# ---- design 1 ----
<file path="config.mk">
export PLATFORM = sky130hd
export DESIGN_NAME = recovery_fifo_bridge
export DESIGN_NICKNAME = d
export VERILOG_FILES = /design/src/rtl/recovery_fifo_bridge.sv
export SDC_FILE = /design/constraint.sdc
export NUM_CORES = 1
export LEC_CHECK = 0
export ABC_AREA = 1
export CAP_MARGIN = 20
export CORE_UTILIZATION = 38
export DETAILED_ROUTE_END_ITERATION = 10
export PLACE_DENSITY = 0.8
export RECOVER_POWER = 25
export SYNTH_ARGS = -nofsm -noshare
export SYNTH_HDL_FRONTEND = slang
export SYNTH_SLANG_ARGS = --single-unit
</file>
<file path="constraint.sdc">
create_clock -name clk_i -period 1.4 [get_ports clk_i]
set_clock_uncertainty 0.05 [all_clocks]
set_input_delay 0.42 -clock clk_i [delete_from_list [all_inputs] [get_ports clk_i]]
set_output_delay 0.42 -clock clk_i [all_outputs]
set_load 0.005 [all_outputs]
</file>
<file path="src/rtl/recovery_fifo_bridge.sv">
`default_nettype none
// ============================================================================
// Module   : recovery_fifo_bridge
// Purpose  : Bridges single-cycle I3C recovery CSR requests on
//            INDIRECT_FIFO_DATA to a synchronous FIFO push/pop handshake.
//            Issues registered acks and tracks push/pop indices and
//            full/empty status for the recovery CSRs.
// Options  : define I3C_RECOVERY_FIFO_TIMEOUT_EN to enable a watchdog that
//            completes a stuck FIFO access with an error and a timeout pulse.
// Revision : 1.0 - initial release
// ============================================================================
module recovery_fifo_bridge #(
   parameter int Depth         = 64,
   parameter int DepthW        = $clog2(Depth) + 1,
   parameter int IdxW          = $clog2(Depth),
   parameter int TimeoutCycles = 256
) (
   input  logic              clk_i,
   input  logic              rst_ni,
   input  logic              req_i,
   input  logic              req_is_wr_i,
   input  logic [31:0]       wr_data_i,
   input  logic [31:0]       wr_biten_i,
   output logic              wr_ack_o,
   output logic              rd_ack_o,
   output logic [31:0]       rd_data_o,
   output logic              err_o,
   input  logic              clr_i,
   output logic              fifo_clr_o,
   output logic              fifo_wvalid_o,
   input  logic              fifo_wready_i,
   output logic [31:0]       fifo_wdata_o,
   input  logic              fifo_rvalid_i,
   output logic              fifo_rready_o,
   input  logic [31:0]       fifo_rdata_i,
   input  logic [DepthW-1:0] fifo_depth_i,
   output logic [IdxW-1:0]   wr_index_o,
   output logic [IdxW-1:0]   rd_index_o,
   output logic              full_o,
   output logic              empty_o,
   output logic              timeout_o
);

   // Direction of the outstanding access is carried by the pending state.
   typedef enum logic [1:0] {
      IDLE    = 2'd0,
      WR_PEND = 2'd1,
      RD_PEND = 2'd2,
      RESP    = 2'd3
   } state_t;

   state_t          r_state;
   logic [31:0]     r_data;
   logic            r_wr_ack;
   logic            r_rd_ack;
   logic            r_err;
   logic            r_timeout;
   logic [31:0]     r_rd_data;
   logic            r_clr;
   logic [IdxW-1:0] r_wr_idx;
   logic [IdxW-1:0] r_rd_idx;

   logic            w_wr_hs;
   logic            w_rd_hs;
   logic            w_pending;
   logic            w_wd_fire;

   assign w_pending = (r_state == WR_PEND) || (r_state == RD_PEND);
   assign w_wr_hs   = (r_state == WR_PEND) && fifo_wready_i;
   assign w_rd_hs   = (r_state == RD_PEND) && fifo_rvalid_i;

`ifdef I3C_RECOVERY_FIFO_TIMEOUT_EN
   // Counter wide enough for TimeoutCycles-1, kept within 8..16 bits.
   localparam int c_wd_w = ($clog2(TimeoutCycles) < 8)  ? 8  :
                           ($clog2(TimeoutCycles) > 16) ? 16 : $clog2(TimeoutCycles);
   localparam logic [c_wd_w-1:0] c_wd_limit = c_wd_w'(TimeoutCycles - 1);

   logic [c_wd_w-1:0] r_wd_cnt;

   assign w_wd_fire = w_pending && (r_wd_cnt == c_wd_limit);

   // Watchdog: counts cycles spent waiting on the FIFO, zero otherwise.
   always_ff @(posedge clk_i or negedge rst_ni) begin
      if (!rst_ni) begin
         r_wd_cnt <= '0;
      end else if (w_pending) begin
         r_wd_cnt <= r_wd_cnt + 1'b1;
      end else begin
         r_wd_cnt <= '0;
      end
   end
`else
   // Without the watchdog the limit has no effect.
   localparam int c_unused_timeout_cycles = TimeoutCycles;
   assign w_wd_fire = 1'b0;
`endif

   // Access sequencer; a clear outranks a handshake, which outranks the watchdog.
   always_ff @(posedge clk_i or negedge rst_ni) begin
      if (!rst_ni) begin
         r_state   <= IDLE;
         r_data    <= '0;
         r_wr_ack  <= 1'b0;
         r_rd_ack  <= 1'b0;
         r_err     <= 1'b0;
         r_timeout <= 1'b0;
         r_rd_data <= '0;
      end else begin
         r_wr_ack  <= 1'b0;
         r_rd_ack  <= 1'b0;
         r_err     <= 1'b0;
         r_timeout <= 1'b0;
         r_rd_data <= '0;
         case (r_state)
            IDLE: begin
               if (req_i) begin
                  r_data  <= wr_data_i & wr_biten_i;
                  r_state <= req_is_wr_i ? WR_PEND : RD_PEND;
               end
            end
            WR_PEND: begin
               if (clr_i) begin
                  r_state  <= RESP;
                  r_wr_ack <= 1'b1;
                  r_err    <= 1'b1;
               end else if (fifo_wready_i) begin
                  r_state  <= RESP;
                  r_wr_ack <= 1'b1;
               end else if (w_wd_fire) begin
                  r_state   <= RESP;
                  r_wr_ack  <= 1'b1;
                  r_err     <= 1'b1;
                  r_timeout <= 1'b1;
               end
            end
            RD_PEND: begin
               if (clr_i) begin
                  r_state  <= RESP;
                  r_rd_ack <= 1'b1;
                  r_err    <= 1'b1;
               end else if (fifo_rvalid_i) begin
                  r_state   <= RESP;
                  r_rd_ack  <= 1'b1;
                  r_rd_data <= fifo_rdata_i;
               end else if (w_wd_fire) begin
                  r_state   <= RESP;
                  r_rd_ack  <= 1'b1;
                  r_err     <= 1'b1;
                  r_timeout <= 1'b1;
               end
            end
            RESP: begin
               r_state <= IDLE;
            end
            default: begin
               r_state <= IDLE;
            end
         endcase
      end
   end

   // Push/pop indices wrap naturally at the power-of-two depth; clear wins.
   always_ff @(posedge clk_i or negedge rst_ni) begin
      if (!rst_ni) begin
         r_wr_idx <= '0;
         r_rd_idx <= '0;
         r_clr    <= 1'b0;
      end else begin
         r_clr <= clr_i;
         if (clr_i) begin
            r_wr_idx <= '0;
            r_rd_idx <= '0;
         end else begin
            if (w_wr_hs) r_wr_idx <= r_wr_idx + 1'b1;
            if (w_rd_hs) r_rd_idx <= r_rd_idx + 1'b1;
         end
      end
   end

   assign fifo_wvalid_o = (r_state == WR_PEND);
   assign fifo_wdata_o  = r_data;
   assign fifo_rready_o = (r_state == RD_PEND) && fifo_rvalid_i;
   assign fifo_clr_o    = r_clr;
   assign wr_ack_o      = r_wr_ack;
   assign rd_ack_o      = r_rd_ack;
   assign err_o         = r_err;
   assign rd_data_o     = r_rd_data;
   assign timeout_o     = r_timeout;
   assign wr_index_o    = r_wr_idx;
   assign rd_index_o    = r_rd_idx;
   assign full_o        = (fifo_depth_i == DepthW'(Depth));
   assign empty_o       = (fifo_depth_i == '0);

endmodule
`default_nettype wire
</file>
# ---- design 2 ----
[config.mk]
export PLATFORM = sky130hd
export DESIGN_NAME = cacheline_adaptor
export DESIGN_NICKNAME = d
export VERILOG_FILES = /design/src/rtl/cacheline_adaptor.sv
export SDC_FILE = /design/constraint.sdc
export NUM_CORES = 2
export LEC_CHECK = 0
export CORE_MARGIN = 2
export CORE_UTILIZATION = 25
export DETAILED_ROUTE_END_ITERATION = 7
export GPL_ROUTABILITY_DRIVEN = 0
export REMOVE_ABC_BUFFERS = 1
export SLEW_MARGIN = 40
export SYNTH_ARGS = -nofsm -noshare
export SYNTH_HDL_FRONTEND = slang
export SYNTH_SLANG_ARGS = --single-unit
[constraint.sdc]
create_clock -name clk -period 3.15 [get_ports clk]
set_clock_uncertainty 0.1 [all_clocks]
set_input_delay 0.4725 -clock clk [delete_from_list [all_inputs] [get_ports clk]]
set_output_delay 0.4725 -clock clk [all_outputs]
set_load 0.02 [all_outputs]
[src/rtl/cacheline_adaptor.sv]
// Splits 256-bit cache line reads/writes into four 64-bit memory bursts,
// least-significant beat first.
module cacheline_adaptor #(
  parameter int unsigned s_line  = 256,
  parameter int unsigned s_burst = 64
) (
  input  logic                clk,
  input  logic                rst,
  input  logic [31:0]         pmem_address,
  input  logic                pmem_read,
  input  logic                pmem_write,
  input  logic [s_line-1:0]   pmem_wdata,
  output logic [s_line-1:0]   pmem_rdata,
  output logic                pmem_resp,
  output logic [31:0]         mem_address,
  output logic                mem_read,
  output logic                mem_write,
  output logic [s_burst-1:0]  mem_wdata,
  input  logic [s_burst-1:0]  mem_rdata,
  input  logic                mem_resp
);

  localparam int unsigned num_beats = s_line / s_burst;
  localparam int unsigned cnt_w     = $clog2(num_beats);
  localparam int unsigned off_w     = $clog2(s_line / 8);

  typedef enum logic [1:0] {IDLE, READ, WRITE, DONE} state_t;

  state_t                               state;
  logic [cnt_w-1:0]                     cnt;
  logic [num_beats-1:0][s_burst-1:0]    wr_line;
  logic [num_beats-1:0][s_burst-1:0]    rd_line;
  logic [num_beats-1:0][s_burst-1:0]    rd_next;
  logic                                 last_beat;
  logic                                 addr_unused;

  // Line offset bits are dropped; the memory always sees line-aligned addresses.
  assign addr_unused = ^pmem_address[off_w-1:0];
  assign last_beat   = (cnt == cnt_w'(num_beats - 1));

  // Assembly buffer with the current beat merged in, so the final beat lands
  // in pmem_rdata on the same edge it is acknowledged.
  always_comb begin
    rd_next      = rd_line;
    rd_next[cnt] = mem_rdata;
  end

  always_ff @(posedge clk) begin
    if (rst) begin
      state       <= IDLE;
      cnt         <= '0;
      wr_line     <= '0;
      rd_line     <= '0;
      pmem_rdata  <= '0;
      pmem_resp   <= 1'b0;
      mem_address <= '0;
      mem_read    <= 1'b0;
      mem_write   <= 1'b0;
      mem_wdata   <= '0;
    end else begin
      pmem_resp <= 1'b0;
      case (state)
        IDLE: begin
          if (pmem_write) begin
            state       <= WRITE;
            cnt         <= '0;
            wr_line     <= pmem_wdata;
            mem_wdata   <= pmem_wdata[s_burst-1:0];
            mem_address <= {pmem_address[31:off_w], off_w'(0)};
            mem_write   <= 1'b1;
          end else if (pmem_read) begin
            state       <= READ;
            cnt         <= '0;
            mem_address <= {pmem_address[31:off_w], off_w'(0)};
            mem_read    <= 1'b1;
          end
        end
        READ: begin
          if (mem_resp) begin
            rd_line[cnt] <= mem_rdata;
            cnt          <= cnt_w'(cnt + 1'b1);
            if (last_beat) begin
              state      <= DONE;
              mem_read   <= 1'b0;
              pmem_resp  <= 1'b1;
              pmem_rdata <= rd_next;
            end
          end
        end
        WRITE: begin
          if (mem_resp) begin
            cnt <= cnt_w'(cnt + 1'b1);
            if (last_beat) begin
              state     <= DONE;
              mem_write <= 1'b0;
              pmem_resp <= 1'b1;
            end else begin
              mem_wdata <= wr_line[cnt_w'(cnt + 1'b1)];
            end
          end
        end
        DONE: begin
          state <= IDLE;
        end
        default: begin
          state <= IDLE;
        end
      endcase
    end
  end

endmodule

Design 2, floorplan with the power grid:
Scale: 1 px per um. Pins as bars on the die edge.
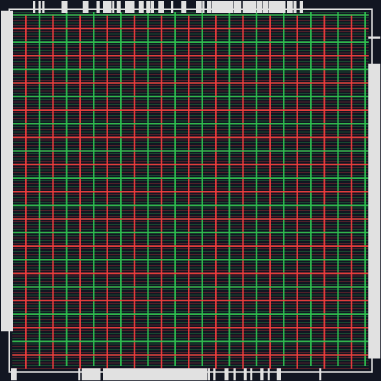
[green] VDD
[red] VSS
signal pins: 712
met1 rails: 132
rows: 131
met4 straps: 26
met5 straps: 26

Design 2, clock distribution:
Scale: 1.5 px per um.
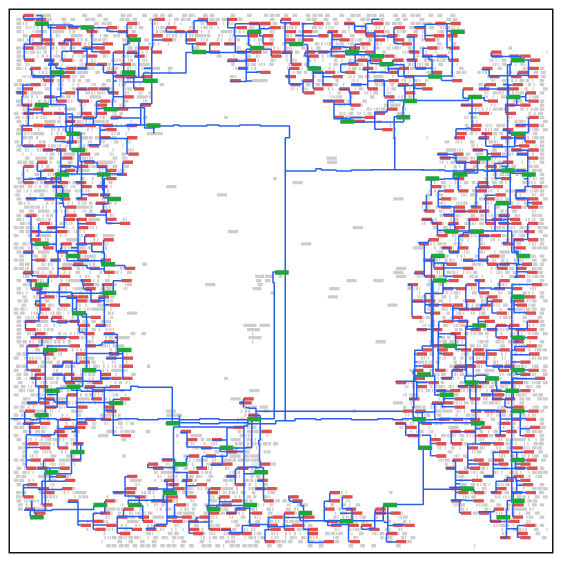
[red] flip-flops | count: 802
[green] cells driving clock nets | count: 91
[blue] clock wires | length: 11100 um
flops lie: widely spread

==> impl_metrics.toml, design 2 <==
# generated from flow reports
[final_layout]
comb_cells = 2577
final_area_sq_um = 44100

[setup_path]
critPathLaunch = "state[0]"
path_cells = "inv_1 > ha_1 > and2b_1 > a211o_2 > buf_12 > a211oi_1 > nor3_1"
worst-path-max-fanout = 19
ff2ff_path_depth = 7
cp.depth = 7
start_kind = "register"
worstPathBufferInverterCount = 2
critPathArrivalTime_ns = 2.93
rr_endpoint = "mem_wdata[44]"
reg2reg_slack_ns = 0.65

[synth]
top_logic_kind = "simple AND/OR/NAND/NOR gates"
yosysTopAreaCellShare_pct = 50.3
ys_cells = 3765
synth-edff-count = 0
common_cells = "1081 x nand2_1, 802 x dfxtp_1, 543 x a21oi_1, 264 x nor2_1, 253 x clkbuf_1"

[clock_network]
cts_buffers = 91

[status]
status = "finished, final reports clean"

[global_route]
grtUsageMet2_pct = 27.2
met3_usage_pct = 5.47
use_met1_pct = 20.6

[floorplanning]
chipArea_sq_um = 131000

[hold_path]
hold_start = "rst"

[placed_design]
portBuffers = 701

[drt]
wl_met1_um = 47700
wl_met2_um = 52000

[final_timing]
layout_min_cycle_time_ns = 2.50
Design 1, local utilization:
Scale: 3 px per um. 10 x 10 tiles, from white (low) to dark blue (high), 0 to 100% covered.
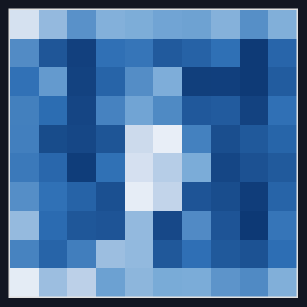
emptiest ninth of the die: center
fullest tile: 97%
mean over tiles: 67%
tiles over 75% full: 44%
fin util: 75.2%
Starting Density: 39.8%

==> impl_metrics.toml, design 1 <==
# generated from flow reports
[status]
status = "finished, violations left"
violations = "negative setup slack"

[setup_path]
r2r-start = "r_state[1]"
worstPathBufferInverterCount = 3
crit_family = "flip-flops"
crit_path_end = "fifo_rready_o"

[run]
cap_viol_max_count = 0

[final_layout]
largest_cell_class = "non-clock buffers"
num-nonclk-buffers = 260
final_cell_mix = "100 x clkdlybuf4s50_1, 82 x dfrtp_1, 71 x buf_2, 62 x nand2_1, 54 x inv_1"

[synth]
synth-edff-count = 0
top_area_cell = "dfrtp_1"
ys_sh_adder_pct = 2.26
common_cells = "96 x nand2_1, 82 x dfrtp_1, 58 x inv_1, 48 x nor2_1, 38 x o21ai_0"
yosys_warnings = 0

[power_and_ir_drop]
power_density_nw_per_um2 = 1460
power_leader = "combinational logic"
ir_worst_vdd_mv = 0.728

[floorplanning]
nWellTaps = 105

[drt]
viasPerCell = 4.69
wl_met1_um = 4190

[clock_network]
cts_buffers = 9

[final_timing]
post-route-period-util_pct = 126
setup_viol = 81
setup_ws_ns = -0.360

[placed_design]
gp_congestion = 0.838

# ---- design 3 ----
Design 3, local utilization:
Scale: 1.5 px per um. 14 x 21 tiles, from white (low) to dark blue (high), 0 to 100% covered.
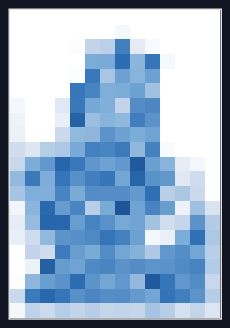

File: src/rtl/game_ctrl.sv
// game_ctrl: frame-level sequencer for the obstacle-dodging game.
// It runs the IDLE -> COUNTDOWN -> RUN -> OVER cycle, enables and resets the
// obstacle animators, detects player/obstacle box overlap, and keeps the
// score, high score and difficulty level shown by the HUD.
//
// Ports:
//   i_clk, i_rst_n      base clock, asynchronous active-low reset
//   i_ani_stb           one-cycle animation strobe, once per frame
//   i_start             debounced start button (level; only the rising edge acts)
//   i_px1..i_py2        player box left/right/top/bottom, inclusive
//   i_ox1..i_oy2        obstacle boxes, obstacle k in bits [12k+11:12k]
//   o_animate           animate enable to all obstacle animators
//   o_obst_rst          one-cycle reset pulse to obstacle animators
//   o_state             0=IDLE 1=COUNTDOWN 2=RUN 3=OVER
//   o_collide           per-obstacle hit flags captured at game over
//   o_score, o_hiscore  current score, best score since reset
//   o_level             difficulty level
module game_ctrl #(
    parameter int N_OBST       = 2,
    parameter int COUNT_FRAMES = 120,
    parameter int SCORE_FRAMES = 30,
    parameter int LEVEL_PTS    = 10,
    parameter int MAX_LEVEL    = 7
) (
    input  logic                 i_clk,
    input  logic                 i_rst_n,
    input  logic                 i_ani_stb,
    input  logic                 i_start,
    input  logic [11:0]          i_px1,
    input  logic [11:0]          i_px2,
    input  logic [11:0]          i_py1,
    input  logic [11:0]          i_py2,
    input  logic [12*N_OBST-1:0] i_ox1,
    input  logic [12*N_OBST-1:0] i_ox2,
    input  logic [12*N_OBST-1:0] i_oy1,
    input  logic [12*N_OBST-1:0] i_oy2,
    output logic                 o_animate,
    output logic                 o_obst_rst,
    output logic [1:0]           o_state,
    output logic [N_OBST-1:0]    o_collide,
    output logic [15:0]          o_score,
    output logic [15:0]          o_hiscore,
    output logic [2:0]           o_level
);

    localparam int CNT_MAX = (COUNT_FRAMES > SCORE_FRAMES) ? COUNT_FRAMES : SCORE_FRAMES;
    localparam int CNT_W   = (CNT_MAX > 1) ? $clog2(CNT_MAX) : 1;
    localparam logic [CNT_W-1:0] CD_LAST = CNT_W'(COUNT_FRAMES - 1);
    localparam logic [CNT_W-1:0] SC_LAST = CNT_W'(SCORE_FRAMES - 1);
    localparam logic [2:0]       LVL_MAX = 3'(MAX_LEVEL);
    localparam logic [15:0]      LVL_PTS = 16'(LEVEL_PTS);

    typedef enum logic [1:0] {
        S_IDLE  = 2'd0,
        S_COUNT = 2'd1,
        S_RUN   = 2'd2,
        S_OVER  = 2'd3
    } state_t;

    state_t              r_state, w_state_nxt;
    logic                r_start_q;
    logic                r_animate;
    logic                r_obst_rst;
    logic [CNT_W-1:0]    r_cnt;
    logic [15:0]         r_score, r_hiscore;
    logic [2:0]          r_level;
    logic [N_OBST-1:0]   r_collide;

    logic [N_OBST-1:0]   w_hit;
    logic                w_start_rise;
    logic                w_start_act;
    logic                w_cd_done;
    logic                w_run_hit;
    logic                w_run_tick;
    logic                w_score_tick;
    logic [15:0]         w_score_inc;
    logic                w_lvl_up;

    // Inclusive box overlap; touching edges count as a hit.
    genvar k;
    generate
        for (k = 0; k < N_OBST; k++) begin : g_hit
            assign w_hit[k] = (i_px1 <= i_ox2[12*k +: 12]) & (i_ox1[12*k +: 12] <= i_px2) &
                              (i_py1 <= i_oy2[12*k +: 12]) & (i_oy1[12*k +: 12] <= i_py2);
        end
    endgenerate

    assign w_start_rise = i_start & ~r_start_q;

    // State register
    always_ff @(posedge i_clk or negedge i_rst_n) begin
        if (!i_rst_n) r_state <= S_IDLE;
        else          r_state <= w_state_nxt;
    end

    // Next-state logic
    always_comb begin
        w_state_nxt = r_state;
        case (r_state)
            S_IDLE:  if (w_start_rise) w_state_nxt = S_COUNT;
            S_COUNT: if (i_ani_stb && r_cnt == CD_LAST) w_state_nxt = S_RUN;
            S_RUN:   if (i_ani_stb && |w_hit) w_state_nxt = S_OVER;
            S_OVER:  if (w_start_rise) w_state_nxt = S_COUNT;
            default: w_state_nxt = S_IDLE;
        endcase
    end

    // Output/control decode driving the datapath registers
    always_comb begin
        w_start_act  = w_start_rise & ((r_state == S_IDLE) | (r_state == S_OVER));
        w_cd_done    = (r_state == S_COUNT) & i_ani_stb & (r_cnt == CD_LAST);
        w_run_hit    = (r_state == S_RUN) & i_ani_stb & (|w_hit);
        w_run_tick   = (r_state == S_RUN) & i_ani_stb & ~(|w_hit);
        w_score_tick = w_run_tick & (r_cnt == SC_LAST);
        w_score_inc  = (r_score == 16'hFFFF) ? r_score : r_score + 16'd1;
        // A saturated score no longer counts as an increment, so no level step.
        w_lvl_up     = w_score_tick & (r_score != 16'hFFFF) &
                       ((w_score_inc % LVL_PTS) == 16'd0) & (r_level < LVL_MAX);
    end

    always_ff @(posedge i_clk or negedge i_rst_n) begin
        if (!i_rst_n) begin
            r_start_q  <= 1'b0;
            r_animate  <= 1'b0;
            r_obst_rst <= 1'b0;
            r_cnt      <= '0;
            r_score    <= '0;
            r_hiscore  <= '0;
            r_level    <= '0;
            r_collide  <= '0;
        end else begin
            r_start_q  <= i_start;
            r_obst_rst <= w_start_act;
            // Stays low on the RUN entry edge so enable follows the state by one
            // cycle, and drops on the same edge that leaves RUN.
            r_animate  <= (r_state == S_RUN) && (w_state_nxt == S_RUN);
            if (w_start_act) begin
                r_cnt     <= '0;
                r_score   <= '0;
                r_level   <= '0;
                r_collide <= '0;
            end else if (r_state == S_COUNT) begin
                if (i_ani_stb) r_cnt <= w_cd_done ? '0 : r_cnt + CNT_W'(1);
            end else if (w_run_hit) begin
                // Collision wins over any score tick on the same strobe.
                r_collide <= w_hit;
                if (r_score > r_hiscore) r_hiscore <= r_score;
            end else if (w_run_tick) begin
                if (w_score_tick) begin
                    r_cnt   <= '0;
                    r_score <= w_score_inc;
                    if (w_lvl_up) r_level <= r_level + 3'd1;
                end else begin
                    r_cnt <= r_cnt + CNT_W'(1);
                end
            end
        end
    end

    assign o_state    = r_state;
    assign o_animate  = r_animate;
    assign o_obst_rst = r_obst_rst;
    assign o_collide  = r_collide;
    assign o_score    = r_score;
    assign o_hiscore  = r_hiscore;
    assign o_level    = r_level;

endmodule

File: config.mk
export PLATFORM = sky130hd
export DESIGN_NAME = game_ctrl
export DESIGN_NICKNAME = d
export VERILOG_FILES = /design/src/rtl/game_ctrl.sv
export SDC_FILE = /design/constraint.sdc
export NUM_CORES = 1
export LEC_CHECK = 0
export CAP_MARGIN = 5
export CORE_ASPECT_RATIO = 1.5
export CORE_MARGIN = 5
export CORE_UTILIZATION = 30
export CTS_CLUSTER_DIAMETER = 150
export DETAILED_ROUTE_END_ITERATION = 6
export PLACE_DENSITY = 0.65
export SYNTH_ARGS = -nofsm -noshare
export SYNTH_HDL_FRONTEND = slang
export SYNTH_SLANG_ARGS = --single-unit
File: constraint.sdc
create_clock -name i_clk -period 17.45 [get_ports i_clk]
set_clock_uncertainty 0.1 [all_clocks]
set_input_delay 3.49 -clock i_clk [delete_from_list [all_inputs] [get_ports i_clk]]
set_output_delay 3.49 -clock i_clk [all_outputs]
set_load 0.01 [all_outputs]
# ---- design 4 ----
===== config.mk =====
export PLATFORM = sky130hd
export DESIGN_NAME = input_chunk_buffer_flat
export DESIGN_NICKNAME = d
export VERILOG_FILES = /design/src/rtl/input_chunk_buffer_if.sv /design/src/rtl/input_chunk_buffer.sv /design/src/flat_wrapper.sv
export SDC_FILE = /design/constraint.sdc
export NUM_CORES = 2
export LEC_CHECK = 0
export ABC_CLOCK_PERIOD_IN_PS = 4100
export CAP_MARGIN = 0
export CORE_MARGIN = 5
export CORE_UTILIZATION = 30
export CTS_CLUSTER_SIZE = 28
export DETAILED_ROUTE_END_ITERATION = 10
export SLEW_MARGIN = 30
export SYNTH_ARGS = -nofsm -noshare
export SYNTH_HDL_FRONTEND = slang
export SYNTH_SLANG_ARGS = --single-unit

===== constraint.sdc =====
create_clock -name clk -period 4.1 [get_ports clk]
set_clock_uncertainty 0.05 [all_clocks]
set_input_delay 0.82 -clock clk [delete_from_list [all_inputs] [get_ports clk]]
set_output_delay 0.82 -clock clk [all_outputs]
set_load 0.02 [all_outputs]

===== src/rtl/input_chunk_buffer_if.sv =====
// Bus bundle for input_chunk_buffer: sample write side, chunk read side and status.
// The producer/consumer side uses master; the buffer uses slave.
interface input_chunk_buffer_if #(
  parameter int SAMPLE_SIZE      = 24,
  parameter int IO_BUFF_PTR_BITS = 6
);
  logic [SAMPLE_SIZE-1:0]      sample_in;
  logic                        sample_valid;
  logic [IO_BUFF_PTR_BITS-1:0] input_buff_ptr;
  logic [SAMPLE_SIZE-1:0]      input_buff_sample;
  logic                        chunk_pulse;
  logic                        chunk_done;
  logic                        overrun;
  logic                        overrun_clr;
  logic [IO_BUFF_PTR_BITS-1:0] wr_level;

  modport master (
    output sample_in, sample_valid, input_buff_ptr, chunk_done, overrun_clr,
    input  input_buff_sample, chunk_pulse, overrun, wr_level
  );

  modport slave (
    input  sample_in, sample_valid, input_buff_ptr, chunk_done, overrun_clr,
    output input_buff_sample, chunk_pulse, overrun, wr_level
  );
endinterface


===== src/rtl/input_chunk_buffer.sv =====
// Ping-pong sample buffer: one bank fills from the sample stream while the other
// is presented to the consumer; banks swap on every full chunk.
module input_chunk_buffer #(
  parameter int SAMPLE_SIZE      = 24,
  parameter int IO_BUFF_SIZE     = 64,
  parameter int IO_BUFF_PTR_BITS = $clog2(IO_BUFF_SIZE)
) (
  input logic                  clk,
  input logic                  rst,
  input_chunk_buffer_if.slave  bus
);
  localparam logic [IO_BUFF_PTR_BITS-1:0] LAST = IO_BUFF_PTR_BITS'(IO_BUFF_SIZE - 1);

  typedef enum logic {IDLE, PENDING} state_t;

  logic [SAMPLE_SIZE-1:0] bank_a [IO_BUFF_SIZE];
  logic [SAMPLE_SIZE-1:0] bank_b [IO_BUFF_SIZE];

  state_t                      state_q, state_d;
  logic [IO_BUFF_PTR_BITS-1:0] wr_ptr_q, wr_ptr_d;
  logic                        fill_b_q, fill_b_d;
  logic                        chunk_pulse_q, chunk_pulse_d;
  logic                        overrun_q, overrun_d;
  logic [SAMPLE_SIZE-1:0]      rd_data_q, rd_data_d;
  logic                        swap;

  assign swap = bus.sample_valid && (wr_ptr_q == LAST);

  always_comb begin
    state_d       = state_q;
    wr_ptr_d      = wr_ptr_q;
    fill_b_d      = fill_b_q;
    overrun_d     = overrun_q;
    chunk_pulse_d = swap;
    // Presented bank is always the one not being filled.
    rd_data_d     = fill_b_q ? bank_a[bus.input_buff_ptr] : bank_b[bus.input_buff_ptr];

    if (bus.sample_valid) wr_ptr_d = swap ? '0 : wr_ptr_q + 1'b1;
    if (swap)             fill_b_d = ~fill_b_q;

    if (bus.overrun_clr) overrun_d = 1'b0;

    // A release coinciding with a swap counts as release-then-present.
    unique case (state_q)
      IDLE: begin
        if (swap) state_d = PENDING;
      end
      PENDING: begin
        if (swap) begin
          if (!bus.chunk_done) overrun_d = 1'b1;
        end else if (bus.chunk_done) begin
          state_d = IDLE;
        end
      end
      default: state_d = IDLE;
    endcase
  end

  always_ff @(posedge clk or negedge rst) begin
    if (!rst) begin
      state_q       <= IDLE;
      wr_ptr_q      <= '0;
      fill_b_q      <= 1'b0;
      chunk_pulse_q <= 1'b0;
      overrun_q     <= 1'b0;
      rd_data_q     <= '0;
    end else begin
      state_q       <= state_d;
      wr_ptr_q      <= wr_ptr_d;
      fill_b_q      <= fill_b_d;
      chunk_pulse_q <= chunk_pulse_d;
      overrun_q     <= overrun_d;
      rd_data_q     <= rd_data_d;
    end
  end

  // Sample storage is deliberately not reset.
  always_ff @(posedge clk) begin
    if (bus.sample_valid) begin
      if (fill_b_q) bank_b[wr_ptr_q] <= bus.sample_in;
      else          bank_a[wr_ptr_q] <= bus.sample_in;
    end
  end

  assign bus.input_buff_sample = rd_data_q;
  assign bus.chunk_pulse       = chunk_pulse_q;
  assign bus.overrun           = overrun_q;
  assign bus.wr_level          = wr_ptr_q;
endmodule


===== src/flat_wrapper.sv =====
// flat-port wrapper written by rule: the top's interface ports become plain ports
module input_chunk_buffer_flat 
#(
  parameter int SAMPLE_SIZE      = 24,
  parameter int IO_BUFF_SIZE     = 64,
  parameter int IO_BUFF_PTR_BITS = $clog2(IO_BUFF_SIZE)
)
  (clk, rst, bus_sample_in, bus_sample_valid, bus_input_buff_ptr, bus_chunk_done, bus_overrun_clr, bus_input_buff_sample, bus_chunk_pulse, bus_overrun, bus_wr_level);
  input_chunk_buffer_if #(.SAMPLE_SIZE(SAMPLE_SIZE), .IO_BUFF_PTR_BITS(IO_BUFF_PTR_BITS)) bus_i ();
  input logic clk;
  input logic rst;
  input wire logic [$bits(bus_i.sample_in)-1:0] bus_sample_in;
  input wire logic [$bits(bus_i.sample_valid)-1:0] bus_sample_valid;
  input wire logic [$bits(bus_i.input_buff_ptr)-1:0] bus_input_buff_ptr;
  input wire logic [$bits(bus_i.chunk_done)-1:0] bus_chunk_done;
  input wire logic [$bits(bus_i.overrun_clr)-1:0] bus_overrun_clr;
  output wire logic [$bits(bus_i.input_buff_sample)-1:0] bus_input_buff_sample;
  output wire logic [$bits(bus_i.chunk_pulse)-1:0] bus_chunk_pulse;
  output wire logic [$bits(bus_i.overrun)-1:0] bus_overrun;
  output wire logic [$bits(bus_i.wr_level)-1:0] bus_wr_level;
  assign bus_i.sample_in = bus_sample_in;
  assign bus_i.sample_valid = bus_sample_valid;
  assign bus_i.input_buff_ptr = bus_input_buff_ptr;
  assign bus_i.chunk_done = bus_chunk_done;
  assign bus_i.overrun_clr = bus_overrun_clr;
  assign bus_input_buff_sample = bus_i.input_buff_sample;
  assign bus_chunk_pulse = bus_i.chunk_pulse;
  assign bus_overrun = bus_i.overrun;
  assign bus_wr_level = bus_i.wr_level;
  input_chunk_buffer #(.SAMPLE_SIZE(SAMPLE_SIZE), .IO_BUFF_SIZE(IO_BUFF_SIZE), .IO_BUFF_PTR_BITS(IO_BUFF_PTR_BITS)) u_core (.clk(clk), .rst(rst), .bus(bus_i));
endmodule

# ---- design 5 ----
**config.mk**
```make
export PLATFORM = sky130hd
export DESIGN_NAME = lcd_ctrl_flat
export DESIGN_NICKNAME = d
export VERILOG_FILES = /design/src/rtl/lcd_ctrl_if.sv /design/src/rtl/lcd_ctrl.sv /design/src/flat_wrapper.sv
export SDC_FILE = /design/constraint.sdc
export NUM_CORES = 1
export LEC_CHECK = 0
export CORE_MARGIN = 1.5
export CORE_UTILIZATION = 45
export CTS_CLUSTER_DIAMETER = 150
export DETAILED_ROUTE_END_ITERATION = 12
export PLACE_DENSITY = 0.67
export SLEW_MARGIN = 20
export SYNTH_ARGS = -nofsm -noshare
export SYNTH_HDL_FRONTEND = slang
export SYNTH_SLANG_ARGS = --single-unit
export TNS_END_PERCENT = 20
```
**constraint.sdc**
```tcl
create_clock -name clk_i -period 2.6 [get_ports clk_i]
set_clock_uncertainty 0.15 [all_clocks]
set_input_delay 0.39 -clock clk_i [delete_from_list [all_inputs] [get_ports clk_i]]
set_output_delay 0.39 -clock clk_i [all_outputs]
set_load 0.02 [all_outputs]
```
**src/rtl/lcd_ctrl_if.sv**
```systemverilog
// ---------------------------------------------------------------------------
// lcd_ctrl_if
//   Write-request channel between the CPU-side MMIO adapter and lcd_ctrl.
//   A byte moves on a rising clock edge where req_valid and req_ready are
//   both high.
//
//   req_valid  master -> slave  request present
//   req_ready  slave  -> master controller accepts a request this cycle
//   req_rs     master -> slave  0 = command byte, 1 = character data
//   req_data   master -> slave  byte to write
// ---------------------------------------------------------------------------
interface lcd_ctrl_if;
  logic       req_valid;
  logic       req_ready;
  logic       req_rs;
  logic [7:0] req_data;

  modport master (
    output req_valid,
    output req_rs,
    output req_data,
    input  req_ready
  );

  modport slave (
    input  req_valid,
    input  req_rs,
    input  req_data,
    output req_ready
  );
endinterface

```
**src/rtl/lcd_ctrl.sv**
```systemverilog
// ---------------------------------------------------------------------------
// lcd_ctrl
//   Write-only driver for an HD44780-compatible 8-bit character LCD. After
//   reset it waits out the panel power-up time, sends the fixed init
//   sequence (function set, display on, clear, entry mode) and then accepts
//   command/data bytes from the request channel, producing setup, enable,
//   hold and execution-time spacing for each byte.
//
//   clk_i        system clock
//   rst_i        asynchronous reset, active-high
//   req          request channel (slave side): valid/ready/rs/data
//   busy_o       inverse of req.req_ready, for CPU status polling
//   init_done_o  init sequence finished; sticky until reset
//   lcd_on_o     LCD power enable, high from the first edge after reset
//   lcd_en_o     LCD EN strobe (registered, glitch-free)
//   lcd_rs_o     LCD register select
//   lcd_rw_o     LCD R/W, always 0
//   lcd_data_o   LCD data bus
// ---------------------------------------------------------------------------
module lcd_ctrl #(
  parameter int SETUP_CYC      = 3,
  parameter int EN_CYC         = 12,
  parameter int HOLD_CYC       = 3,
  parameter int SHORT_WAIT_CYC = 2000,
  parameter int LONG_WAIT_CYC  = 82000,
  parameter int PWRUP_CYC      = 750000,
  parameter int CNT_W          = 20
) (
  input  logic             clk_i,
  input  logic             rst_i,
  lcd_ctrl_if.slave        req,
  output logic             busy_o,
  output logic             init_done_o,
  output logic             lcd_on_o,
  output logic             lcd_en_o,
  output logic             lcd_rs_o,
  output logic             lcd_rw_o,
  output logic [7:0]       lcd_data_o
);

  typedef enum logic [2:0] {
    S_PWRUP,
    S_LOAD,
    S_SETUP,
    S_PULSE,
    S_HOLD,
    S_WAIT,
    S_IDLE
  } state_t;

  // The timer counts up from 0 on state entry; a state ends on the cycle
  // where the timer reaches its length minus one.
  localparam logic [CNT_W-1:0] PWRUP_LAST = CNT_W'(PWRUP_CYC - 1);
  localparam logic [CNT_W-1:0] SETUP_LAST = CNT_W'(SETUP_CYC - 1);
  localparam logic [CNT_W-1:0] EN_LAST    = CNT_W'(EN_CYC - 1);
  localparam logic [CNT_W-1:0] HOLD_LAST  = CNT_W'(HOLD_CYC - 1);
  localparam logic [CNT_W-1:0] SHORT_LAST = CNT_W'(SHORT_WAIT_CYC - 1);
  localparam logic [CNT_W-1:0] LONG_LAST  = CNT_W'(LONG_WAIT_CYC - 1);

  state_t           state_q, state_d;
  logic [CNT_W-1:0] timer_q, timer_d;
  logic [1:0]       idx_q, idx_d;
  logic             done_q, done_d;
  logic             rs_q, rs_d;
  logic [7:0]       data_q, data_d;
  logic             en_q, en_d;
  logic             on_q, on_d;

  logic             ready;
  logic [CNT_W-1:0] wait_last;

  // Power-up init commands: 8-bit/2-line/5x8, display on, clear, entry mode.
  function automatic logic [7:0] init_cmd(input logic [1:0] idx);
    logic [7:0] cmd;
    case (idx)
      2'd0:    cmd = 8'h38;
      2'd1:    cmd = 8'h0C;
      2'd2:    cmd = 8'h01;
      default: cmd = 8'h06;
    endcase
    return cmd;
  endfunction

  assign ready = (state_q == S_IDLE) && done_q;

  // Clear display and return home (commands 0x01..0x03) need the long
  // execution time; everything else gets the short one.
  assign wait_last = (!rs_q && (data_q inside {[8'h01:8'h03]})) ? LONG_LAST : SHORT_LAST;

  // Next-state logic. The pins are only reloaded on LOAD or on an accepted
  // request, so the last byte stays on the bus between transfers.
  always_comb begin
    state_d = state_q;
    timer_d = timer_q + 1'b1;
    idx_d   = idx_q;
    done_d  = done_q;
    rs_d    = rs_q;
    data_d  = data_q;
    on_d    = 1'b1;

    unique case (state_q)
      S_PWRUP: begin
        if (timer_q == PWRUP_LAST) begin
          idx_d   = 2'd0;
          state_d = S_LOAD;
        end
      end
      S_LOAD: begin
        rs_d    = 1'b0;
        data_d  = init_cmd(idx_q);
        state_d = S_SETUP;
      end
      S_SETUP: begin
        if (timer_q == SETUP_LAST) state_d = S_PULSE;
      end
      S_PULSE: begin
        if (timer_q == EN_LAST) state_d = S_HOLD;
      end
      S_HOLD: begin
        if (timer_q == HOLD_LAST) state_d = S_WAIT;
      end
      S_WAIT: begin
        if (timer_q == wait_last) begin
          if (done_q) begin
            state_d = S_IDLE;
          end else if (idx_q == 2'd3) begin
            done_d  = 1'b1;
            state_d = S_IDLE;
          end else begin
            idx_d   = idx_q + 2'd1;
            state_d = S_LOAD;
          end
        end
      end
      S_IDLE: begin
        // Park the timer so it cannot wrap during a long idle period.
        timer_d = timer_q;
        if (req.req_valid && ready) begin
          rs_d    = req.req_rs;
          data_d  = req.req_data;
          state_d = S_SETUP;
        end
      end
      default: begin
        state_d = S_PWRUP;
      end
    endcase

    if (state_d != state_q) timer_d = '0;

    // EN is registered from the next state so it is high exactly while the
    // FSM sits in PULSE.
    en_d = (state_d == S_PULSE);
  end

  // State and pin registers; reset forces EN low immediately and restarts
  // the whole power-up sequence.
  always_ff @(posedge clk_i or posedge rst_i) begin
    if (rst_i) begin
      state_q <= S_PWRUP;
      timer_q <= '0;
      idx_q   <= 2'd0;
      done_q  <= 1'b0;
      rs_q    <= 1'b0;
      data_q  <= 8'h00;
      en_q    <= 1'b0;
      on_q    <= 1'b0;
    end else begin
      state_q <= state_d;
      timer_q <= timer_d;
      idx_q   <= idx_d;
      done_q  <= done_d;
      rs_q    <= rs_d;
      data_q  <= data_d;
      en_q    <= en_d;
      on_q    <= on_d;
    end
  end

  assign req.req_ready = ready;
  assign busy_o        = ~ready;
  assign init_done_o   = done_q;
  assign lcd_on_o      = on_q;
  assign lcd_en_o      = en_q;
  assign lcd_rs_o      = rs_q;
  assign lcd_rw_o      = 1'b0;
  assign lcd_data_o    = data_q;

endmodule
```
**src/flat_wrapper.sv**
```systemverilog
// flat-port wrapper written by rule: the top's interface ports become plain ports
module lcd_ctrl_flat 
#(
  parameter int SETUP_CYC      = 3,
  parameter int EN_CYC         = 12,
  parameter int HOLD_CYC       = 3,
  parameter int SHORT_WAIT_CYC = 2000,
  parameter int LONG_WAIT_CYC  = 82000,
  parameter int PWRUP_CYC      = 750000,
  parameter int CNT_W          = 20
)
  (clk_i, rst_i, busy_o, init_done_o, lcd_on_o, lcd_en_o, lcd_rs_o, lcd_rw_o, lcd_data_o, req_req_valid, req_req_rs, req_req_data, req_req_ready);
  lcd_ctrl_if req_i ();
  input  logic clk_i;
  input  logic rst_i;
  output logic busy_o;
  output logic init_done_o;
  output logic lcd_on_o;
  output logic lcd_en_o;
  output logic lcd_rs_o;
  output logic lcd_rw_o;
  output logic [7:0] lcd_data_o;
  input wire logic [$bits(req_i.req_valid)-1:0] req_req_valid;
  input wire logic [$bits(req_i.req_rs)-1:0] req_req_rs;
  input wire logic [$bits(req_i.req_data)-1:0] req_req_data;
  output wire logic [$bits(req_i.req_ready)-1:0] req_req_ready;
  assign req_i.req_valid = req_req_valid;
  assign req_i.req_rs = req_req_rs;
  assign req_i.req_data = req_req_data;
  assign req_req_ready = req_i.req_ready;
  lcd_ctrl #(.SETUP_CYC(SETUP_CYC), .EN_CYC(EN_CYC), .HOLD_CYC(HOLD_CYC), .SHORT_WAIT_CYC(SHORT_WAIT_CYC), .LONG_WAIT_CYC(LONG_WAIT_CYC), .PWRUP_CYC(PWRUP_CYC), .CNT_W(CNT_W)) u_core (.clk_i(clk_i), .rst_i(rst_i), .req(req_i), .busy_o(busy_o), .init_done_o(init_done_o), .lcd_on_o(lcd_on_o), .lcd_en_o(lcd_en_o), .lcd_rs_o(lcd_rs_o), .lcd_rw_o(lcd_rw_o), .lcd_data_o(lcd_data_o));
endmodule
```
# ---- design 6 ----
===== src/rtl/sdrc_rfsh_sched.sv =====
// SDRAM auto-refresh scheduler: interval timer, owed-refresh counter and a
// two-state request FSM that defers refreshes until the application is idle.
//
// state    | meaning
// ---------+-------------------------------------------------------------
// ST_IDLE  | no refresh requested; waiting for owed refreshes plus an
//          | idle application or urgency
// ST_REQ   | rfsh_req high; one auto-refresh is retired per rfsh_ack
module sdrc_rfsh_sched #(
  parameter int RFSH_TIMER_W = 12,
  parameter int RFSH_PEND_W  = 3
) (
  input  logic                    sdram_clk,
  input  logic                    reset_n,
  input  logic                    sdr_init_done,
  input  logic [RFSH_TIMER_W-1:0] cfg_sdr_rfsh,
  input  logic [RFSH_PEND_W-1:0]  cfg_sdr_rfmax,
  input  logic                    app_idle,
  input  logic                    rfsh_ack,
  output logic                    rfsh_req,
  output logic                    rfsh_urgent,
  output logic [RFSH_PEND_W-1:0]  rfsh_pend_cnt,
  output logic                    rfsh_ovf,
  output logic                    rfsh_err
);

  localparam logic [RFSH_TIMER_W-1:0] TIMER_ONE = 1;
  localparam logic [RFSH_PEND_W-1:0]  PEND_ONE  = 1;
  localparam logic [RFSH_PEND_W-1:0]  PEND_MAX  = '1;

  typedef enum logic {ST_IDLE, ST_REQ} state_t;

  state_t                  state_q, state_nxt;
  logic [RFSH_TIMER_W-1:0] timer_q;
  logic [RFSH_PEND_W-1:0]  pend_q, pend_nxt;
  logic                    timer_en, tick, valid_ack, ovf_set, urgent_nxt;

  assign timer_en  = sdr_init_done && (cfg_sdr_rfsh != '0);
  // Equality compare: a shrunk interval below the current count wraps the
  // timer through its full range rather than firing early.
  assign tick      = timer_en && (timer_q == (cfg_sdr_rfsh - TIMER_ONE));
  assign valid_ack = rfsh_ack && rfsh_req;

  assign rfsh_req      = (state_q == ST_REQ);
  assign rfsh_pend_cnt = pend_q;
  assign rfsh_urgent   = (cfg_sdr_rfmax != '0) && (pend_q >= cfg_sdr_rfmax);

  always_ff @(posedge sdram_clk or negedge reset_n) begin
    if (!reset_n) begin
      timer_q <= '0;
    end else if (!timer_en || tick) begin
      timer_q <= '0;
    end else begin
      timer_q <= timer_q + TIMER_ONE;
    end
  end

  always_comb begin
    pend_nxt = pend_q;
    ovf_set  = 1'b0;
    if (tick && !valid_ack) begin
      if (pend_q == PEND_MAX) ovf_set = 1'b1;
      else                    pend_nxt = pend_q + PEND_ONE;
    end else if (valid_ack && !tick && (pend_q != '0)) begin
      pend_nxt = pend_q - PEND_ONE;
    end
  end

  assign urgent_nxt = (cfg_sdr_rfmax != '0) && (pend_nxt >= cfg_sdr_rfmax);

  always_comb begin
    state_nxt = state_q;
    case (state_q)
      ST_IDLE: if ((pend_q != '0) && (app_idle || rfsh_urgent)) state_nxt = ST_REQ;
      ST_REQ:  if (valid_ack && !((pend_nxt != '0) && (app_idle || urgent_nxt)))
                 state_nxt = ST_IDLE;
      default: state_nxt = ST_IDLE;
    endcase
    if (!sdr_init_done) state_nxt = ST_IDLE;
  end

  always_ff @(posedge sdram_clk or negedge reset_n) begin
    if (!reset_n) begin
      state_q <= ST_IDLE;
      pend_q  <= '0;
    end else if (!sdr_init_done) begin
      state_q <= ST_IDLE;
      pend_q  <= '0;
    end else begin
      state_q <= state_nxt;
      pend_q  <= pend_nxt;
    end
  end

  // Error flags are sticky across init_done drops; only reset clears them.
  always_ff @(posedge sdram_clk or negedge reset_n) begin
    if (!reset_n) begin
      rfsh_ovf <= 1'b0;
      rfsh_err <= 1'b0;
    end else begin
      if (ovf_set)                rfsh_ovf <= 1'b1;
      if (rfsh_ack && !rfsh_req) rfsh_err <= 1'b1;
    end
  end

endmodule

===== config.mk =====
export PLATFORM = sky130hd
export DESIGN_NAME = sdrc_rfsh_sched
export DESIGN_NICKNAME = d
export VERILOG_FILES = /design/src/rtl/sdrc_rfsh_sched.sv
export SDC_FILE = /design/constraint.sdc
export NUM_CORES = 1
export LEC_CHECK = 0
export ABC_AREA = 1
export CAP_MARGIN = 10
export CORE_ASPECT_RATIO = 0.75
export CORE_MARGIN = 1
export CORE_UTILIZATION = 30
export DETAILED_ROUTE_END_ITERATION = 16
export GPL_TIMING_DRIVEN = 1
export HOLD_SLACK_MARGIN = 0.08
export SLEW_MARGIN = 20
export SYNTH_ARGS = -nofsm -noshare
export SYNTH_HDL_FRONTEND = slang
export SYNTH_SLANG_ARGS = --single-unit

===== constraint.sdc =====
create_clock -name sdram_clk -period 6 [get_ports sdram_clk]
set_input_delay 0.6 -clock sdram_clk [delete_from_list [all_inputs] [get_ports sdram_clk]]
set_output_delay 0.6 -clock sdram_clk [all_outputs]
set_load 0.01 [all_outputs]


==> notes/layouts.md <==
Pictures saved along the way, in no particular order.

Floorplan with the power grid.
panel A
Scale: 6 px per um. Pins as bars on the die edge.
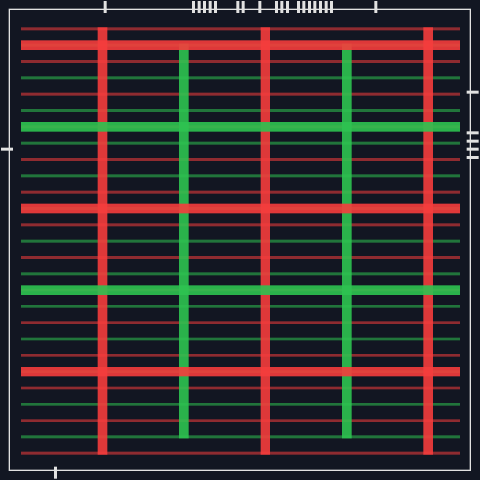
panel B
Scale: 2 px per um. Pins as bars on the die edge.
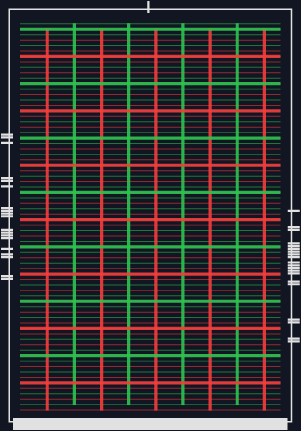
panel C
Scale: 4 px per um. Pins as bars on the die edge.
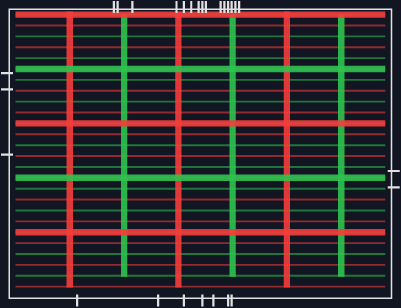
panel D
Pins as bars on the die edge.
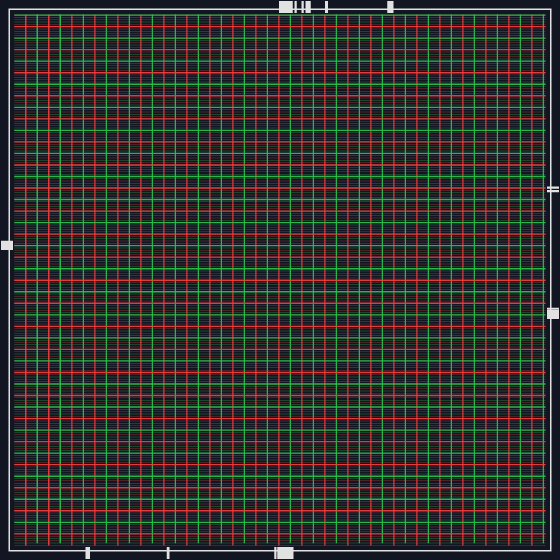
design 4 -> panel D
design 6 -> panel C
design 3 -> panel B
design 5 -> panel A
The one with the smallest die is panel A.
The one with the largest die is panel D.

Design 3, clock distribution:
Scale: 3 px per um.
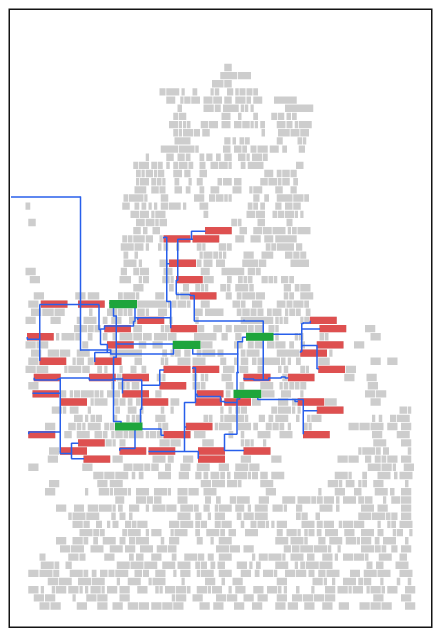
[green] cells driving clock nets | count: 5
[blue] clock wires | length: 809 um
[red] flip-flops | count: 49
routed clock nets: 6

About 'local utilization' of design 3:
densest ninth of the die: center
fullest tile: 85%
mean over tiles: 33%
tiles over 75% full: 4.4%
emptiest ninth of the die: upper left
Starting Density: 30.4%
Placeable Area: 25100 sq um
fin util: 39.7%

==> impl_metrics.toml, design 3 <==
# generated from flow reports
[drt]
drc = 0
top_layer_used = "met4"
dr_wl_met3_um = 996

[power_and_ir_drop]
switching_share_pct = 31.8
power_leader = "combinational logic"
intPower_mw = 0.286
p_switching_mw = 0.133
clkPwrFrac_pct = 30.7

[hold_path]
hold_start = "o_hiscore[11]"

[synth]
netlist-cell-type-count = 101
avgSynthCellArea_sq_um = 8.00

[floorplanning]
fp-row-count = 71
chipArea_sq_um = 28800

[clock_network]
root_buffer = "clkbuf_16"
post_cts_buffers = 0
cts.hold.buffers_added = 0
cts_num_sinks = 49
clkTransAtPathRegs_ns = 0.07
cts_tree = "built"

[status]
status = "finished, final reports clean"

[run]
cap_viol_max_count = 0

[setup_path]
reg2reg_slack_ns = 9.85
crit_family = "AND-OR/OR-AND gates"
critPathArrivalTime_ns = 7.80

[final_timing]
worst_slew_margin_rel_pct = 28.2
rsz0062_at_grt = "false"
hold_viol_final = 0
fmax_mhz = 129

[global_route]
grtUsageMet2_pct = 34.7
antenna_found_initial = 3
grt_overflow = 0
grt_max_degree = 50
grt_pass1_vias = 7963

[final_layout]
regArea_sq_um = 1230
nNetsFinal = 1387
sh_comb_area_pct = 58.5
fin_cells = 1450

[placed_design]
hpwl_um = 22500
gp_congestion = 0.971
Design 6, routing congestion:
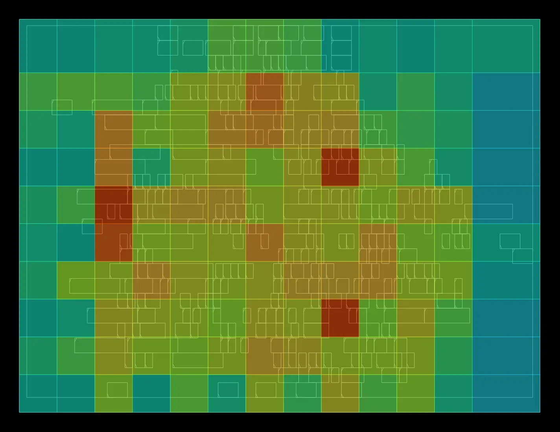
M2 GR Usage: 21.9%
routing usage on met1: 23.6%
met3 usage: 1.27%

==> impl_metrics.toml, design 6 <==
# generated from flow reports
[synth]
common_cells = "81 x nand2_1, 40 x inv_1, 39 x nor2_1, 25 x nand3_1, 18 x dfrtp_1"
top_logic_kind = "simple AND/OR/NAND/NOR gates"
ys_area_sq_um = 1950
yosys_warnings = 0
yosysMostFrequentCell = "nand2_1"

[setup_path]
slowest_stage = "clkdlybuf4s50_1"
start_kind = "input port"
crit_family = "simple AND/OR/NAND/NOR gates"
critical_path.most_common_cell = "nand2_1"
critPathLaunch = "cfg_sdr_rfsh[0]"
worst-path-max-fanout = 7
crit_path_end = "rfsh_req"
worstPathRequired_ns = 6.14
r2r-start = "timer_q[7]"

[global_route]
busiest_layer = "met1"
track_usage_pct = 15.1
grt_max_degree = 19
antenna_found_initial = 0

[floorplanning]
ios = 27
dieHeight_um = 71.9

[placed_design]
placed_area_sq_um = 2300
dp_cells = 399
portBuffers = 26

[final_timing]
timing.setup.tns_ns = 0
rsz0062_at_grt = "false"
slew_viol_final = 0

[final_layout]
flop-count = 18
final_util_pct = 37.4
final_common_cell = "nand2_1"
diodes = 0
largest_reg_flops = 12
final_area_sq_um = 2350
drive_above_1_share_pct = 9.94

[drt]
drt_iter0_markers = 94
wl_met2_um = 1900

[status]
status = "finished, final reports clean"

[hold_path]
whs_path_depth = 1
holdPathEnd = "rfsh_err"
hold_class = "reg2reg"

[clock_network]
clk_path_buf_depth = 2
cts_buffers = 3

[power_and_ir_drop]
switching_share_pct = 27.6
power_mw = 0.292
Design 5, routing congestion:
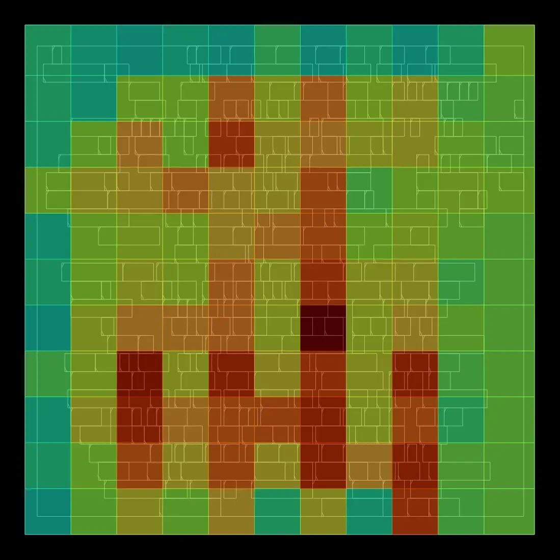
M2 GR Usage: 34.2%
wire per inst: 16.9 um
fin util: 61.2%
met3 usage: 4.19%

==> impl_metrics.toml, design 5 <==
# generated from flow reports
[final_timing]
slew_viol_final = 0
hold_viol_final = 0

[setup_path]
path_cells = "or4_4 > nor4_4 > buf_4 > a31oi_2 > a211oi_4 > buf_4 > buf_12 > nor4_2"
crit_path_end = "u_core.timer_q[4]"
crit_family = "simple AND/OR/NAND/NOR gates"

[drt]
routed_wl_um = 6290
top_layer_used = "met4"
wl_met1_um = 2760

[power_and_ir_drop]
pwr-share-comb_pct = 2.9
switching_share_pct = 20.2
intPower_mw = 0.906
ir_worst_vdd_mv = 0.230
pg_comb_mw = 0.0335

[global_route]
grt_pass1_vias = 2080

[status]
status = "finished, final reports clean"

[synth]
synthMuxAreaShare_pct = 0
yosysTopAreaCellShare_pct = 38.0
synth_area_sq_um = 2440
yosys.area_share.xor_xnor_pct = 7.19

[run]
warnings = 30

[final_layout]
top_register = "u_core.timer_q"
final-clk-cell-share_pct = 3.67

[clock_network]
insertion_delay_ns = 0.30
Design 4, local utilization:
32 x 32 tiles, from white (low) to dark blue (high), 0 to 100% covered.
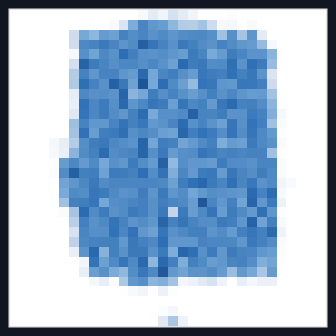
densest ninth of the die: center
emptiest ninth of the die: lower left
tiles over 75% full: 3.5%
fullest tile: 85%
nearly empty tiles: 43%
Placeable Area: 392000 sq um
Starting Density: 30.1%
fin util: 35.4%

==> impl_metrics.toml, design 4 <==
# generated from flow reports
[final_layout]
inv_count = 13
buffer_area_share_pct = 3.84
seq_area_share_pct = 67.0
fillCellCount = 35300
fin_cells = 10500
final_area_sq_um = 139000
flop-count = 3106

[synth]
ys_cells = 4583
top_area_cell = "edfxtp_1"
ys_sh_adder_pct = 0.0106
avgSynthCellArea_sq_um = 25.7
netlist-cell-type-count = 28
synth-main-ff-cell = "edfxtp_1"
top_logic_kind = "multiplexers"
yosys_warnings = 0

[final_timing]
fmax_mhz = 308
post-route-period-util_pct = 79.2

[drt]
wl_met1_um = 119000
top_layer_used = "met5"
wl_met2_um = 151000

[global_route]
antenna_found_initial = 29
grt_pass1_vias = 54800
met3_usage_pct = 2.51
grt_max_degree = 110
grtUsageMet2_pct = 24.6
busiest_layer = "met2"

[clock_network]
post_cts_buffers = 0
htreeDepth = 5
cts.hold.buffers_added = 1

[power_and_ir_drop]
intPower_mw = 53.4
pg_comb_mw = 5.27
ir_worst_vdd_mv = 0.412
seq_power_share_pct = 52.3

[floorplanning]
ios = 67

[placed_design]
portBuffers = 66

[setup_path]
worstPathRequired_ns = 3.23
r2r-start = "u_core.bus.wr_level[5]"

[status]
status = "finished, final reports clean"

# ---- design 7 ----
Design 7, routing congestion:
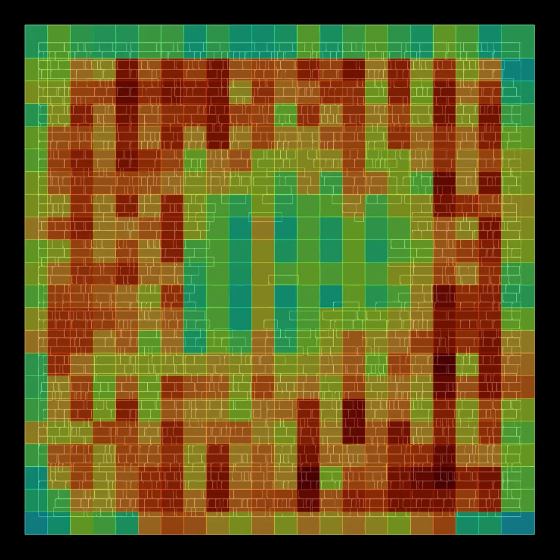

$ cat src/rtl/kmeans_apb_master_if.sv
// kmeans_apb_master_if
//   APB bus between the kmeans_apb_master initiator and the Kmeans
//   accelerator's register/RAM port.
//
//   Signals:
//     psel, penable, pwrite  initiator -> slave  transfer controls
//     paddr   [ADDR_WIDTH]   initiator -> slave  address
//     pwdata  [DATA_WIDTH]   initiator -> slave  write data
//     pready                 slave -> initiator  ACCESS-phase completion
//     prdata  [DATA_WIDTH]   slave -> initiator  read data
//
//   Modports: master (initiator side), slave (accelerator side).
interface kmeans_apb_master_if #(
    parameter int ADDR_WIDTH = 9,
    parameter int DATA_WIDTH = 91
);
    logic                  psel;
    logic                  penable;
    logic                  pwrite;
    logic [ADDR_WIDTH-1:0] paddr;
    logic [DATA_WIDTH-1:0] pwdata;
    logic                  pready;
    logic [DATA_WIDTH-1:0] prdata;

    modport master (
        output psel, penable, pwrite, paddr, pwdata,
        input  pready, prdata
    );

    modport slave (
        input  psel, penable, pwrite, paddr, pwdata,
        output pready, prdata
    );
endinterface

$ cat src/rtl/kmeans_apb_master.sv
// kmeans_apb_master
//   APB initiator for the Kmeans accelerator. Single commands taken on a
//   valid/ready port become one APB SETUP/ACCESS transfer each; completion is
//   reported on a one-cycle response strobe. The accelerator's interrupt is
//   captured into a sticky pending flag.
//
//   Ports:
//     clk, rst                      clock, synchronous active-high reset
//     cmd_valid/cmd_ready           command handshake
//     cmd_write, cmd_addr, cmd_wdata command contents
//     rsp_valid                     one-cycle completion strobe
//     rsp_write, rsp_rdata, rsp_err completion echo, read data, timeout flag
//     busy                          transfer in progress (SETUP or ACCESS)
//     apb                           APB bus (kmeans_apb_master_if.master)
//     interupt                      accelerator interrupt (level, synchronous)
//     irq_pending, irq_ack          sticky interrupt flag and its clear
//
//   Optional feature: define KMEANS_APB_TIMEOUT_EN to abort an ACCESS phase
//   that has not seen pready after TIMEOUT_CYCLES cycles (rsp_err=1).
//   Without it the ACCESS phase waits indefinitely and rsp_err stays 0.
module kmeans_apb_master #(
    parameter int ADDR_WIDTH     = 9,
    parameter int DATA_WIDTH     = 91,
    parameter int TIMEOUT_CYCLES = 256
) (
    input  logic                  clk,
    input  logic                  rst,
    input  logic                  cmd_valid,
    output logic                  cmd_ready,
    input  logic                  cmd_write,
    input  logic [ADDR_WIDTH-1:0] cmd_addr,
    input  logic [DATA_WIDTH-1:0] cmd_wdata,
    output logic                  rsp_valid,
    output logic                  rsp_write,
    output logic [DATA_WIDTH-1:0] rsp_rdata,
    output logic                  rsp_err,
    output logic                  busy,
    kmeans_apb_master_if.master   apb,
    input  logic                  interupt,
    output logic                  irq_pending,
    input  logic                  irq_ack
);
    typedef enum logic [1:0] {IDLE, SETUP, ACCESS} state_t;

    if (TIMEOUT_CYCLES < 2) begin : g_bad_timeout
        $error("kmeans_apb_master: TIMEOUT_CYCLES must be at least 2");
    end

    state_t                state, state_next;
    logic                  psel, penable, pwrite;
    logic [ADDR_WIDTH-1:0] paddr;
    logic [DATA_WIDTH-1:0] pwdata;
    logic                  interupt_d;
    logic                  tmo_hit;

    logic                  cmd_ready_next, psel_next, penable_next, pwrite_next;
    logic [ADDR_WIDTH-1:0] paddr_next;
    logic [DATA_WIDTH-1:0] pwdata_next;
    logic                  rsp_valid_next, rsp_write_next, rsp_err_next;
    logic [DATA_WIDTH-1:0] rsp_rdata_next;

    assign apb.psel    = psel;
    assign apb.penable = penable;
    assign apb.pwrite  = pwrite;
    assign apb.paddr   = paddr;
    assign apb.pwdata  = pwdata;

`ifdef KMEANS_APB_TIMEOUT_EN
    localparam int CNT_W = (TIMEOUT_CYCLES > 2) ? $clog2(TIMEOUT_CYCLES) : 1;
    logic [CNT_W-1:0] tmo_cnt;

    // Counts ACCESS cycles without pready; cleared while in SETUP so every
    // ACCESS phase starts from zero.
    always_ff @(posedge clk) begin
        if (rst) begin
            tmo_cnt <= '0;
        end else if (state == SETUP) begin
            tmo_cnt <= '0;
        end else if (state == ACCESS && !apb.pready) begin
            tmo_cnt <= tmo_cnt + 1'b1;
        end
    end

    assign tmo_hit = (state == ACCESS) && !apb.pready &&
                     (tmo_cnt == CNT_W'(TIMEOUT_CYCLES - 1));
`else
    assign tmo_hit = 1'b0;
`endif

    always_comb begin
        state_next     = state;
        cmd_ready_next = cmd_ready;
        psel_next      = psel;
        penable_next   = penable;
        pwrite_next    = pwrite;
        paddr_next     = paddr;
        pwdata_next    = pwdata;
        rsp_valid_next = 1'b0;
        rsp_write_next = rsp_write;
        rsp_rdata_next = rsp_rdata;
        rsp_err_next   = rsp_err;
        unique case (state)
            IDLE: begin
                cmd_ready_next = 1'b1;
                psel_next      = 1'b0;
                penable_next   = 1'b0;
                if (cmd_valid && cmd_ready) begin
                    state_next     = SETUP;
                    cmd_ready_next = 1'b0;
                    psel_next      = 1'b1;
                    pwrite_next    = cmd_write;
                    paddr_next     = cmd_addr;
                    pwdata_next    = cmd_wdata;
                end
            end
            SETUP: begin
                state_next   = ACCESS;
                penable_next = 1'b1;
            end
            ACCESS: begin
                // A completion without pready can only be a timeout abort.
                if (apb.pready || tmo_hit) begin
                    state_next     = IDLE;
                    cmd_ready_next = 1'b1;
                    psel_next      = 1'b0;
                    penable_next   = 1'b0;
                    rsp_valid_next = 1'b1;
                    rsp_write_next = pwrite;
                    rsp_err_next   = !apb.pready;
                    rsp_rdata_next = (pwrite || !apb.pready) ? '0 : apb.prdata;
                end
            end
            default: state_next = IDLE;
        endcase
    end

    always_ff @(posedge clk) begin
        if (rst) begin
            state       <= IDLE;
            cmd_ready   <= 1'b1;
            psel        <= 1'b0;
            penable     <= 1'b0;
            pwrite      <= 1'b0;
            paddr       <= '0;
            pwdata      <= '0;
            rsp_valid   <= 1'b0;
            rsp_write   <= 1'b0;
            rsp_rdata   <= '0;
            rsp_err     <= 1'b0;
            busy        <= 1'b0;
            interupt_d  <= 1'b0;
            irq_pending <= 1'b0;
        end else begin
            state       <= state_next;
            cmd_ready   <= cmd_ready_next;
            psel        <= psel_next;
            penable     <= penable_next;
            pwrite      <= pwrite_next;
            paddr       <= paddr_next;
            pwdata      <= pwdata_next;
            rsp_valid   <= rsp_valid_next;
            rsp_write   <= rsp_write_next;
            rsp_rdata   <= rsp_rdata_next;
            rsp_err     <= rsp_err_next;
            busy        <= (state_next != IDLE);
            interupt_d  <= interupt;
            // A new rising edge wins over a simultaneous ack.
            irq_pending <= (interupt && !interupt_d) || (irq_pending && !irq_ack);
        end
    end
endmodule

$ cat src/flat_wrapper.sv
// flat-port wrapper written by rule: the top's interface ports become plain ports
module kmeans_apb_master_flat 
#(
    parameter int ADDR_WIDTH     = 9,
    parameter int DATA_WIDTH     = 91,
    parameter int TIMEOUT_CYCLES = 256
)
  (clk, rst, cmd_valid, cmd_ready, cmd_write, cmd_addr, cmd_wdata, rsp_valid, rsp_write, rsp_rdata, rsp_err, busy, interupt, irq_pending, irq_ack, apb_psel, apb_penable, apb_pwrite, apb_paddr, apb_pwdata, apb_pready, apb_prdata);
  kmeans_apb_master_if #(.ADDR_WIDTH(ADDR_WIDTH), .DATA_WIDTH(DATA_WIDTH)) apb_i ();
  input  logic clk;
  input  logic rst;
  input  logic cmd_valid;
  output logic cmd_ready;
  input  logic cmd_write;
  input  logic [ADDR_WIDTH-1:0] cmd_addr;
  input  logic [DATA_WIDTH-1:0] cmd_wdata;
  output logic rsp_valid;
  output logic rsp_write;
  output logic [DATA_WIDTH-1:0] rsp_rdata;
  output logic rsp_err;
  output logic busy;
  input  logic interupt;
  output logic irq_pending;
  input  logic irq_ack;
  output wire logic [$bits(apb_i.psel)-1:0] apb_psel;
  output wire logic [$bits(apb_i.penable)-1:0] apb_penable;
  output wire logic [$bits(apb_i.pwrite)-1:0] apb_pwrite;
  output wire logic [$bits(apb_i.paddr)-1:0] apb_paddr;
  output wire logic [$bits(apb_i.pwdata)-1:0] apb_pwdata;
  input wire logic [$bits(apb_i.pready)-1:0] apb_pready;
  input wire logic [$bits(apb_i.prdata)-1:0] apb_prdata;
  assign apb_psel = apb_i.psel;
  assign apb_penable = apb_i.penable;
  assign apb_pwrite = apb_i.pwrite;
  assign apb_paddr = apb_i.paddr;
  assign apb_pwdata = apb_i.pwdata;
  assign apb_i.pready = apb_pready;
  assign apb_i.prdata = apb_prdata;
  kmeans_apb_master #(.ADDR_WIDTH(ADDR_WIDTH), .DATA_WIDTH(DATA_WIDTH), .TIMEOUT_CYCLES(TIMEOUT_CYCLES)) u_core (.clk(clk), .rst(rst), .cmd_valid(cmd_valid), .cmd_ready(cmd_ready), .cmd_write(cmd_write), .cmd_addr(cmd_addr), .cmd_wdata(cmd_wdata), .rsp_valid(rsp_valid), .rsp_write(rsp_write), .rsp_rdata(rsp_rdata), .rsp_err(rsp_err), .busy(busy), .apb(apb_i), .interupt(interupt), .irq_pending(irq_pending), .irq_ack(irq_ack));
endmodule
$ cat config.mk
export PLATFORM = sky130hd
export DESIGN_NAME = kmeans_apb_master_flat
export DESIGN_NICKNAME = d
export VERILOG_FILES = /design/src/rtl/kmeans_apb_master_if.sv /design/src/rtl/kmeans_apb_master.sv /design/src/flat_wrapper.sv
export SDC_FILE = /design/constraint.sdc
export NUM_CORES = 1
export LEC_CHECK = 0
export ABC_AREA = 1
export CAP_MARGIN = 20
export CORE_MARGIN = 4
export CORE_UTILIZATION = 36
export DETAILED_ROUTE_END_ITERATION = 10
export HOLD_SLACK_MARGIN = 0.1
export PLACE_DENSITY = 0.77
export SLEW_MARGIN = 20
export SYNTH_ARGS = -nofsm -noshare
export SYNTH_HDL_FRONTEND = slang
export SYNTH_SLANG_ARGS = --single-unit
$ cat constraint.sdc
create_clock -name clk -period 1.3 [get_ports clk]
set_clock_uncertainty 0.05 [all_clocks]
set_input_delay 0.39 -clock clk [delete_from_list [all_inputs] [get_ports clk]]
set_output_delay 0.39 -clock clk [all_outputs]
set_load 0.02 [all_outputs]
# ---- design 8 ----
===== src/rtl/req_capture_enc_pkg.sv =====
// Shared definitions for the request capture / priority offer block.
package req_capture_enc_pkg;
    localparam int WIDTH_DEF = 8;
    localparam int IDXW_DEF  = $clog2(WIDTH_DEF);

    // Offer FSM: IDLE waits for an eligible request, OFFER holds idx until accepted
    typedef enum logic {
        S_IDLE  = 1'b0,
        S_OFFER = 1'b1
    } state_t;
endpackage


===== src/rtl/req_capture_enc_prio_enc_n.sv =====
// Combinational WIDTH-to-IDXW encoder: reports the highest set bit and whether any bit is set.
module prio_enc_n
    import req_capture_enc_pkg::*;
#(
    parameter int WIDTH = WIDTH_DEF,
    parameter int IDXW  = $clog2(WIDTH)
) (
    input  logic [WIDTH-1:0] i_vec,
    output logic [IDXW-1:0]  o_idx,
    output logic             o_any
);

    // Scan upward so the last (highest) set bit wins
    always_comb begin
        o_idx = '0;
        for (int i = 0; i < WIDTH; i++) begin
            if (i_vec[i]) o_idx = IDXW'(i);
        end
        o_any = |i_vec;
    end

endmodule


===== src/rtl/req_capture_enc.sv =====
// Edge-captured sticky request register feeding a non-preemptive priority offer
// over a valid/ready handshake. Bit WIDTH-1 has the highest priority.
module req_capture_enc
    import req_capture_enc_pkg::*;
#(
    parameter int WIDTH = WIDTH_DEF,
    parameter int IDXW  = $clog2(WIDTH)
) (
    input  logic             i_clk,
    input  logic             i_rst,
    input  logic [WIDTH-1:0] i_req,
    input  logic [WIDTH-1:0] i_mask,
    input  logic             i_ovf_clr,
    output logic [IDXW-1:0]  o_idx,
    output logic             o_valid,
    input  logic             i_ready,
    output logic [WIDTH-1:0] o_pending,
    output logic [WIDTH-1:0] o_ovf
);

    logic [WIDTH-1:0] r_req_q;
    logic [WIDTH-1:0] r_pending;
    logic [WIDTH-1:0] r_ovf;
    logic [IDXW-1:0]  r_idx;
    logic             r_valid;
    state_t           r_state;

    logic [WIDTH-1:0] w_rise;
    logic [WIDTH-1:0] w_clr;
    logic [WIDTH-1:0] w_elig;
    logic [IDXW-1:0]  w_enc_idx;
    logic             w_any;
    state_t           w_state_nxt;
    logic [IDXW-1:0]  w_idx_nxt;
    logic             w_valid_nxt;

    assign w_rise = i_req & ~r_req_q;
    // The accepted index retires its pending bit on the handshake edge
    assign w_clr  = (r_valid && i_ready) ? (WIDTH'(1) << r_idx) : '0;
    assign w_elig = r_pending & i_mask;

    prio_enc_n #(.WIDTH(WIDTH), .IDXW(IDXW)) u_enc (
        .i_vec (w_elig),
        .o_idx (w_enc_idx),
        .o_any (w_any)
    );

    // Edge detect, sticky pending (a new rise beats a same-cycle clear) and overflow flags
    always_ff @(posedge i_clk or posedge i_rst) begin
        if (i_rst) begin
            r_req_q   <= '0;
            r_pending <= '0;
            r_ovf     <= '0;
        end else begin
            r_req_q   <= i_req;
            r_pending <= (r_pending & ~w_clr) | w_rise;
            if (i_ovf_clr) r_ovf <= '0;
            else           r_ovf <= r_ovf | (w_rise & r_pending & ~w_clr);
        end
    end

    // FSM state register
    always_ff @(posedge i_clk or posedge i_rst) begin
        if (i_rst) r_state <= S_IDLE;
        else       r_state <= w_state_nxt;
    end

    // Next state: offer when anything is eligible, return to IDLE on acceptance
    always_comb begin
        w_state_nxt = r_state;
        case (r_state)
            S_IDLE:  if (w_any)   w_state_nxt = S_OFFER;
            S_OFFER: if (i_ready) w_state_nxt = S_IDLE;
            default:              w_state_nxt = S_IDLE;
        endcase
    end

    // Output next values: idx is latched only on entry to OFFER, so no preemption
    always_comb begin
        w_valid_nxt = (w_state_nxt == S_OFFER);
        w_idx_nxt   = r_idx;
        if (r_state == S_IDLE && w_any) w_idx_nxt = w_enc_idx;
    end

    // Registered offer outputs
    always_ff @(posedge i_clk or posedge i_rst) begin
        if (i_rst) begin
            r_idx   <= '0;
            r_valid <= 1'b0;
        end else begin
            r_idx   <= w_idx_nxt;
            r_valid <= w_valid_nxt;
        end
    end

    assign o_idx     = r_idx;
    assign o_valid   = r_valid;
    assign o_pending = r_pending;
    assign o_ovf     = r_ovf;

endmodule

===== config.mk =====
export PLATFORM = sky130hd
export DESIGN_NAME = req_capture_enc
export DESIGN_NICKNAME = d
export VERILOG_FILES = /design/src/rtl/req_capture_enc_pkg.sv /design/src/rtl/req_capture_enc_prio_enc_n.sv /design/src/rtl/req_capture_enc.sv
export SDC_FILE = /design/constraint.sdc
export NUM_CORES = 1
export LEC_CHECK = 0
export CAP_MARGIN = 20
export CORE_MARGIN = 1
export CORE_UTILIZATION = 47
export DETAILED_ROUTE_END_ITERATION = 7
export GPL_ROUTABILITY_DRIVEN = 1
export GPL_TIMING_DRIVEN = 0
export PLACE_DENSITY = 0.8
export SYNTH_ARGS = -nofsm -noshare
export SYNTH_HDL_FRONTEND = slang
export SYNTH_SLANG_ARGS = --single-unit

===== constraint.sdc =====
create_clock -name i_clk -period 3.6 [get_ports i_clk]
set_clock_uncertainty 0.05 [all_clocks]
set_input_delay 0.54 -clock i_clk [delete_from_list [all_inputs] [get_ports i_clk]]
set_output_delay 0.54 -clock i_clk [all_outputs]
set_load 0.05 [all_outputs]

# ---- design 9 ----
--- src/rtl/regs_bank.sv ---
// regs_bank: register bank between the byte-stream command decoder and the
// board-control I/O.
//
//   Status channels 0..N_RD-1 (read-only): status_in is synchronised through
//   two flops. A request on valid_bus[i] captures a snapshot of the
//   synchronised value and raises have_msg_bus[i]. The snapshot is held until
//   the reply formatter acknowledges it on rdreq_bus[i].
//
//   Control channels N_RD..N_RD+N_WR-1 (read/write): a strobe on
//   valid_bus[N_RD+k] loads master_data into control k. Each control can
//   optionally act as a self-clearing pulse (PULSE_MASK) and can optionally
//   post its new value back as a message (ECHO_EN_MASK).
//
// Ports
//   clk           system clock
//   n_rst         asynchronous active-low reset
//   master_data   write data from the decoder (ignored by status channels)
//   valid_bus     per-channel request/write strobe
//   rdreq_bus     per-channel read acknowledge
//   have_msg_bus  per-channel pending-message flags
//   len           reply length, always 1
//   slave_data    data of the lowest-index pending channel, 0 if none
//   status_in     raw asynchronous status inputs, slice i = channel i
//   ctrl_out      registered control outputs, slice k = control k
//
// Build option
//   REGS_BANK_CHANGE_NOTIFY_EN: when defined, any change on a synchronised
//   status channel posts an unsolicited snapshot message.

module regs_bank_ctrl #(
    parameter int              W         = 8,
    parameter logic [W-1:0]    RST       = '0,
    parameter bit              PULSE     = 1'b0,
    parameter logic [7:0]      PLEN      = 8'd4
) (
    input  logic         clk,
    input  logic         n_rst,
    input  logic         wr,
    input  logic [W-1:0] data,
    output logic [W-1:0] q
);
    // cnt stays 0 for non-pulse controls, so the expiry branch never fires.
    logic [7:0] cnt;

    always_ff @(posedge clk or negedge n_rst) begin
        if (!n_rst) begin
            q   <= RST;
            cnt <= '0;
        end else if (wr) begin
            q <= data;
            if (PULSE) cnt <= PLEN;
        end else if (cnt != 8'd0) begin
            cnt <= cnt - 8'd1;
            // Last counted cycle: value has been visible for PLEN cycles.
            if (cnt == 8'd1) q <= RST;
        end
    end
endmodule

module regs_bank #(
    parameter int                N_RD         = 4,
    parameter int                N_WR         = 23,
    parameter int                W            = 8,
    parameter logic [N_WR*W-1:0] RST_VAL      = '0,
    parameter logic [N_WR-1:0]   PULSE_MASK   = '0,
    parameter int                PULSE_LEN    = 4,
    parameter logic [N_WR-1:0]   ECHO_EN_MASK = '0
) (
    input  logic                 clk,
    input  logic                 n_rst,
    input  logic [W-1:0]         master_data,
    input  logic [N_RD+N_WR-1:0] valid_bus,
    input  logic [N_RD+N_WR-1:0] rdreq_bus,
    output logic [N_RD+N_WR-1:0] have_msg_bus,
    output logic [7:0]           len,
    output logic [W-1:0]         slave_data,
    input  logic [N_RD*W-1:0]    status_in,
    output logic [N_WR*W-1:0]    ctrl_out
);
    localparam int         N    = N_RD + N_WR;
    localparam logic [7:0] PLEN = 8'(PULSE_LEN);

    logic [N_RD-1:0][W-1:0] s1, s2, snap;
    logic [N_WR-1:0][W-1:0] ctrl;
    logic [N-1:0]           pending, pending_nxt, set_bus;
    logic [N_RD-1:0]        chg;

`ifdef REGS_BANK_CHANGE_NOTIFY_EN
    logic [N_RD-1:0][W-1:0] s2_q;

    always_ff @(posedge clk or negedge n_rst) begin
        if (!n_rst) s2_q <= '0;
        else        s2_q <= s2;
    end

    always_comb begin
        chg = '0;
        for (int i = 0; i < N_RD; i++) chg[i] = (s2[i] != s2_q[i]);
    end
`else
    assign chg = '0;
`endif

    // Status channels always post on request; controls only when echo is on.
    // A new post wins over an acknowledge in the same cycle.
    always_comb begin
        set_bus     = (valid_bus & {ECHO_EN_MASK, {N_RD{1'b1}}}) | {{N_WR{1'b0}}, chg};
        pending_nxt = set_bus | (pending & ~rdreq_bus);
    end

    always_ff @(posedge clk or negedge n_rst) begin
        if (!n_rst) begin
            s1      <= '0;
            s2      <= '0;
            snap    <= '0;
            pending <= '0;
        end else begin
            s1      <= status_in;
            s2      <= s1;
            pending <= pending_nxt;
            for (int i = 0; i < N_RD; i++)
                if (valid_bus[i] || chg[i]) snap[i] <= s2[i];
        end
    end

    for (genvar k = 0; k < N_WR; k++) begin : g_ctrl
        regs_bank_ctrl #(
            .W     (W),
            .RST   (RST_VAL[k*W +: W]),
            .PULSE (PULSE_MASK[k]),
            .PLEN  (PLEN)
        ) u_ctrl (
            .clk   (clk),
            .n_rst (n_rst),
            .wr    (valid_bus[N_RD+k]),
            .data  (master_data),
            .q     (ctrl[k])
        );
    end

    // Lowest-index pending channel wins: scan from the top so the last hit sticks.
    always_comb begin
        slave_data = '0;
        for (int c = N_WR - 1; c >= 0; c--)
            if (pending[N_RD+c]) slave_data = ctrl[c];
        for (int i = N_RD - 1; i >= 0; i--)
            if (pending[i]) slave_data = snap[i];
    end

    assign have_msg_bus = pending;
    assign ctrl_out     = ctrl;
    assign len          = 8'd1;
endmodule

--- config.mk ---
export PLATFORM = sky130hd
export DESIGN_NAME = regs_bank
export DESIGN_NICKNAME = d
export VERILOG_FILES = /design/src/rtl/regs_bank.sv
export SDC_FILE = /design/constraint.sdc
export NUM_CORES = 1
export LEC_CHECK = 0
export CAP_MARGIN = 20
export CORE_UTILIZATION = 30
export DETAILED_ROUTE_END_ITERATION = 8
export HOLD_SLACK_MARGIN = 0.15
export PLACE_DENSITY = 0.59
export SLEW_MARGIN = 20
export SYNTH_ARGS = -nofsm -noshare
export SYNTH_HDL_FRONTEND = slang
export SYNTH_HIERARCHICAL = 1
export SYNTH_SLANG_ARGS = --single-unit
--- constraint.sdc ---
create_clock -name clk -period 2 [get_ports clk]
set_clock_uncertainty 0.05 [all_clocks]
set_input_delay 0.4 -clock clk [delete_from_list [all_inputs] [get_ports clk]]
set_output_delay 0.4 -clock clk [all_outputs]
set_load 0.01 [all_outputs]

==> notes/layouts.md <==
Pictures saved along the way, in no particular order.

Local utilization.
picture 1
Scale: 2 px per um. 16 x 16 tiles, from white (low) to dark blue (high), 0 to 100% covered.
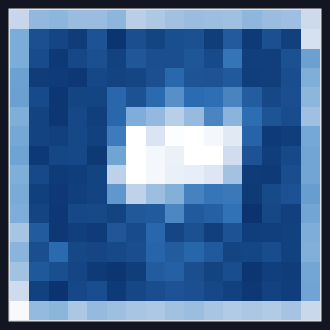
picture 2
Scale: 6 px per um. 10 x 10 tiles, from white (low) to dark blue (high), 0 to 100% covered.
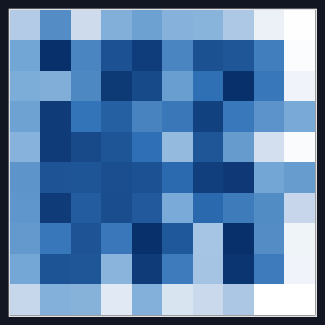
picture 3
Scale: 1 px per um. 29 x 29 tiles, from white (low) to dark blue (high), 0 to 100% covered.
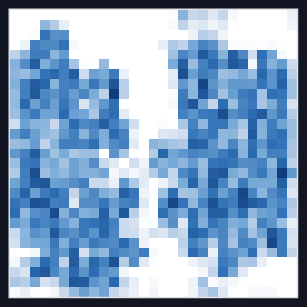
- design 9 = picture 3
- design 7 = picture 1
- design 8 = picture 2
Of these, largest die: picture 3

Design 8, clock distribution:
Scale: 12 px per um.
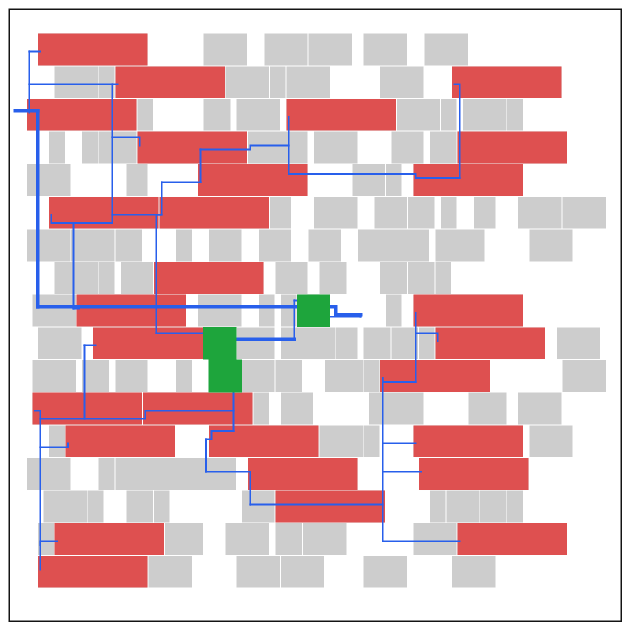
[green] cells driving clock nets | count: 3
[red] flip-flops | count: 28
[blue] clock wires | length: 277 um
routed clock nets: 4
clock power share: 17.4%
Worst-Skew Late Latency: 0.31 ns
Clk power: 0.145 mW

==> impl_metrics.toml, design 8 <==
# generated from flow reports
[drt]
via_count = 914
viasPerCell = 5.44
drt_iter0_markers = 8
drc = 0

[synth]
common_cells = "28 x dfrtp_1, 12 x nor2_1, 10 x a31oi_1, 10 x inv_1, 6 x a21o_1"
yosys.area_share.xor_xnor_pct = 0
top_logic_kind = "AND-OR/OR-AND gates"
fp_nets = 117
top_cells_by_area = "dfrtp_1 62%, a31oi_1 5.6%, a21o_1 4.0%"
netlist-cell-type-count = 22

[power_and_ir_drop]
p_seq_mw = 0.389
seq_power_share_pct = 46.5
leakage_nw = 0.682
intPower_mw = 0.528

[hold_path]
hold_class = "in2async"

[status]
status = "finished, final reports clean"

[final_timing]
slew_viol_final = 0
rsz0062_at_grt = "false"

[final_layout]
comb_cells = 58
final_area_sq_um = 1600
flop-count = 28

[setup_path]
endpoint_kind = "output port"

[floorplanning]
fp-row-count = 17

[global_route]
use_met1_pct = 25.2
Design 7, clock distribution:
Scale: 4 px per um.
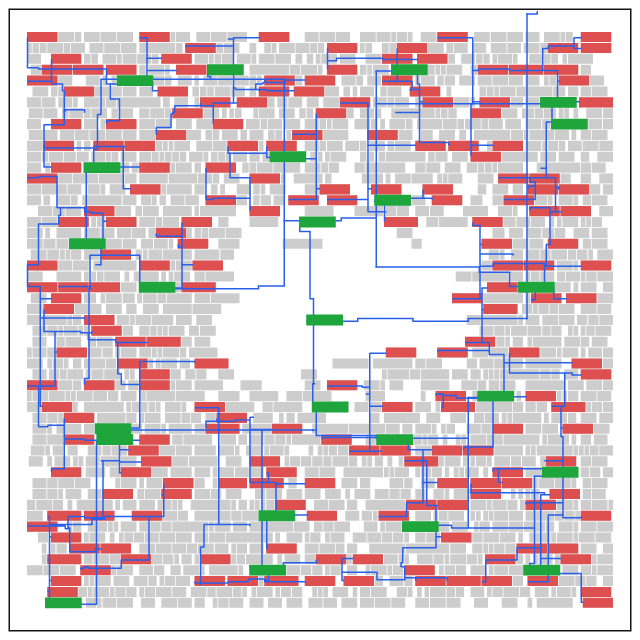
[blue] clock wires | length: 2920 um
[red] flip-flops | count: 203
[green] cells driving clock nets | count: 24
flops lie: widely spread

## Picture notes: 'routing congestion' of design 7
grt peak-use layer: met2
fin util: 80.7%

==> impl_metrics.toml, design 7 <==
# generated from flow reports
[status]
violations = "negative setup slack"
status = "finished, violations left"

[drt]
dr_wl_met3_um = 3420
wire_per_inst_um = 22.6

[power_and_ir_drop]
power_clock_mw = 7.89
leakage_nw = 7.03

[clock_network]
htreeDepth = 1
root_buffer = "clkbuf_16"
insertion_delay_ns = 0.52

[synth]
synth_async_sr_flop_share_pct = 0
ys_seq_share_pct = 52.2
simple_gate_share_pct = 35.9

[setup_path]
critical_path.most_common_cell = "buf_6"
worstSetupPathType = "reg2reg"
slowest_stage = "dfxtp_4"
r2r-start = "u_core.state[0]"

[final_layout]
comb_cells = 709
syn_to_final_growth_pct = 119

[hold_path]
hold_start = "rst"

[final_timing]
setup_ws_ns = -0.248
setup_viol = 397

[floorplanning]
nWellTaps = 275

[global_route]
antenna_found_initial = 2
Design 9, M4 wires:
Scale: 1 px per um.
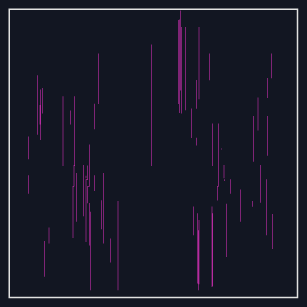
wire length on this layer: 2750 um
nets with wire on the layer: 39
share of all routed wire: 3.4%
final WL: 81700 um
total number of vias: 19900

==> impl_metrics.toml, design 9 <==
# generated from flow reports
[synth]
ys_sh_adder_pct = 3.50
ys_cells = 2132
synth-edff-count = 0
synth_area_sq_um = 24300

[final_timing]
setup_viol = 8
setup_ws_ns = -0.928
rsz0062_at_grt = "true"

[final_layout]
sh_comb_area_pct = 33.5
fillCellCount = 7625
final-clk-cell-share_pct = 6.13
buffer_area_share_pct = 19.4

[setup_path]
crit_family = "AND-OR/OR-AND gates"
worst-path-max-fanout = 4

[drt]
wl_met1_um = 35000

[status]
status = "finished, violations left"
violations = "negative setup slack"

[power_and_ir_drop]
leakage_nw = 15.8
pwr-share-comb_pct = 28.2

[hold_path]
holdPathEnd = "s1[18]"
whs_path_depth = 1

[clock_network]
clkTransAtPathRegs_ns = 0.06

# ---- design 10 ----
Design 10, local utilization:
Scale: 3 px per um. 8 x 8 tiles, from white (low) to dark blue (high), 0 to 100% covered.
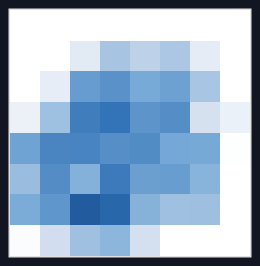

[src/rtl/rx_sync_ctrl.sv]
// rtl/rx_sync_ctrl.sv - 8b/10b receive word-alignment FSM with bitslip requests and in-sync data forwarding
module rx_sync_ctrl #(
    parameter int LOCK_COMMAS  = 3,
    parameter int SLIP_TIMEOUT = 16,
    parameter int SLIP_WAIT    = 8,
    parameter int ERR_LIMIT    = 4,
    parameter int GOOD_RUN     = 4
) (
    input  logic       clk,
    input  logic       reset_n,
    input  logic       en,
    input  logic       dec_valid,
    input  logic [7:0] dec_data,
    input  logic       dec_kout,
    input  logic       dec_code_err,
    output logic       bitslip,
    output logic       sync_ok,
    output logic [1:0] sync_state,
    output logic [7:0] rx_data,
    output logic       rx_k,
    output logic       rx_valid
);

    localparam int COMMA_W = $clog2(LOCK_COMMAS + 1);
    localparam int NC_W    = $clog2(SLIP_TIMEOUT + 1);
    localparam int WAIT_W  = $clog2(SLIP_WAIT + 1);
    localparam int ERR_W   = $clog2(ERR_LIMIT + 1);
    localparam int GOOD_W  = $clog2(GOOD_RUN + 1);

    // Each counter's terminal test is made on the pre-increment value.
    localparam logic [COMMA_W-1:0] COMMA_TERM = COMMA_W'(LOCK_COMMAS - 1);
    localparam logic [NC_W-1:0]    NC_TERM    = NC_W'(SLIP_TIMEOUT - 1);
    localparam logic [WAIT_W-1:0]  WAIT_TERM  = WAIT_W'(SLIP_WAIT - 1);
    localparam logic [ERR_W-1:0]   ERR_TERM   = ERR_W'(ERR_LIMIT - 1);
    localparam logic [GOOD_W-1:0]  GOOD_TERM  = GOOD_W'(GOOD_RUN - 1);

    typedef enum logic [1:0] {
        ST_LOS   = 2'b00,
        ST_CD    = 2'b01,
        ST_SYNC  = 2'b10,
        ST_SLIP  = 2'b11
    } state_t;

    state_t             state;
    logic [COMMA_W-1:0] comma_cnt;
    logic [NC_W-1:0]    nc_cnt;
    logic [WAIT_W-1:0]  wait_cnt;
    logic [ERR_W-1:0]   err_cnt;
    logic [GOOD_W-1:0]  good_cnt;

    logic is_comma;
    logic is_bad;
    logic is_good;

    // A comma carrying a code error is treated as a bad symbol only.
    assign is_comma = dec_valid && dec_kout && (dec_data == 8'hBC) && !dec_code_err;
    assign is_bad   = dec_valid && dec_code_err;
    assign is_good  = dec_valid && !dec_code_err;

    assign sync_ok    = (state == ST_SYNC);
    assign sync_state = state;

    always_ff @(posedge clk) begin
        if (!reset_n) begin
            state     <= ST_LOS;
            comma_cnt <= '0;
            nc_cnt    <= '0;
            wait_cnt  <= '0;
            err_cnt   <= '0;
            good_cnt  <= '0;
            bitslip   <= 1'b0;
            rx_data   <= 8'h00;
            rx_k      <= 1'b0;
            rx_valid  <= 1'b0;
        end else begin
            bitslip  <= 1'b0;
            rx_valid <= dec_valid && (state == ST_SYNC) && en;
            if (dec_valid) begin
                rx_data <= dec_data;
                rx_k    <= dec_kout;
            end

            if (!en) begin
                state     <= ST_LOS;
                comma_cnt <= '0;
                nc_cnt    <= '0;
                wait_cnt  <= '0;
                err_cnt   <= '0;
                good_cnt  <= '0;
            end else begin
                case (state)
                    ST_LOS: begin
                        if (is_comma) begin
                            nc_cnt <= '0;
                            if (LOCK_COMMAS == 1) begin
                                state     <= ST_SYNC;
                                comma_cnt <= '0;
                                err_cnt   <= '0;
                                good_cnt  <= '0;
                            end else begin
                                state     <= ST_CD;
                                comma_cnt <= COMMA_W'(1);
                            end
                        end else if (dec_valid) begin
                            if (nc_cnt == NC_TERM) begin
                                nc_cnt   <= '0;
                                wait_cnt <= '0;
                                bitslip  <= 1'b1;
                                state    <= ST_SLIP;
                            end else begin
                                nc_cnt <= nc_cnt + 1'b1;
                            end
                        end
                    end

                    ST_CD: begin
                        if (is_comma) begin
                            nc_cnt <= '0;
                            if (comma_cnt == COMMA_TERM) begin
                                state     <= ST_SYNC;
                                comma_cnt <= '0;
                                err_cnt   <= '0;
                                good_cnt  <= '0;
                            end else begin
                                comma_cnt <= comma_cnt + 1'b1;
                            end
                        end else if (is_bad) begin
                            state     <= ST_LOS;
                            comma_cnt <= '0;
                            nc_cnt    <= '0;
                        end else if (is_good) begin
                            if (nc_cnt == NC_TERM) begin
                                state     <= ST_LOS;
                                comma_cnt <= '0;
                                nc_cnt    <= '0;
                            end else begin
                                nc_cnt <= nc_cnt + 1'b1;
                            end
                        end
                    end

                    ST_SYNC: begin
                        if (is_bad) begin
                            good_cnt <= '0;
                            if (err_cnt == ERR_TERM) begin
                                state   <= ST_LOS;
                                err_cnt <= '0;
                            end else begin
                                err_cnt <= err_cnt + 1'b1;
                            end
                        end else if (is_good) begin
                            // A clean run of GOOD_RUN symbols forgives one earlier error.
                            if (err_cnt != '0) begin
                                if (good_cnt == GOOD_TERM) begin
                                    err_cnt  <= err_cnt - 1'b1;
                                    good_cnt <= '0;
                                end else begin
                                    good_cnt <= good_cnt + 1'b1;
                                end
                            end else begin
                                good_cnt <= '0;
                            end
                        end
                    end

                    ST_SLIP: begin
                        if (wait_cnt == WAIT_TERM) begin
                            state     <= ST_LOS;
                            wait_cnt  <= '0;
                            comma_cnt <= '0;
                            nc_cnt    <= '0;
                        end else begin
                            wait_cnt <= wait_cnt + 1'b1;
                        end
                    end

                    default: state <= ST_LOS;
                endcase
            end
        end
    end

endmodule

[config.mk]
export PLATFORM = sky130hd
export DESIGN_NAME = rx_sync_ctrl
export DESIGN_NICKNAME = d
export VERILOG_FILES = /design/src/rtl/rx_sync_ctrl.sv
export SDC_FILE = /design/constraint.sdc
export NUM_CORES = 1
export LEC_CHECK = 0
export CAP_MARGIN = 20
export CORE_AREA = 2 2 78 80
export CTS_CLUSTER_DIAMETER = 150
export DETAILED_ROUTE_END_ITERATION = 8
export DIE_AREA = 0 0 80 82
export GPL_TIMING_DRIVEN = 0
export PLACE_DENSITY = 0.61
export SLEW_MARGIN = 20
export SYNTH_ARGS = -nofsm -noshare
export SYNTH_HDL_FRONTEND = slang
export SYNTH_SLANG_ARGS = --single-unit
[constraint.sdc]
create_clock -name clk -period 2.1 [get_ports clk]
set_input_delay 0.42 -clock clk [delete_from_list [all_inputs] [get_ports clk]]
set_output_delay 0.42 -clock clk [all_outputs]
set_load 0.01 [all_outputs]
# ---- design 11 ----
<file path="src/rtl/cdb_pkg.sv">
// Shared widths, requester indices and the registered CDB packet type.
package cdb_pkg;

    localparam int TAG_W  = 6;
    localparam int REG_W  = 5;
    localparam int DATA_W = 32;

    localparam int REQ_INT  = 0;
    localparam int REQ_LDST = 1;
    localparam int REQ_MULT = 2;
    localparam int REQ_DIV  = 3;

    typedef struct packed {
        logic              valid;
        logic [TAG_W-1:0]  tag;
        logic [REG_W-1:0]  rd;
        logic [DATA_W-1:0] data;
        logic              wr;
    } cdb_pkt_t;

endpackage

</file>
<file path="src/rtl/rr_arbiter.sv">
// Round-robin arbiter: combinational one-hot grant searched from ptr upward.
module rr_arbiter #(
    parameter int NUM_REQ = 4
) (
    input  logic               clk,
    input  logic               rst,
    input  logic [NUM_REQ-1:0] req,
    input  logic               enable,
    output logic [NUM_REQ-1:0] grant
);

    localparam int PTR_W = (NUM_REQ > 1) ? $clog2(NUM_REQ) : 1;

    logic [PTR_W-1:0] ptr;
    logic [PTR_W-1:0] ptr_nxt;
    logic [PTR_W-1:0] idx;
    logic             found;

    always_comb begin
        grant = '0;
        found = 1'b0;
        idx   = '0;
        for (int unsigned k = 0; k < NUM_REQ; k++) begin
            idx = PTR_W'((32'(ptr) + k) % NUM_REQ);
            if (!found && req[idx]) begin
                grant[idx] = 1'b1;
                found      = 1'b1;
            end
        end
        if (!enable || rst)
            grant = '0;
    end

    // A grant always coincides with a transfer since grant is masked by req.
    always_comb begin
        ptr_nxt = ptr;
        for (int unsigned i = 0; i < NUM_REQ; i++) begin
            if (grant[i])
                ptr_nxt = PTR_W'((i + 1) % NUM_REQ);
        end
    end

    always_ff @(posedge clk) begin
        if (rst)
            ptr <= '0;
        else
            ptr <= ptr_nxt;
    end

endmodule

</file>
<file path="src/rtl/cdb_arbiter.sv">
// Common Data Bus arbiter: round-robin grant, payload mux and registered broadcast.
module cdb_arbiter #(
    parameter int NUM_REQ = 4,
    parameter int TAG_W   = 6,
    parameter int REG_W   = 5,
    parameter int DATA_W  = 32
) (
    input  logic                      clk,
    input  logic                      rst,
    input  logic                      flush,
    input  logic [NUM_REQ-1:0]        req_valid,
    input  logic [NUM_REQ*TAG_W-1:0]  req_tag,
    input  logic [NUM_REQ*REG_W-1:0]  req_rd,
    input  logic [NUM_REQ*DATA_W-1:0] req_data,
    input  logic [NUM_REQ-1:0]        req_wr,
    output logic [NUM_REQ-1:0]        req_ready,
    output logic                      cdb_valid,
    output logic [TAG_W-1:0]          cdb_tag,
    output logic [REG_W-1:0]          cdb_rd,
    output logic [DATA_W-1:0]         cdb_data,
    output logic                      write_en_regfile
);

    import cdb_pkg::*;

    logic [NUM_REQ-1:0] grant;
    cdb_pkt_t           nxt;
    cdb_pkt_t           pkt_q;

    rr_arbiter #(.NUM_REQ(NUM_REQ)) u_rr (
        .clk    (clk),
        .rst    (rst),
        .req    (req_valid),
        .enable (~flush),
        .grant  (grant)
    );

    always_comb begin
        nxt = '0;
        for (int unsigned i = 0; i < NUM_REQ; i++) begin
            if (grant[i]) begin
                nxt.valid = 1'b1;
                nxt.tag   = req_tag[i*TAG_W +: TAG_W];
                nxt.rd    = req_rd[i*REG_W +: REG_W];
                nxt.data  = req_data[i*DATA_W +: DATA_W];
                nxt.wr    = req_wr[i];
            end
        end
    end

    // Payload fields hold across idle cycles; only valid is updated every cycle.
    always_ff @(posedge clk) begin
        if (rst) begin
            pkt_q <= '0;
        end else begin
            pkt_q.valid <= nxt.valid;
            if (nxt.valid) begin
                pkt_q.tag  <= nxt.tag;
                pkt_q.rd   <= nxt.rd;
                pkt_q.data <= nxt.data;
                pkt_q.wr   <= nxt.wr;
            end
        end
    end

    assign req_ready        = grant;
    assign cdb_valid        = pkt_q.valid;
    assign cdb_tag          = pkt_q.tag;
    assign cdb_rd           = pkt_q.rd;
    assign cdb_data         = pkt_q.data;
    assign write_en_regfile = pkt_q.valid & pkt_q.wr;

endmodule

</file>
<file path="config.mk">
export PLATFORM = sky130hd
export DESIGN_NAME = cdb_arbiter
export DESIGN_NICKNAME = d
export VERILOG_FILES = /design/src/rtl/cdb_pkg.sv /design/src/rtl/rr_arbiter.sv /design/src/rtl/cdb_arbiter.sv
export SDC_FILE = /design/constraint.sdc
export NUM_CORES = 1
export LEC_CHECK = 0
export CAP_MARGIN = 20
export CORE_MARGIN = 5
export CORE_UTILIZATION = 38
export CTS_CLUSTER_SIZE = 14
export DETAILED_ROUTE_END_ITERATION = 10
export PLACE_DENSITY = 0.95
export SYNTH_ARGS = -nofsm -noshare
export SYNTH_HDL_FRONTEND = slang
export SYNTH_SLANG_ARGS = --single-unit
</file>
<file path="constraint.sdc">
create_clock -name clk -period 5.76 [get_ports clk]
set_input_delay 1.152 -clock clk [delete_from_list [all_inputs] [get_ports clk]]
set_output_delay 1.152 -clock clk [all_outputs]
set_load 0.02 [all_outputs]
</file>
# ---- design 12 ----
`config.mk`:
```
export PLATFORM = sky130hd
export DESIGN_NAME = ro_freq_counter
export DESIGN_NICKNAME = d
export VERILOG_FILES = /design/src/rtl/ro_freq_counter.sv
export SDC_FILE = /design/constraint.sdc
export NUM_CORES = 1
export LEC_CHECK = 0
export ABC_AREA = 1
export CAP_MARGIN = 20
export CORE_ASPECT_RATIO = 1.5
export CORE_UTILIZATION = 56
export DETAILED_ROUTE_END_ITERATION = 16
export PLACE_DENSITY = 0.8
export SLEW_MARGIN = 25
export SYNTH_ARGS = -nofsm -noshare
export SYNTH_HDL_FRONTEND = slang
export SYNTH_SLANG_ARGS = --single-unit
```
`constraint.sdc`:
```
create_clock -name clk -period 2.1 [get_ports clk]
set_input_delay 0.525 -clock clk [delete_from_list [all_inputs] [get_ports clk]]
set_output_delay 0.525 -clock clk [all_outputs]
set_load 0.05 [all_outputs]
```
`src/rtl/ro_freq_counter.sv`:
```
`default_nettype none
`timescale 1ns/1ps
// ============================================================================
//  Module   : ro_freq_counter
//  Brief    : Ring-oscillator frequency counter. Synchronises the asynchronous
//             oscillator output into clk, counts its rising edges over a gate
//             window of 2^(GATE_LOG2_BASE + gate_sel) clk cycles and latches
//             the (saturating) result. f_osc = count * f_clk / window.
//  Options  : OSC_PRESCALE_EN - divide osc_in by 2 with a toggle flop clocked
//             by osc_in before synchronisation (count then reads f_osc/2).
//  Revision : 1.0 - initial release
// ============================================================================
module ro_freq_counter #(
    parameter int CNT_W          = 16,
    parameter int GATE_LOG2_BASE = 8
) (
    input  logic             clk,
    input  logic             rst_n,
    input  logic             ena,
    input  logic             osc_in,
    input  logic             start,
    input  logic             cont,
    input  logic [1:0]       gate_sel,
    output logic [CNT_W-1:0] count,
    output logic             valid,
    output logic             done,
    output logic             busy,
    output logic             overflow
);

    // Timer must hold W-1 for the longest window (gate_sel = 3).
    localparam int TMR_W = GATE_LOG2_BASE + 3;

    localparam logic [CNT_W-1:0] c_cnt_max = {CNT_W{1'b1}};
    localparam logic [CNT_W-1:0] c_cnt_one = {{(CNT_W-1){1'b0}}, 1'b1};
    localparam logic [TMR_W-1:0] c_tmr_one = {{(TMR_W-1){1'b0}}, 1'b1};

    typedef enum logic [1:0] {
        ST_IDLE = 2'd0,
        ST_ARM  = 2'd1,
        ST_GATE = 2'd2
    } state_t;

    state_t             state_q, state_d;
    logic               arm_q, arm_d;
    logic [1:0]         gsel_q, gsel_d;
    logic [TMR_W-1:0]   timer_q, timer_d;
    logic [CNT_W-1:0]   acc_q, acc_d;
    logic               ovf_acc_q, ovf_acc_d;
    logic [CNT_W-1:0]   count_q, count_d;
    logic               overflow_q, overflow_d;
    logic               valid_q, valid_d;
    logic               done_q, done_d;
    logic               s1_q, s2_q, s3_q;
    logic               w_osc_src;
    logic               w_edge;
    logic               w_acc_full;

    // W-1 for a given window select, computed one bit wider so 2^TMR_W fits.
    function automatic logic [TMR_W-1:0] win_m1(input logic [1:0] g);
        logic [TMR_W:0] w;
        w = {{TMR_W{1'b0}}, 1'b1} << (GATE_LOG2_BASE + int'(g));
        w = w - {{TMR_W{1'b0}}, 1'b1};
        return w[TMR_W-1:0];
    endfunction

`ifdef OSC_PRESCALE_EN
    logic div_q;
    logic div_d;

    assign div_d = ~div_q;

    // Divide-by-2 toggle in the oscillator domain; halves the edge rate seen by clk.
    always_ff @(posedge osc_in or negedge rst_n) begin
        if (!rst_n) div_q <= 1'b0;
        else        div_q <= div_d;
    end

    assign w_osc_src = div_q;
`else
    assign w_osc_src = osc_in;
`endif

    // Two-flop synchroniser plus an edge-detect flop on the oscillator input.
    always_ff @(posedge clk or negedge rst_n) begin
        if (!rst_n) begin
            s1_q <= 1'b0;
            s2_q <= 1'b0;
            s3_q <= 1'b0;
        end else begin
            s1_q <= w_osc_src;
            s2_q <= s1_q;
            s3_q <= s2_q;
        end
    end

    assign w_edge     = s2_q & ~s3_q;
    assign w_acc_full = (acc_q == c_cnt_max);

    // Next-state and datapath: sequencing IDLE -> ARM (2 cycles) -> GATE (W cycles).
    always_comb begin
        state_d    = state_q;
        arm_d      = arm_q;
        gsel_d     = gsel_q;
        timer_d    = timer_q;
        acc_d      = acc_q;
        ovf_acc_d  = ovf_acc_q;
        count_d    = count_q;
        overflow_d = overflow_q;
        valid_d    = valid_q;
        done_d     = 1'b0;

        case (state_q)
            ST_IDLE: begin
                if (start && ena) begin
                    gsel_d  = gate_sel;
                    arm_d   = 1'b0;
                    valid_d = 1'b0;
                    state_d = ST_ARM;
                end
            end

            ST_ARM: begin
                if (!ena) begin
                    state_d = ST_IDLE;
                end else begin
                    // Synchroniser keeps running here so stale samples drain out.
                    acc_d     = '0;
                    ovf_acc_d = 1'b0;
                    timer_d   = win_m1(gsel_q);
                    if (arm_q) state_d = ST_GATE;
                    else       arm_d   = 1'b1;
                end
            end

            ST_GATE: begin
                if (!ena) begin
                    state_d = ST_IDLE;
                end else if (timer_q == '0) begin
                    // Fold the final cycle's edge straight into the result.
                    if (w_edge && w_acc_full) begin
                        count_d    = c_cnt_max;
                        overflow_d = 1'b1;
                    end else begin
                        count_d    = w_edge ? (acc_q + c_cnt_one) : acc_q;
                        overflow_d = ovf_acc_q;
                    end
                    valid_d = 1'b1;
                    done_d  = 1'b1;
                    if (cont) begin
                        // Back-to-back window: no ARM, no lost cycle.
                        timer_d   = win_m1(gsel_q);
                        acc_d     = '0;
                        ovf_acc_d = 1'b0;
                    end else begin
                        state_d = ST_IDLE;
                    end
                end else begin
                    timer_d = timer_q - c_tmr_one;
                    if (w_edge) begin
                        if (w_acc_full) ovf_acc_d = 1'b1;
                        else            acc_d     = acc_q + c_cnt_one;
                    end
                end
            end

            default: begin
                state_d = ST_IDLE;
            end
        endcase
    end

    // State and datapath registers, cleared asynchronously by rst_n.
    always_ff @(posedge clk or negedge rst_n) begin
        if (!rst_n) begin
            state_q    <= ST_IDLE;
            arm_q      <= 1'b0;
            gsel_q     <= 2'd0;
            timer_q    <= '0;
            acc_q      <= '0;
            ovf_acc_q  <= 1'b0;
            count_q    <= '0;
            overflow_q <= 1'b0;
            valid_q    <= 1'b0;
            done_q     <= 1'b0;
        end else begin
            state_q    <= state_d;
            arm_q      <= arm_d;
            gsel_q     <= gsel_d;
            timer_q    <= timer_d;
            acc_q      <= acc_d;
            ovf_acc_q  <= ovf_acc_d;
            count_q    <= count_d;
            overflow_q <= overflow_d;
            valid_q    <= valid_d;
            done_q     <= done_d;
        end
    end

    assign count    = count_q;
    assign overflow = overflow_q;
    assign valid    = valid_q;
    assign done     = done_q;
    assign busy     = (state_q != ST_IDLE);

endmodule
`default_nettype wire

```

## Gallery

Clock distribution.
Scale: 6 px per um.
shot_01.png
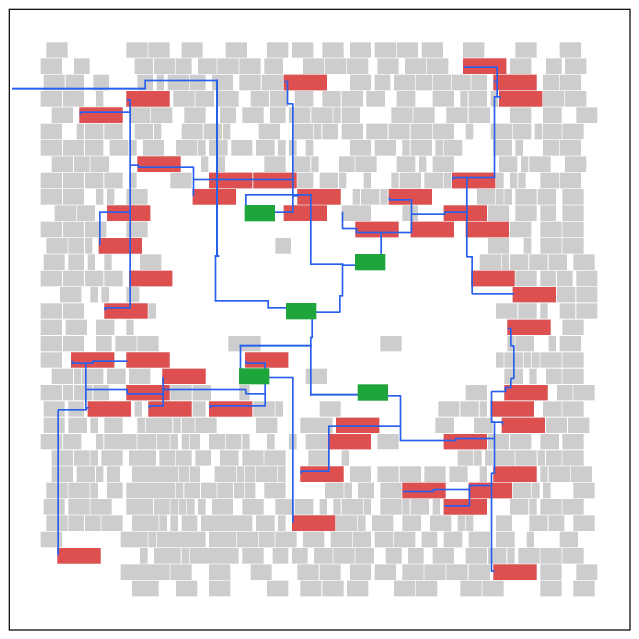
shot_02.png
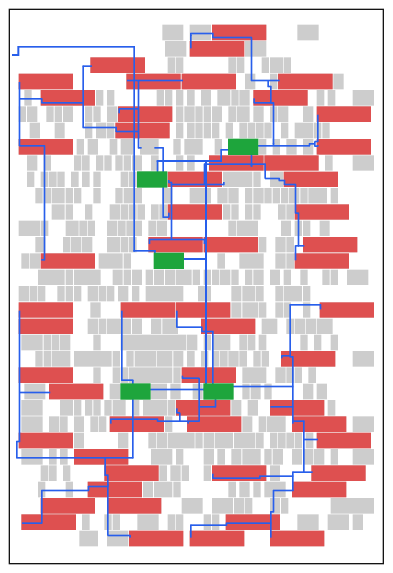
shot_03.png
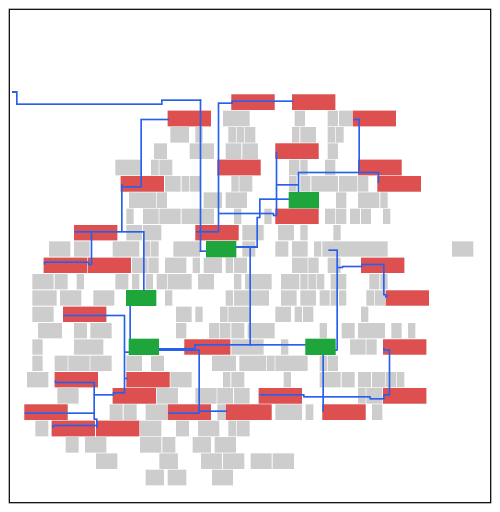
shot_01.png comes from design 11.
shot_03.png comes from design 10.
shot_02.png comes from design 12.
- largest die: shot_01.png
- fewest sequential cells: shot_03.png

Design 11, local utilization:
Scale: 3 px per um. 10 x 10 tiles, from white (low) to dark blue (high), 0 to 100% covered.
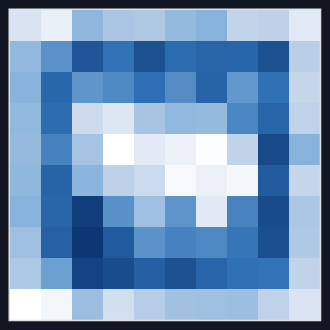
emptiest ninth of the die: center
fullest tile: 97%
nearly empty tiles: 3.0%
mean over tiles: 49%
Starting Density: 38.4%
Placeable Area: 8590 sq um
fin util: 62.7%

==> impl_metrics.toml, design 11 <==
# generated from flow reports
[status]
status = "finished, final reports clean"

[setup_path]
slowest_delay_ns = 0.64
reg2reg_slack_ns = 1.45
cp.depth = 8

[final_timing]
fmax_mhz = 199
worst_slew_margin_rel_pct = 40.3
layout_min_cycle_time_ns = 5.02

[power_and_ir_drop]
ir_worst_vdd_mv = 0.256
p_switching_mw = 0.817
leakage_nw = 2.23
clkPwrFrac_pct = 10.5

[synth]
yosysMostFrequentCell = "buf_4"
ys_area_sq_um = 3300
fp_nets = 584
avgSynthCellArea_sq_um = 8.38
synth-main-ff-cell = "dfxtp_1"

[final_layout]
comb_area_sq_um = 1710

[drt]
drt_iter0_markers = 151
wl_met1_um = 4570

[placed_design]
placed_area_sq_um = 5300

[clock_network]
clk_path_buf_depth = 2
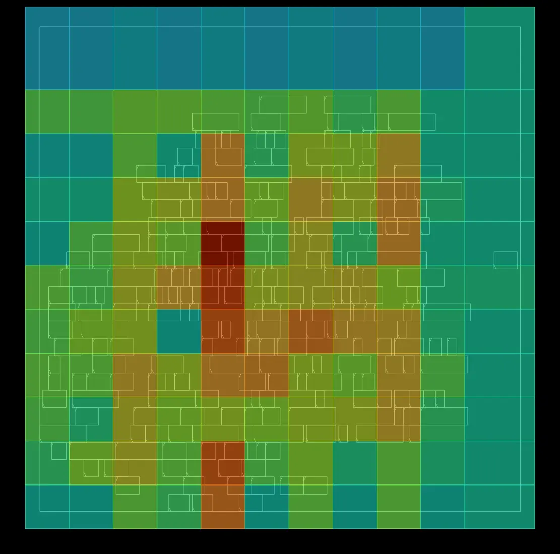
Design 10: routing congestion
grt peak-use layer: met2
routing usage on met1: 14.5%
M2 GR Usage: 21.9%
met3 usage: 3.85%
wire per inst: 12.2 um

Design 10, floorplan with the power grid:
Scale: 6 px per um. Pins as bars on the die edge.
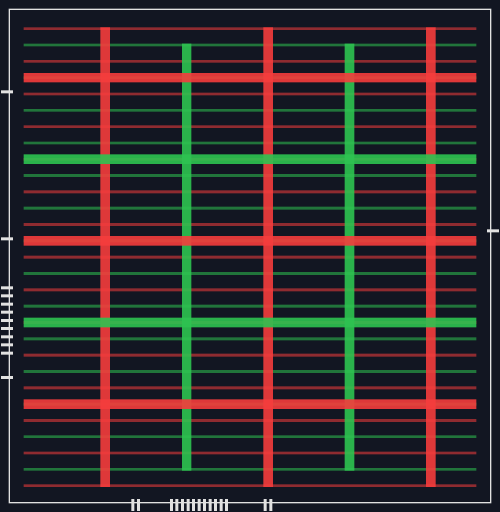
[green] VDD
[red] VSS
met5 straps: 5
met4 straps: 5
rows: 28
signal pins: 28
met1 rails: 29

About 'local utilization' of design 10:
nearly empty tiles: 31%
densest ninth of the die: center
fullest tile: 82%

==> impl_metrics.toml, design 10 <==
# generated from flow reports
[setup_path]
worstSetupPathType = "in2reg"
start_kind = "input port"
cp.depth = 6
rr_endpoint = "good_cnt[0]"
r2r-start = "sync_state[1]"
worstPathBufferInverterCount = 1

[power_and_ir_drop]
clkPwrFrac_pct = 45.7
power_clock_mw = 0.584
power_mw = 1.28
leakage_nw = 0.795
ir_worst_vdd_mv = 0.273
p_switching_mw = 0.288
pwr-share-comb_pct = 8.4
pg_comb_mw = 0.108

[synth]
ys_cells = 196
synth_area_sq_um = 1660
aoi_share_pct = 15.7
yosysMostFrequentCell = "dfxtp_1"
top_area_cell = "dfxtp_1"
netlist-cell-type-count = 43
synthMuxAreaShare_pct = 7.33

[status]
status = "finished, violations left"
violations = "negative setup slack"

[drt]
drt_iter0_markers = 79
drc = 0

[hold_path]
hold_start = "dec_data[0]"
holdPathEnd = "rx_data[0]"

[final_timing]
setup_ws_ns = -0.0491
layout_min_cycle_time_ns = 2.15
rsz0062_at_grt = "true"
setup_viol = 4
hold_viol_final = 0

[final_layout]
syn_to_final_growth_pct = 30.8
nNetsFinal = 258
final_common_cell = "dfxtp_1"
regArea_sq_um = 603
buffer_area_share_pct = 14.2
flop-count = 30

[clock_network]
cts_buffers = 5
cts_resized = 26
cts_num_sinks = 30

[global_route]
grt_overflow = 0
Design 12, M4 wires:
Scale: 4 px per um.
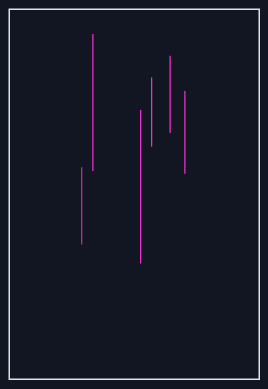
main direction: vertical
nets with wire on the layer: 6
longest straight run: 38.1 um
share of all routed wire: 2.2%
total number of vias: 2708
final WL: 6810 um

Design 12, local utilization:
Scale: 3 px per um. 6 x 9 tiles, from white (low) to dark blue (high), 0 to 100% covered.
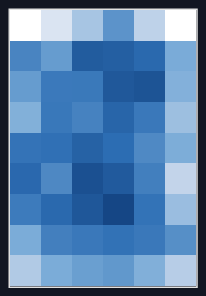
nearly empty tiles: 3.7%
tiles over 75% full: 26%
fullest tile: 91%

==> impl_metrics.toml, design 12 <==
# generated from flow reports
[status]
status = "finished, final reports clean"

[placed_design]
pre_cts_ws_ns = 0.0608

[final_layout]
clock_buffers = 6
buffer_area_share_pct = 9.66
drive_above_1_share_pct = 8.14
inv_count = 47
final_common_cell = "nand2_1"

[global_route]
use_met1_pct = 30.8
grt_pass1_wl_um = 11800
busiest_layer = "met2"

[power_and_ir_drop]
pg_comb_mw = 0.650
p_switching_mw = 0.914
intPower_mw = 1.81
p_seq_mw = 1.32
power_clock_mw = 0.752
seq_power_share_pct = 48.5

[synth]
simple_gate_share_pct = 34.2
synth-main-ff-cell = "dfrtp_1"
ys_ff = 55
yosysMostFrequentCell = "nand2_1"
ys_cells = 408
yosys.area_share.xor_xnor_pct = 2.60
yosysTopAreaCellShare_pct = 45.4

[clock_network]
root_buffer = "clkbuf_8"
clk_path_buf_depth = 2
cts_num_sinks = 55

[setup_path]
start_kind = "register"
slowest_delay_ns = 0.81
crit_path_end = "overflow"

[final_timing]
slew_viol_final = 0

[hold_path]
hold_class = "in2async"

[floorplanning]
core_sq_um = 5160

# ---- design 13 ----
<file path="src/rtl/fetch_pkg.sv">
// Shared types and constants for the instruction-fetch stage.
package fetch_pkg;

    localparam int unsigned XLEN  = 16;
    localparam int unsigned OPC_W = 4;

    typedef logic [XLEN-1:0]  word_t;
    typedef logic [OPC_W-1:0] opcode_t;

    localparam word_t   FETCH_NOP_INSTR   = 16'h0000;
    localparam opcode_t FETCH_HALT_OPCODE = 4'hF;
    localparam word_t   FETCH_PC_INC      = 16'd2;
    localparam word_t   FETCH_RESET_PC    = 16'h0000;

    typedef enum logic [2:0] {
        FETCH,
        WAIT,
        VALID,
        DRAIN,
        HALTED
    } fetch_state_e;

    // Payload handed to the F/D register: instruction, its PC and the sequential successor.
    typedef struct packed {
        word_t instr;
        word_t pc;
        word_t pc_next;
    } fd_payload_t;

    function automatic logic is_halt(input word_t instr, input opcode_t halt_opc);
        return instr[XLEN-1 -: OPC_W] == halt_opc;
    endfunction

endpackage

</file>
<file path="src/rtl/fetch_hold_reg.sv">
// Capture register for a fetched instruction and its PC / PC+inc.
//   clk, rst_n : clock, asynchronous active-low reset
//   load       : capture d on the rising edge
//   d, q       : payload in / held payload out
module fetch_hold_reg
    import fetch_pkg::*;
#(
    parameter word_t RESET_INSTR = FETCH_NOP_INSTR
) (
    input  logic        clk,
    input  logic        rst_n,
    input  logic        load,
    input  fd_payload_t d,
    output fd_payload_t q
);

    always_ff @(posedge clk or negedge rst_n) begin
        if (!rst_n) begin
            q.instr   <= RESET_INSTR;
            q.pc      <= '0;
            q.pc_next <= '0;
        end else if (load) begin
            q <= d;
        end
    end

endmodule

</file>
<file path="src/rtl/fetch_unit.sv">
// Instruction-fetch stage: owns the PC, issues single-outstanding requests to a
// variable-latency instruction memory and feeds the F/D pipeline register.
//   clk, rst        : clock, asynchronous active-low reset
//   stall           : hold F/D, do not advance
//   redirect        : taken branch resolved in decode, target on redirect_pc
//   imem_req/addr   : one-cycle request strobe and address (current PC)
//   imem_rdy/data   : memory response
//   fd_wen          : F/D write enable
//   instruction_out, oldPC_out, newPC_out, halt_out : F/D payload
module fetch_unit
    import fetch_pkg::*;
#(
    parameter word_t   RESET_PC    = FETCH_RESET_PC,
    parameter word_t   PC_INC      = FETCH_PC_INC,
    parameter word_t   NOP_INSTR   = FETCH_NOP_INSTR,
    parameter opcode_t HALT_OPCODE = FETCH_HALT_OPCODE
) (
    input  logic        clk,
    input  logic        rst,
    input  logic        stall,
    input  logic        redirect,
    input  logic [15:0] redirect_pc,
    output logic        imem_req,
    output logic [15:0] imem_addr,
    input  logic        imem_rdy,
    input  logic [15:0] imem_data,
    output logic        fd_wen,
    output logic [15:0] instruction_out,
    output logic [15:0] oldPC_out,
    output logic [15:0] newPC_out,
    output logic        halt_out
);

    fetch_state_e state;
    fetch_state_e state_nxt;
    word_t        pc;
    word_t        pc_nxt;
    word_t        pc_inc;
    fd_payload_t  held;
    fd_payload_t  held_d;
    logic         held_load;
    logic         held_is_halt;
    logic         redirect_act;

    assign pc_inc       = XLEN'(pc + PC_INC);
    assign held_is_halt = is_halt(held.instr, HALT_OPCODE);
    // Redirect is ignored while reset is asserted so no write leaks out.
    assign redirect_act = rst && redirect;

    // Captured instruction plus the PC pair that travels with it.
    fetch_hold_reg #(
        .RESET_INSTR (NOP_INSTR)
    ) u_hold (
        .clk   (clk),
        .rst_n (rst),
        .load  (held_load),
        .d     (held_d),
        .q     (held)
    );

    // Next-state, PC update and capture control; redirect beats stall and imem_rdy.
    always_comb begin
        state_nxt      = state;
        pc_nxt         = pc;
        held_load      = 1'b0;
        held_d.instr   = imem_data;
        held_d.pc      = pc;
        held_d.pc_next = pc_inc;

        if (redirect) begin
            pc_nxt = redirect_pc;
            // A request is still in flight in these cases; its response must be drained.
            if ((state == FETCH) ||
                ((state == WAIT || state == DRAIN) && !imem_rdy)) begin
                state_nxt = DRAIN;
            end else begin
                state_nxt = FETCH;
            end
        end else begin
            case (state)
                FETCH: state_nxt = WAIT;
                WAIT: begin
                    if (imem_rdy) begin
                        held_load = 1'b1;
                        state_nxt = VALID;
                    end
                end
                VALID: begin
                    if (!stall) begin
                        if (held_is_halt) begin
                            state_nxt = HALTED;
                        end else begin
                            pc_nxt    = pc_inc;
                            state_nxt = FETCH;
                        end
                    end
                end
                DRAIN: begin
                    if (imem_rdy) begin
                        state_nxt = FETCH;
                    end
                end
                HALTED:  state_nxt = HALTED;
                default: state_nxt = FETCH;
            endcase
        end
    end

    // State and PC registers.
    always_ff @(posedge clk or negedge rst) begin
        if (!rst) begin
            state <= FETCH;
            pc    <= RESET_PC;
        end else begin
            state <= state_nxt;
            pc    <= pc_nxt;
        end
    end

    // Request strobe is decoded from state; gated so it stays low during reset.
    assign imem_req  = rst && (state == FETCH);
    assign imem_addr = pc;

    // F/D interface: a redirect forces a NOP bubble into F/D in the same cycle.
    assign fd_wen          = redirect_act || (rst && (state == VALID) && !stall);
    assign instruction_out = redirect_act ? NOP_INSTR : held.instr;
    assign oldPC_out       = held.pc;
    assign newPC_out       = held.pc_next;
    assign halt_out        = !redirect_act && held_is_halt &&
                             ((state == VALID) || (state == HALTED));

endmodule

</file>
<file path="config.mk">
export PLATFORM = sky130hd
export DESIGN_NAME = fetch_unit
export DESIGN_NICKNAME = d
export VERILOG_FILES = /design/src/rtl/fetch_pkg.sv /design/src/rtl/fetch_hold_reg.sv /design/src/rtl/fetch_unit.sv
export SDC_FILE = /design/constraint.sdc
export NUM_CORES = 1
export LEC_CHECK = 0
export CAP_MARGIN = 40
export CORE_MARGIN = 2
export CORE_UTILIZATION = 52
export CTS_CLUSTER_SIZE = 10
export DETAILED_ROUTE_END_ITERATION = 10
export PLACE_DENSITY = 0.91
export SYNTH_ARGS = -nofsm -noshare
export SYNTH_HDL_FRONTEND = slang
export SYNTH_SLANG_ARGS = --single-unit
</file>
<file path="constraint.sdc">
create_clock -name clk -period 2.5 [get_ports clk]
set_input_delay 0.5 -clock clk [delete_from_list [all_inputs] [get_ports clk]]
set_output_delay 0.5 -clock clk [all_outputs]
set_load 0.05 [all_outputs]
</file>
Design 13, routing congestion:
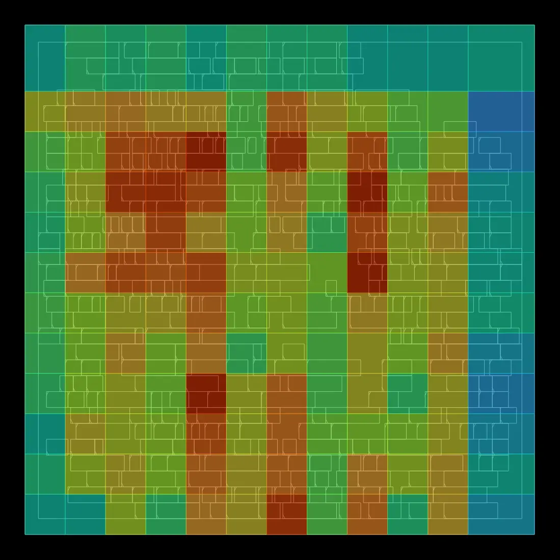
routing usage on met1: 27.1%
wire per inst: 15.9 um
M2 GR Usage: 35.3%

==> impl_metrics.toml <==
# generated from flow reports
[final_timing]
setup_viol = 0
post-route-period-util_pct = 94.5
hold_viol_final = 0

[final_layout]
clock_buffers = 11
comb_area_sq_um = 1570
final_cell_mix = "83 x clkdlybuf4s50_1, 66 x dfrtp_1, 36 x nand2_1, 28 x mux2_4, 26 x o21ai_0"
drive_above_1_share_pct = 20.3
regArea_sq_um = 1650
final_common_cell = "clkdlybuf4s50_1"
buffer_area_share_pct = 22.9
inv_count = 3
comb_cells = 205
largest_reg_flops = 47
num-nonclk-buffers = 110

[floorplanning]
ios = 104

[power_and_ir_drop]
power_leader = "combinational logic"
pg_comb_mw = 3.16
clkPwrFrac_pct = 19.5
intPower_mw = 3.51

[global_route]
antenna_found_initial = 0
grt_max_degree = 64

[setup_path]
worstPathBufferInverterCount = 3
critPathArrivalTime_ns = 1.86
r2r-start = "imem_addr[1]"
critical_path.most_common_cell = "buf_4"
crit_path_end = "halt_out"
critPathLaunch = "redirect"
worstPathRequired_ns = 2.00

[run]
warnings = 26
cap_viol_max_count = 0

[synth]
simple_gate_share_pct = 17.4
synthMuxAreaShare_pct = 14.6
common_cells = "66 x dfrtp_1, 36 x nand2_1, 35 x buf_4, 28 x mux2_4, 26 x o21ai_0"
netlist-cell-type-count = 41

[status]
status = "finished, final reports clean"

[drt]
drc = 0
ant_nets = 0
wl_met2_um = 3850

[clock_network]
insertion_delay_ns = 0.35
root_buffer = "clkbuf_8"
Design 13, floorplan with the power grid:
Scale: 6 px per um. Pins as bars on the die edge.
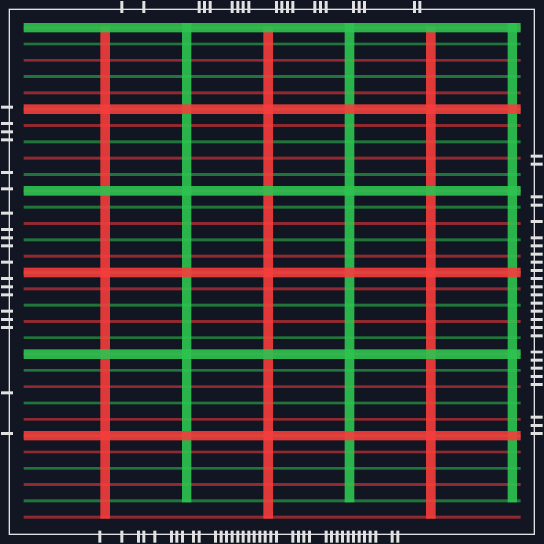
[red] VSS
[green] VDD
signal pins: 104
met4 straps: 6
rows: 30
met5 straps: 6
met1 rails: 31
Die Y: 87.3 um
Placeable Area: 6760 sq um
Die W: 87.3 um
Max VDD drop: 0.768 mV



## Gallery

Signal wires by layer.
(a)
Scale: 6 px per um. Only two layers are drawn.
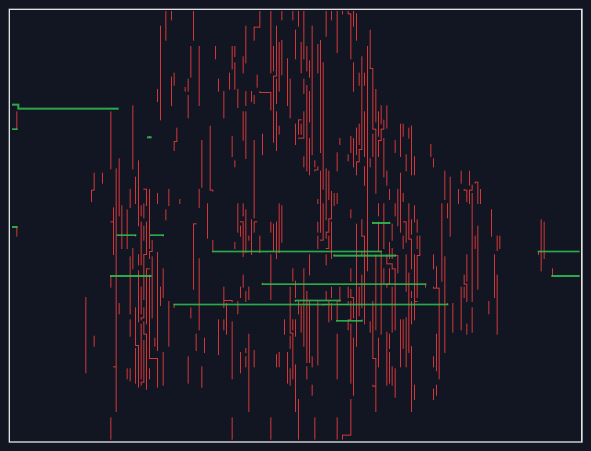
(b)
Scale: 8 px per um. Only two layers are drawn.
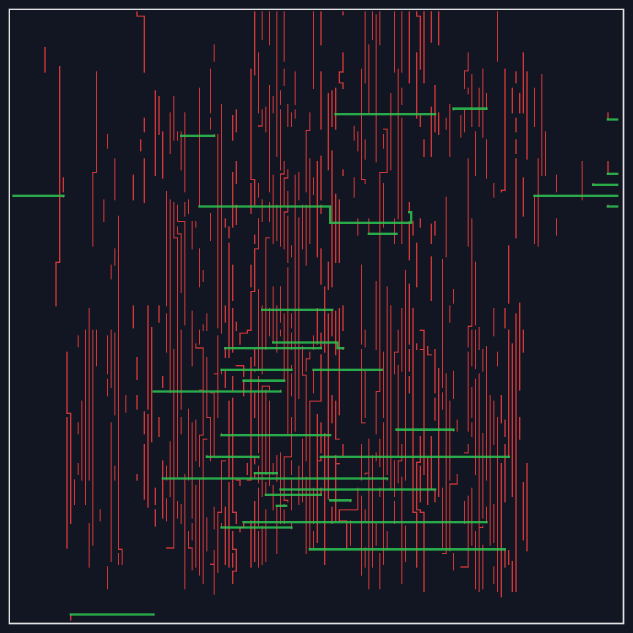
(c)
Scale: 6 px per um. Only two layers are drawn.
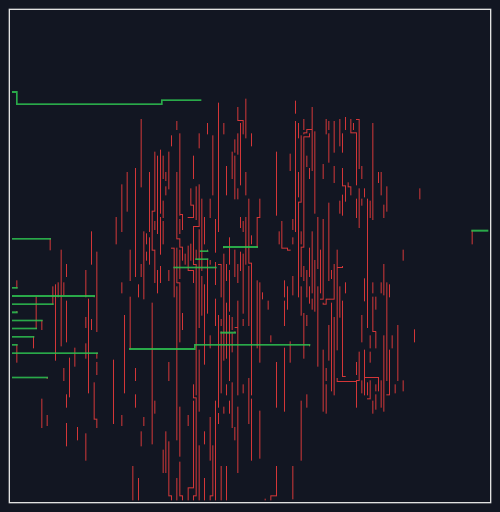
(d)
Scale: 12 px per um. Only two layers are drawn.
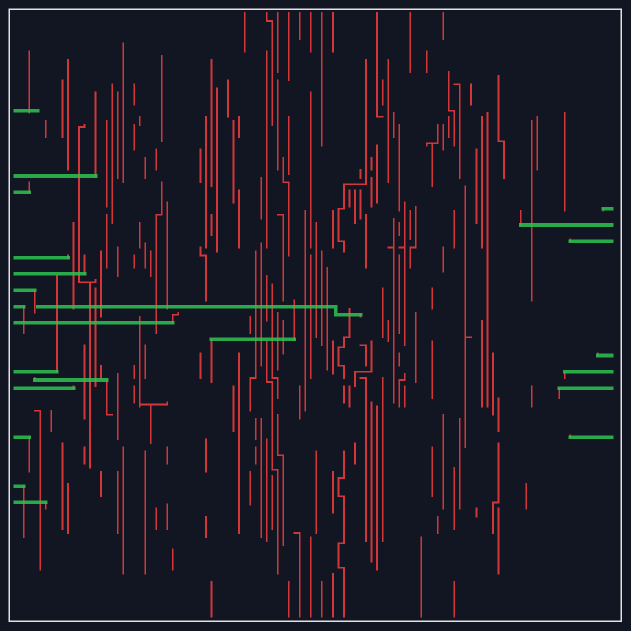
Of these, most wire: (b)
Design 10 is (c).
Design 8 is (d).
Design 6 is (a).
Design 5 is (b).

Key to (d):
[red] met2 | wire length: 1130 um
[green] met3 | wire length: 113 um


## Gallery

Clock distribution.
image #1
Scale: 6 px per um.
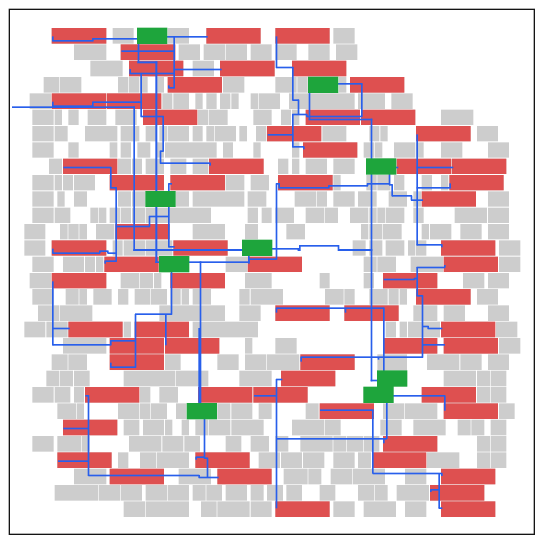
image #2
Scale: 8 px per um.
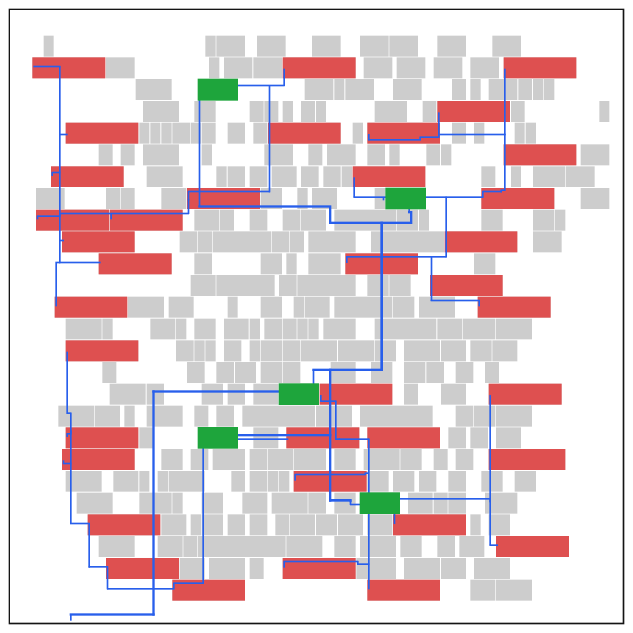
image #3
Scale: 2 px per um.
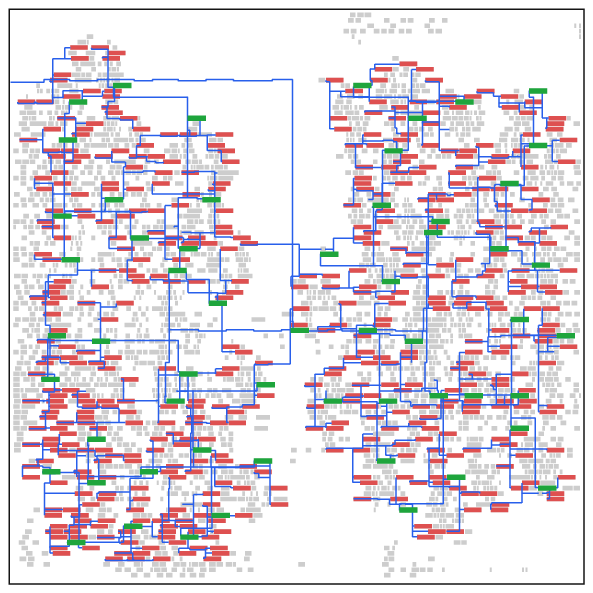
image #4
Scale: 6 px per um.
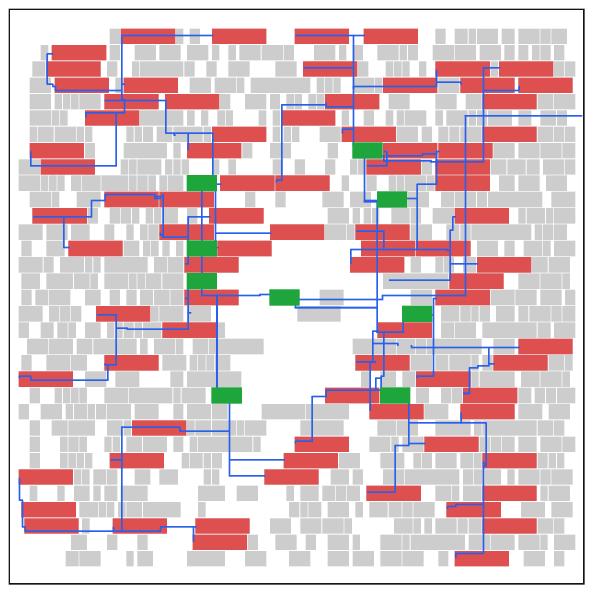
image #5
Scale: 6 px per um.
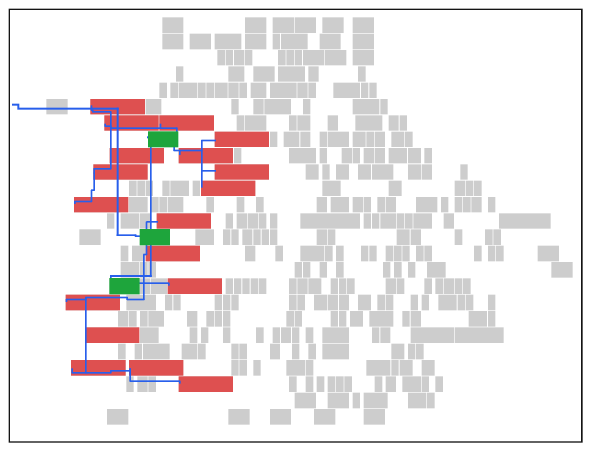
Design 1 is image #4.
Design 5 is image #2.
Design 6 is image #5.
Design 13 is image #1.
Design 9 is image #3.

Power and IR drop assume default switching activity.
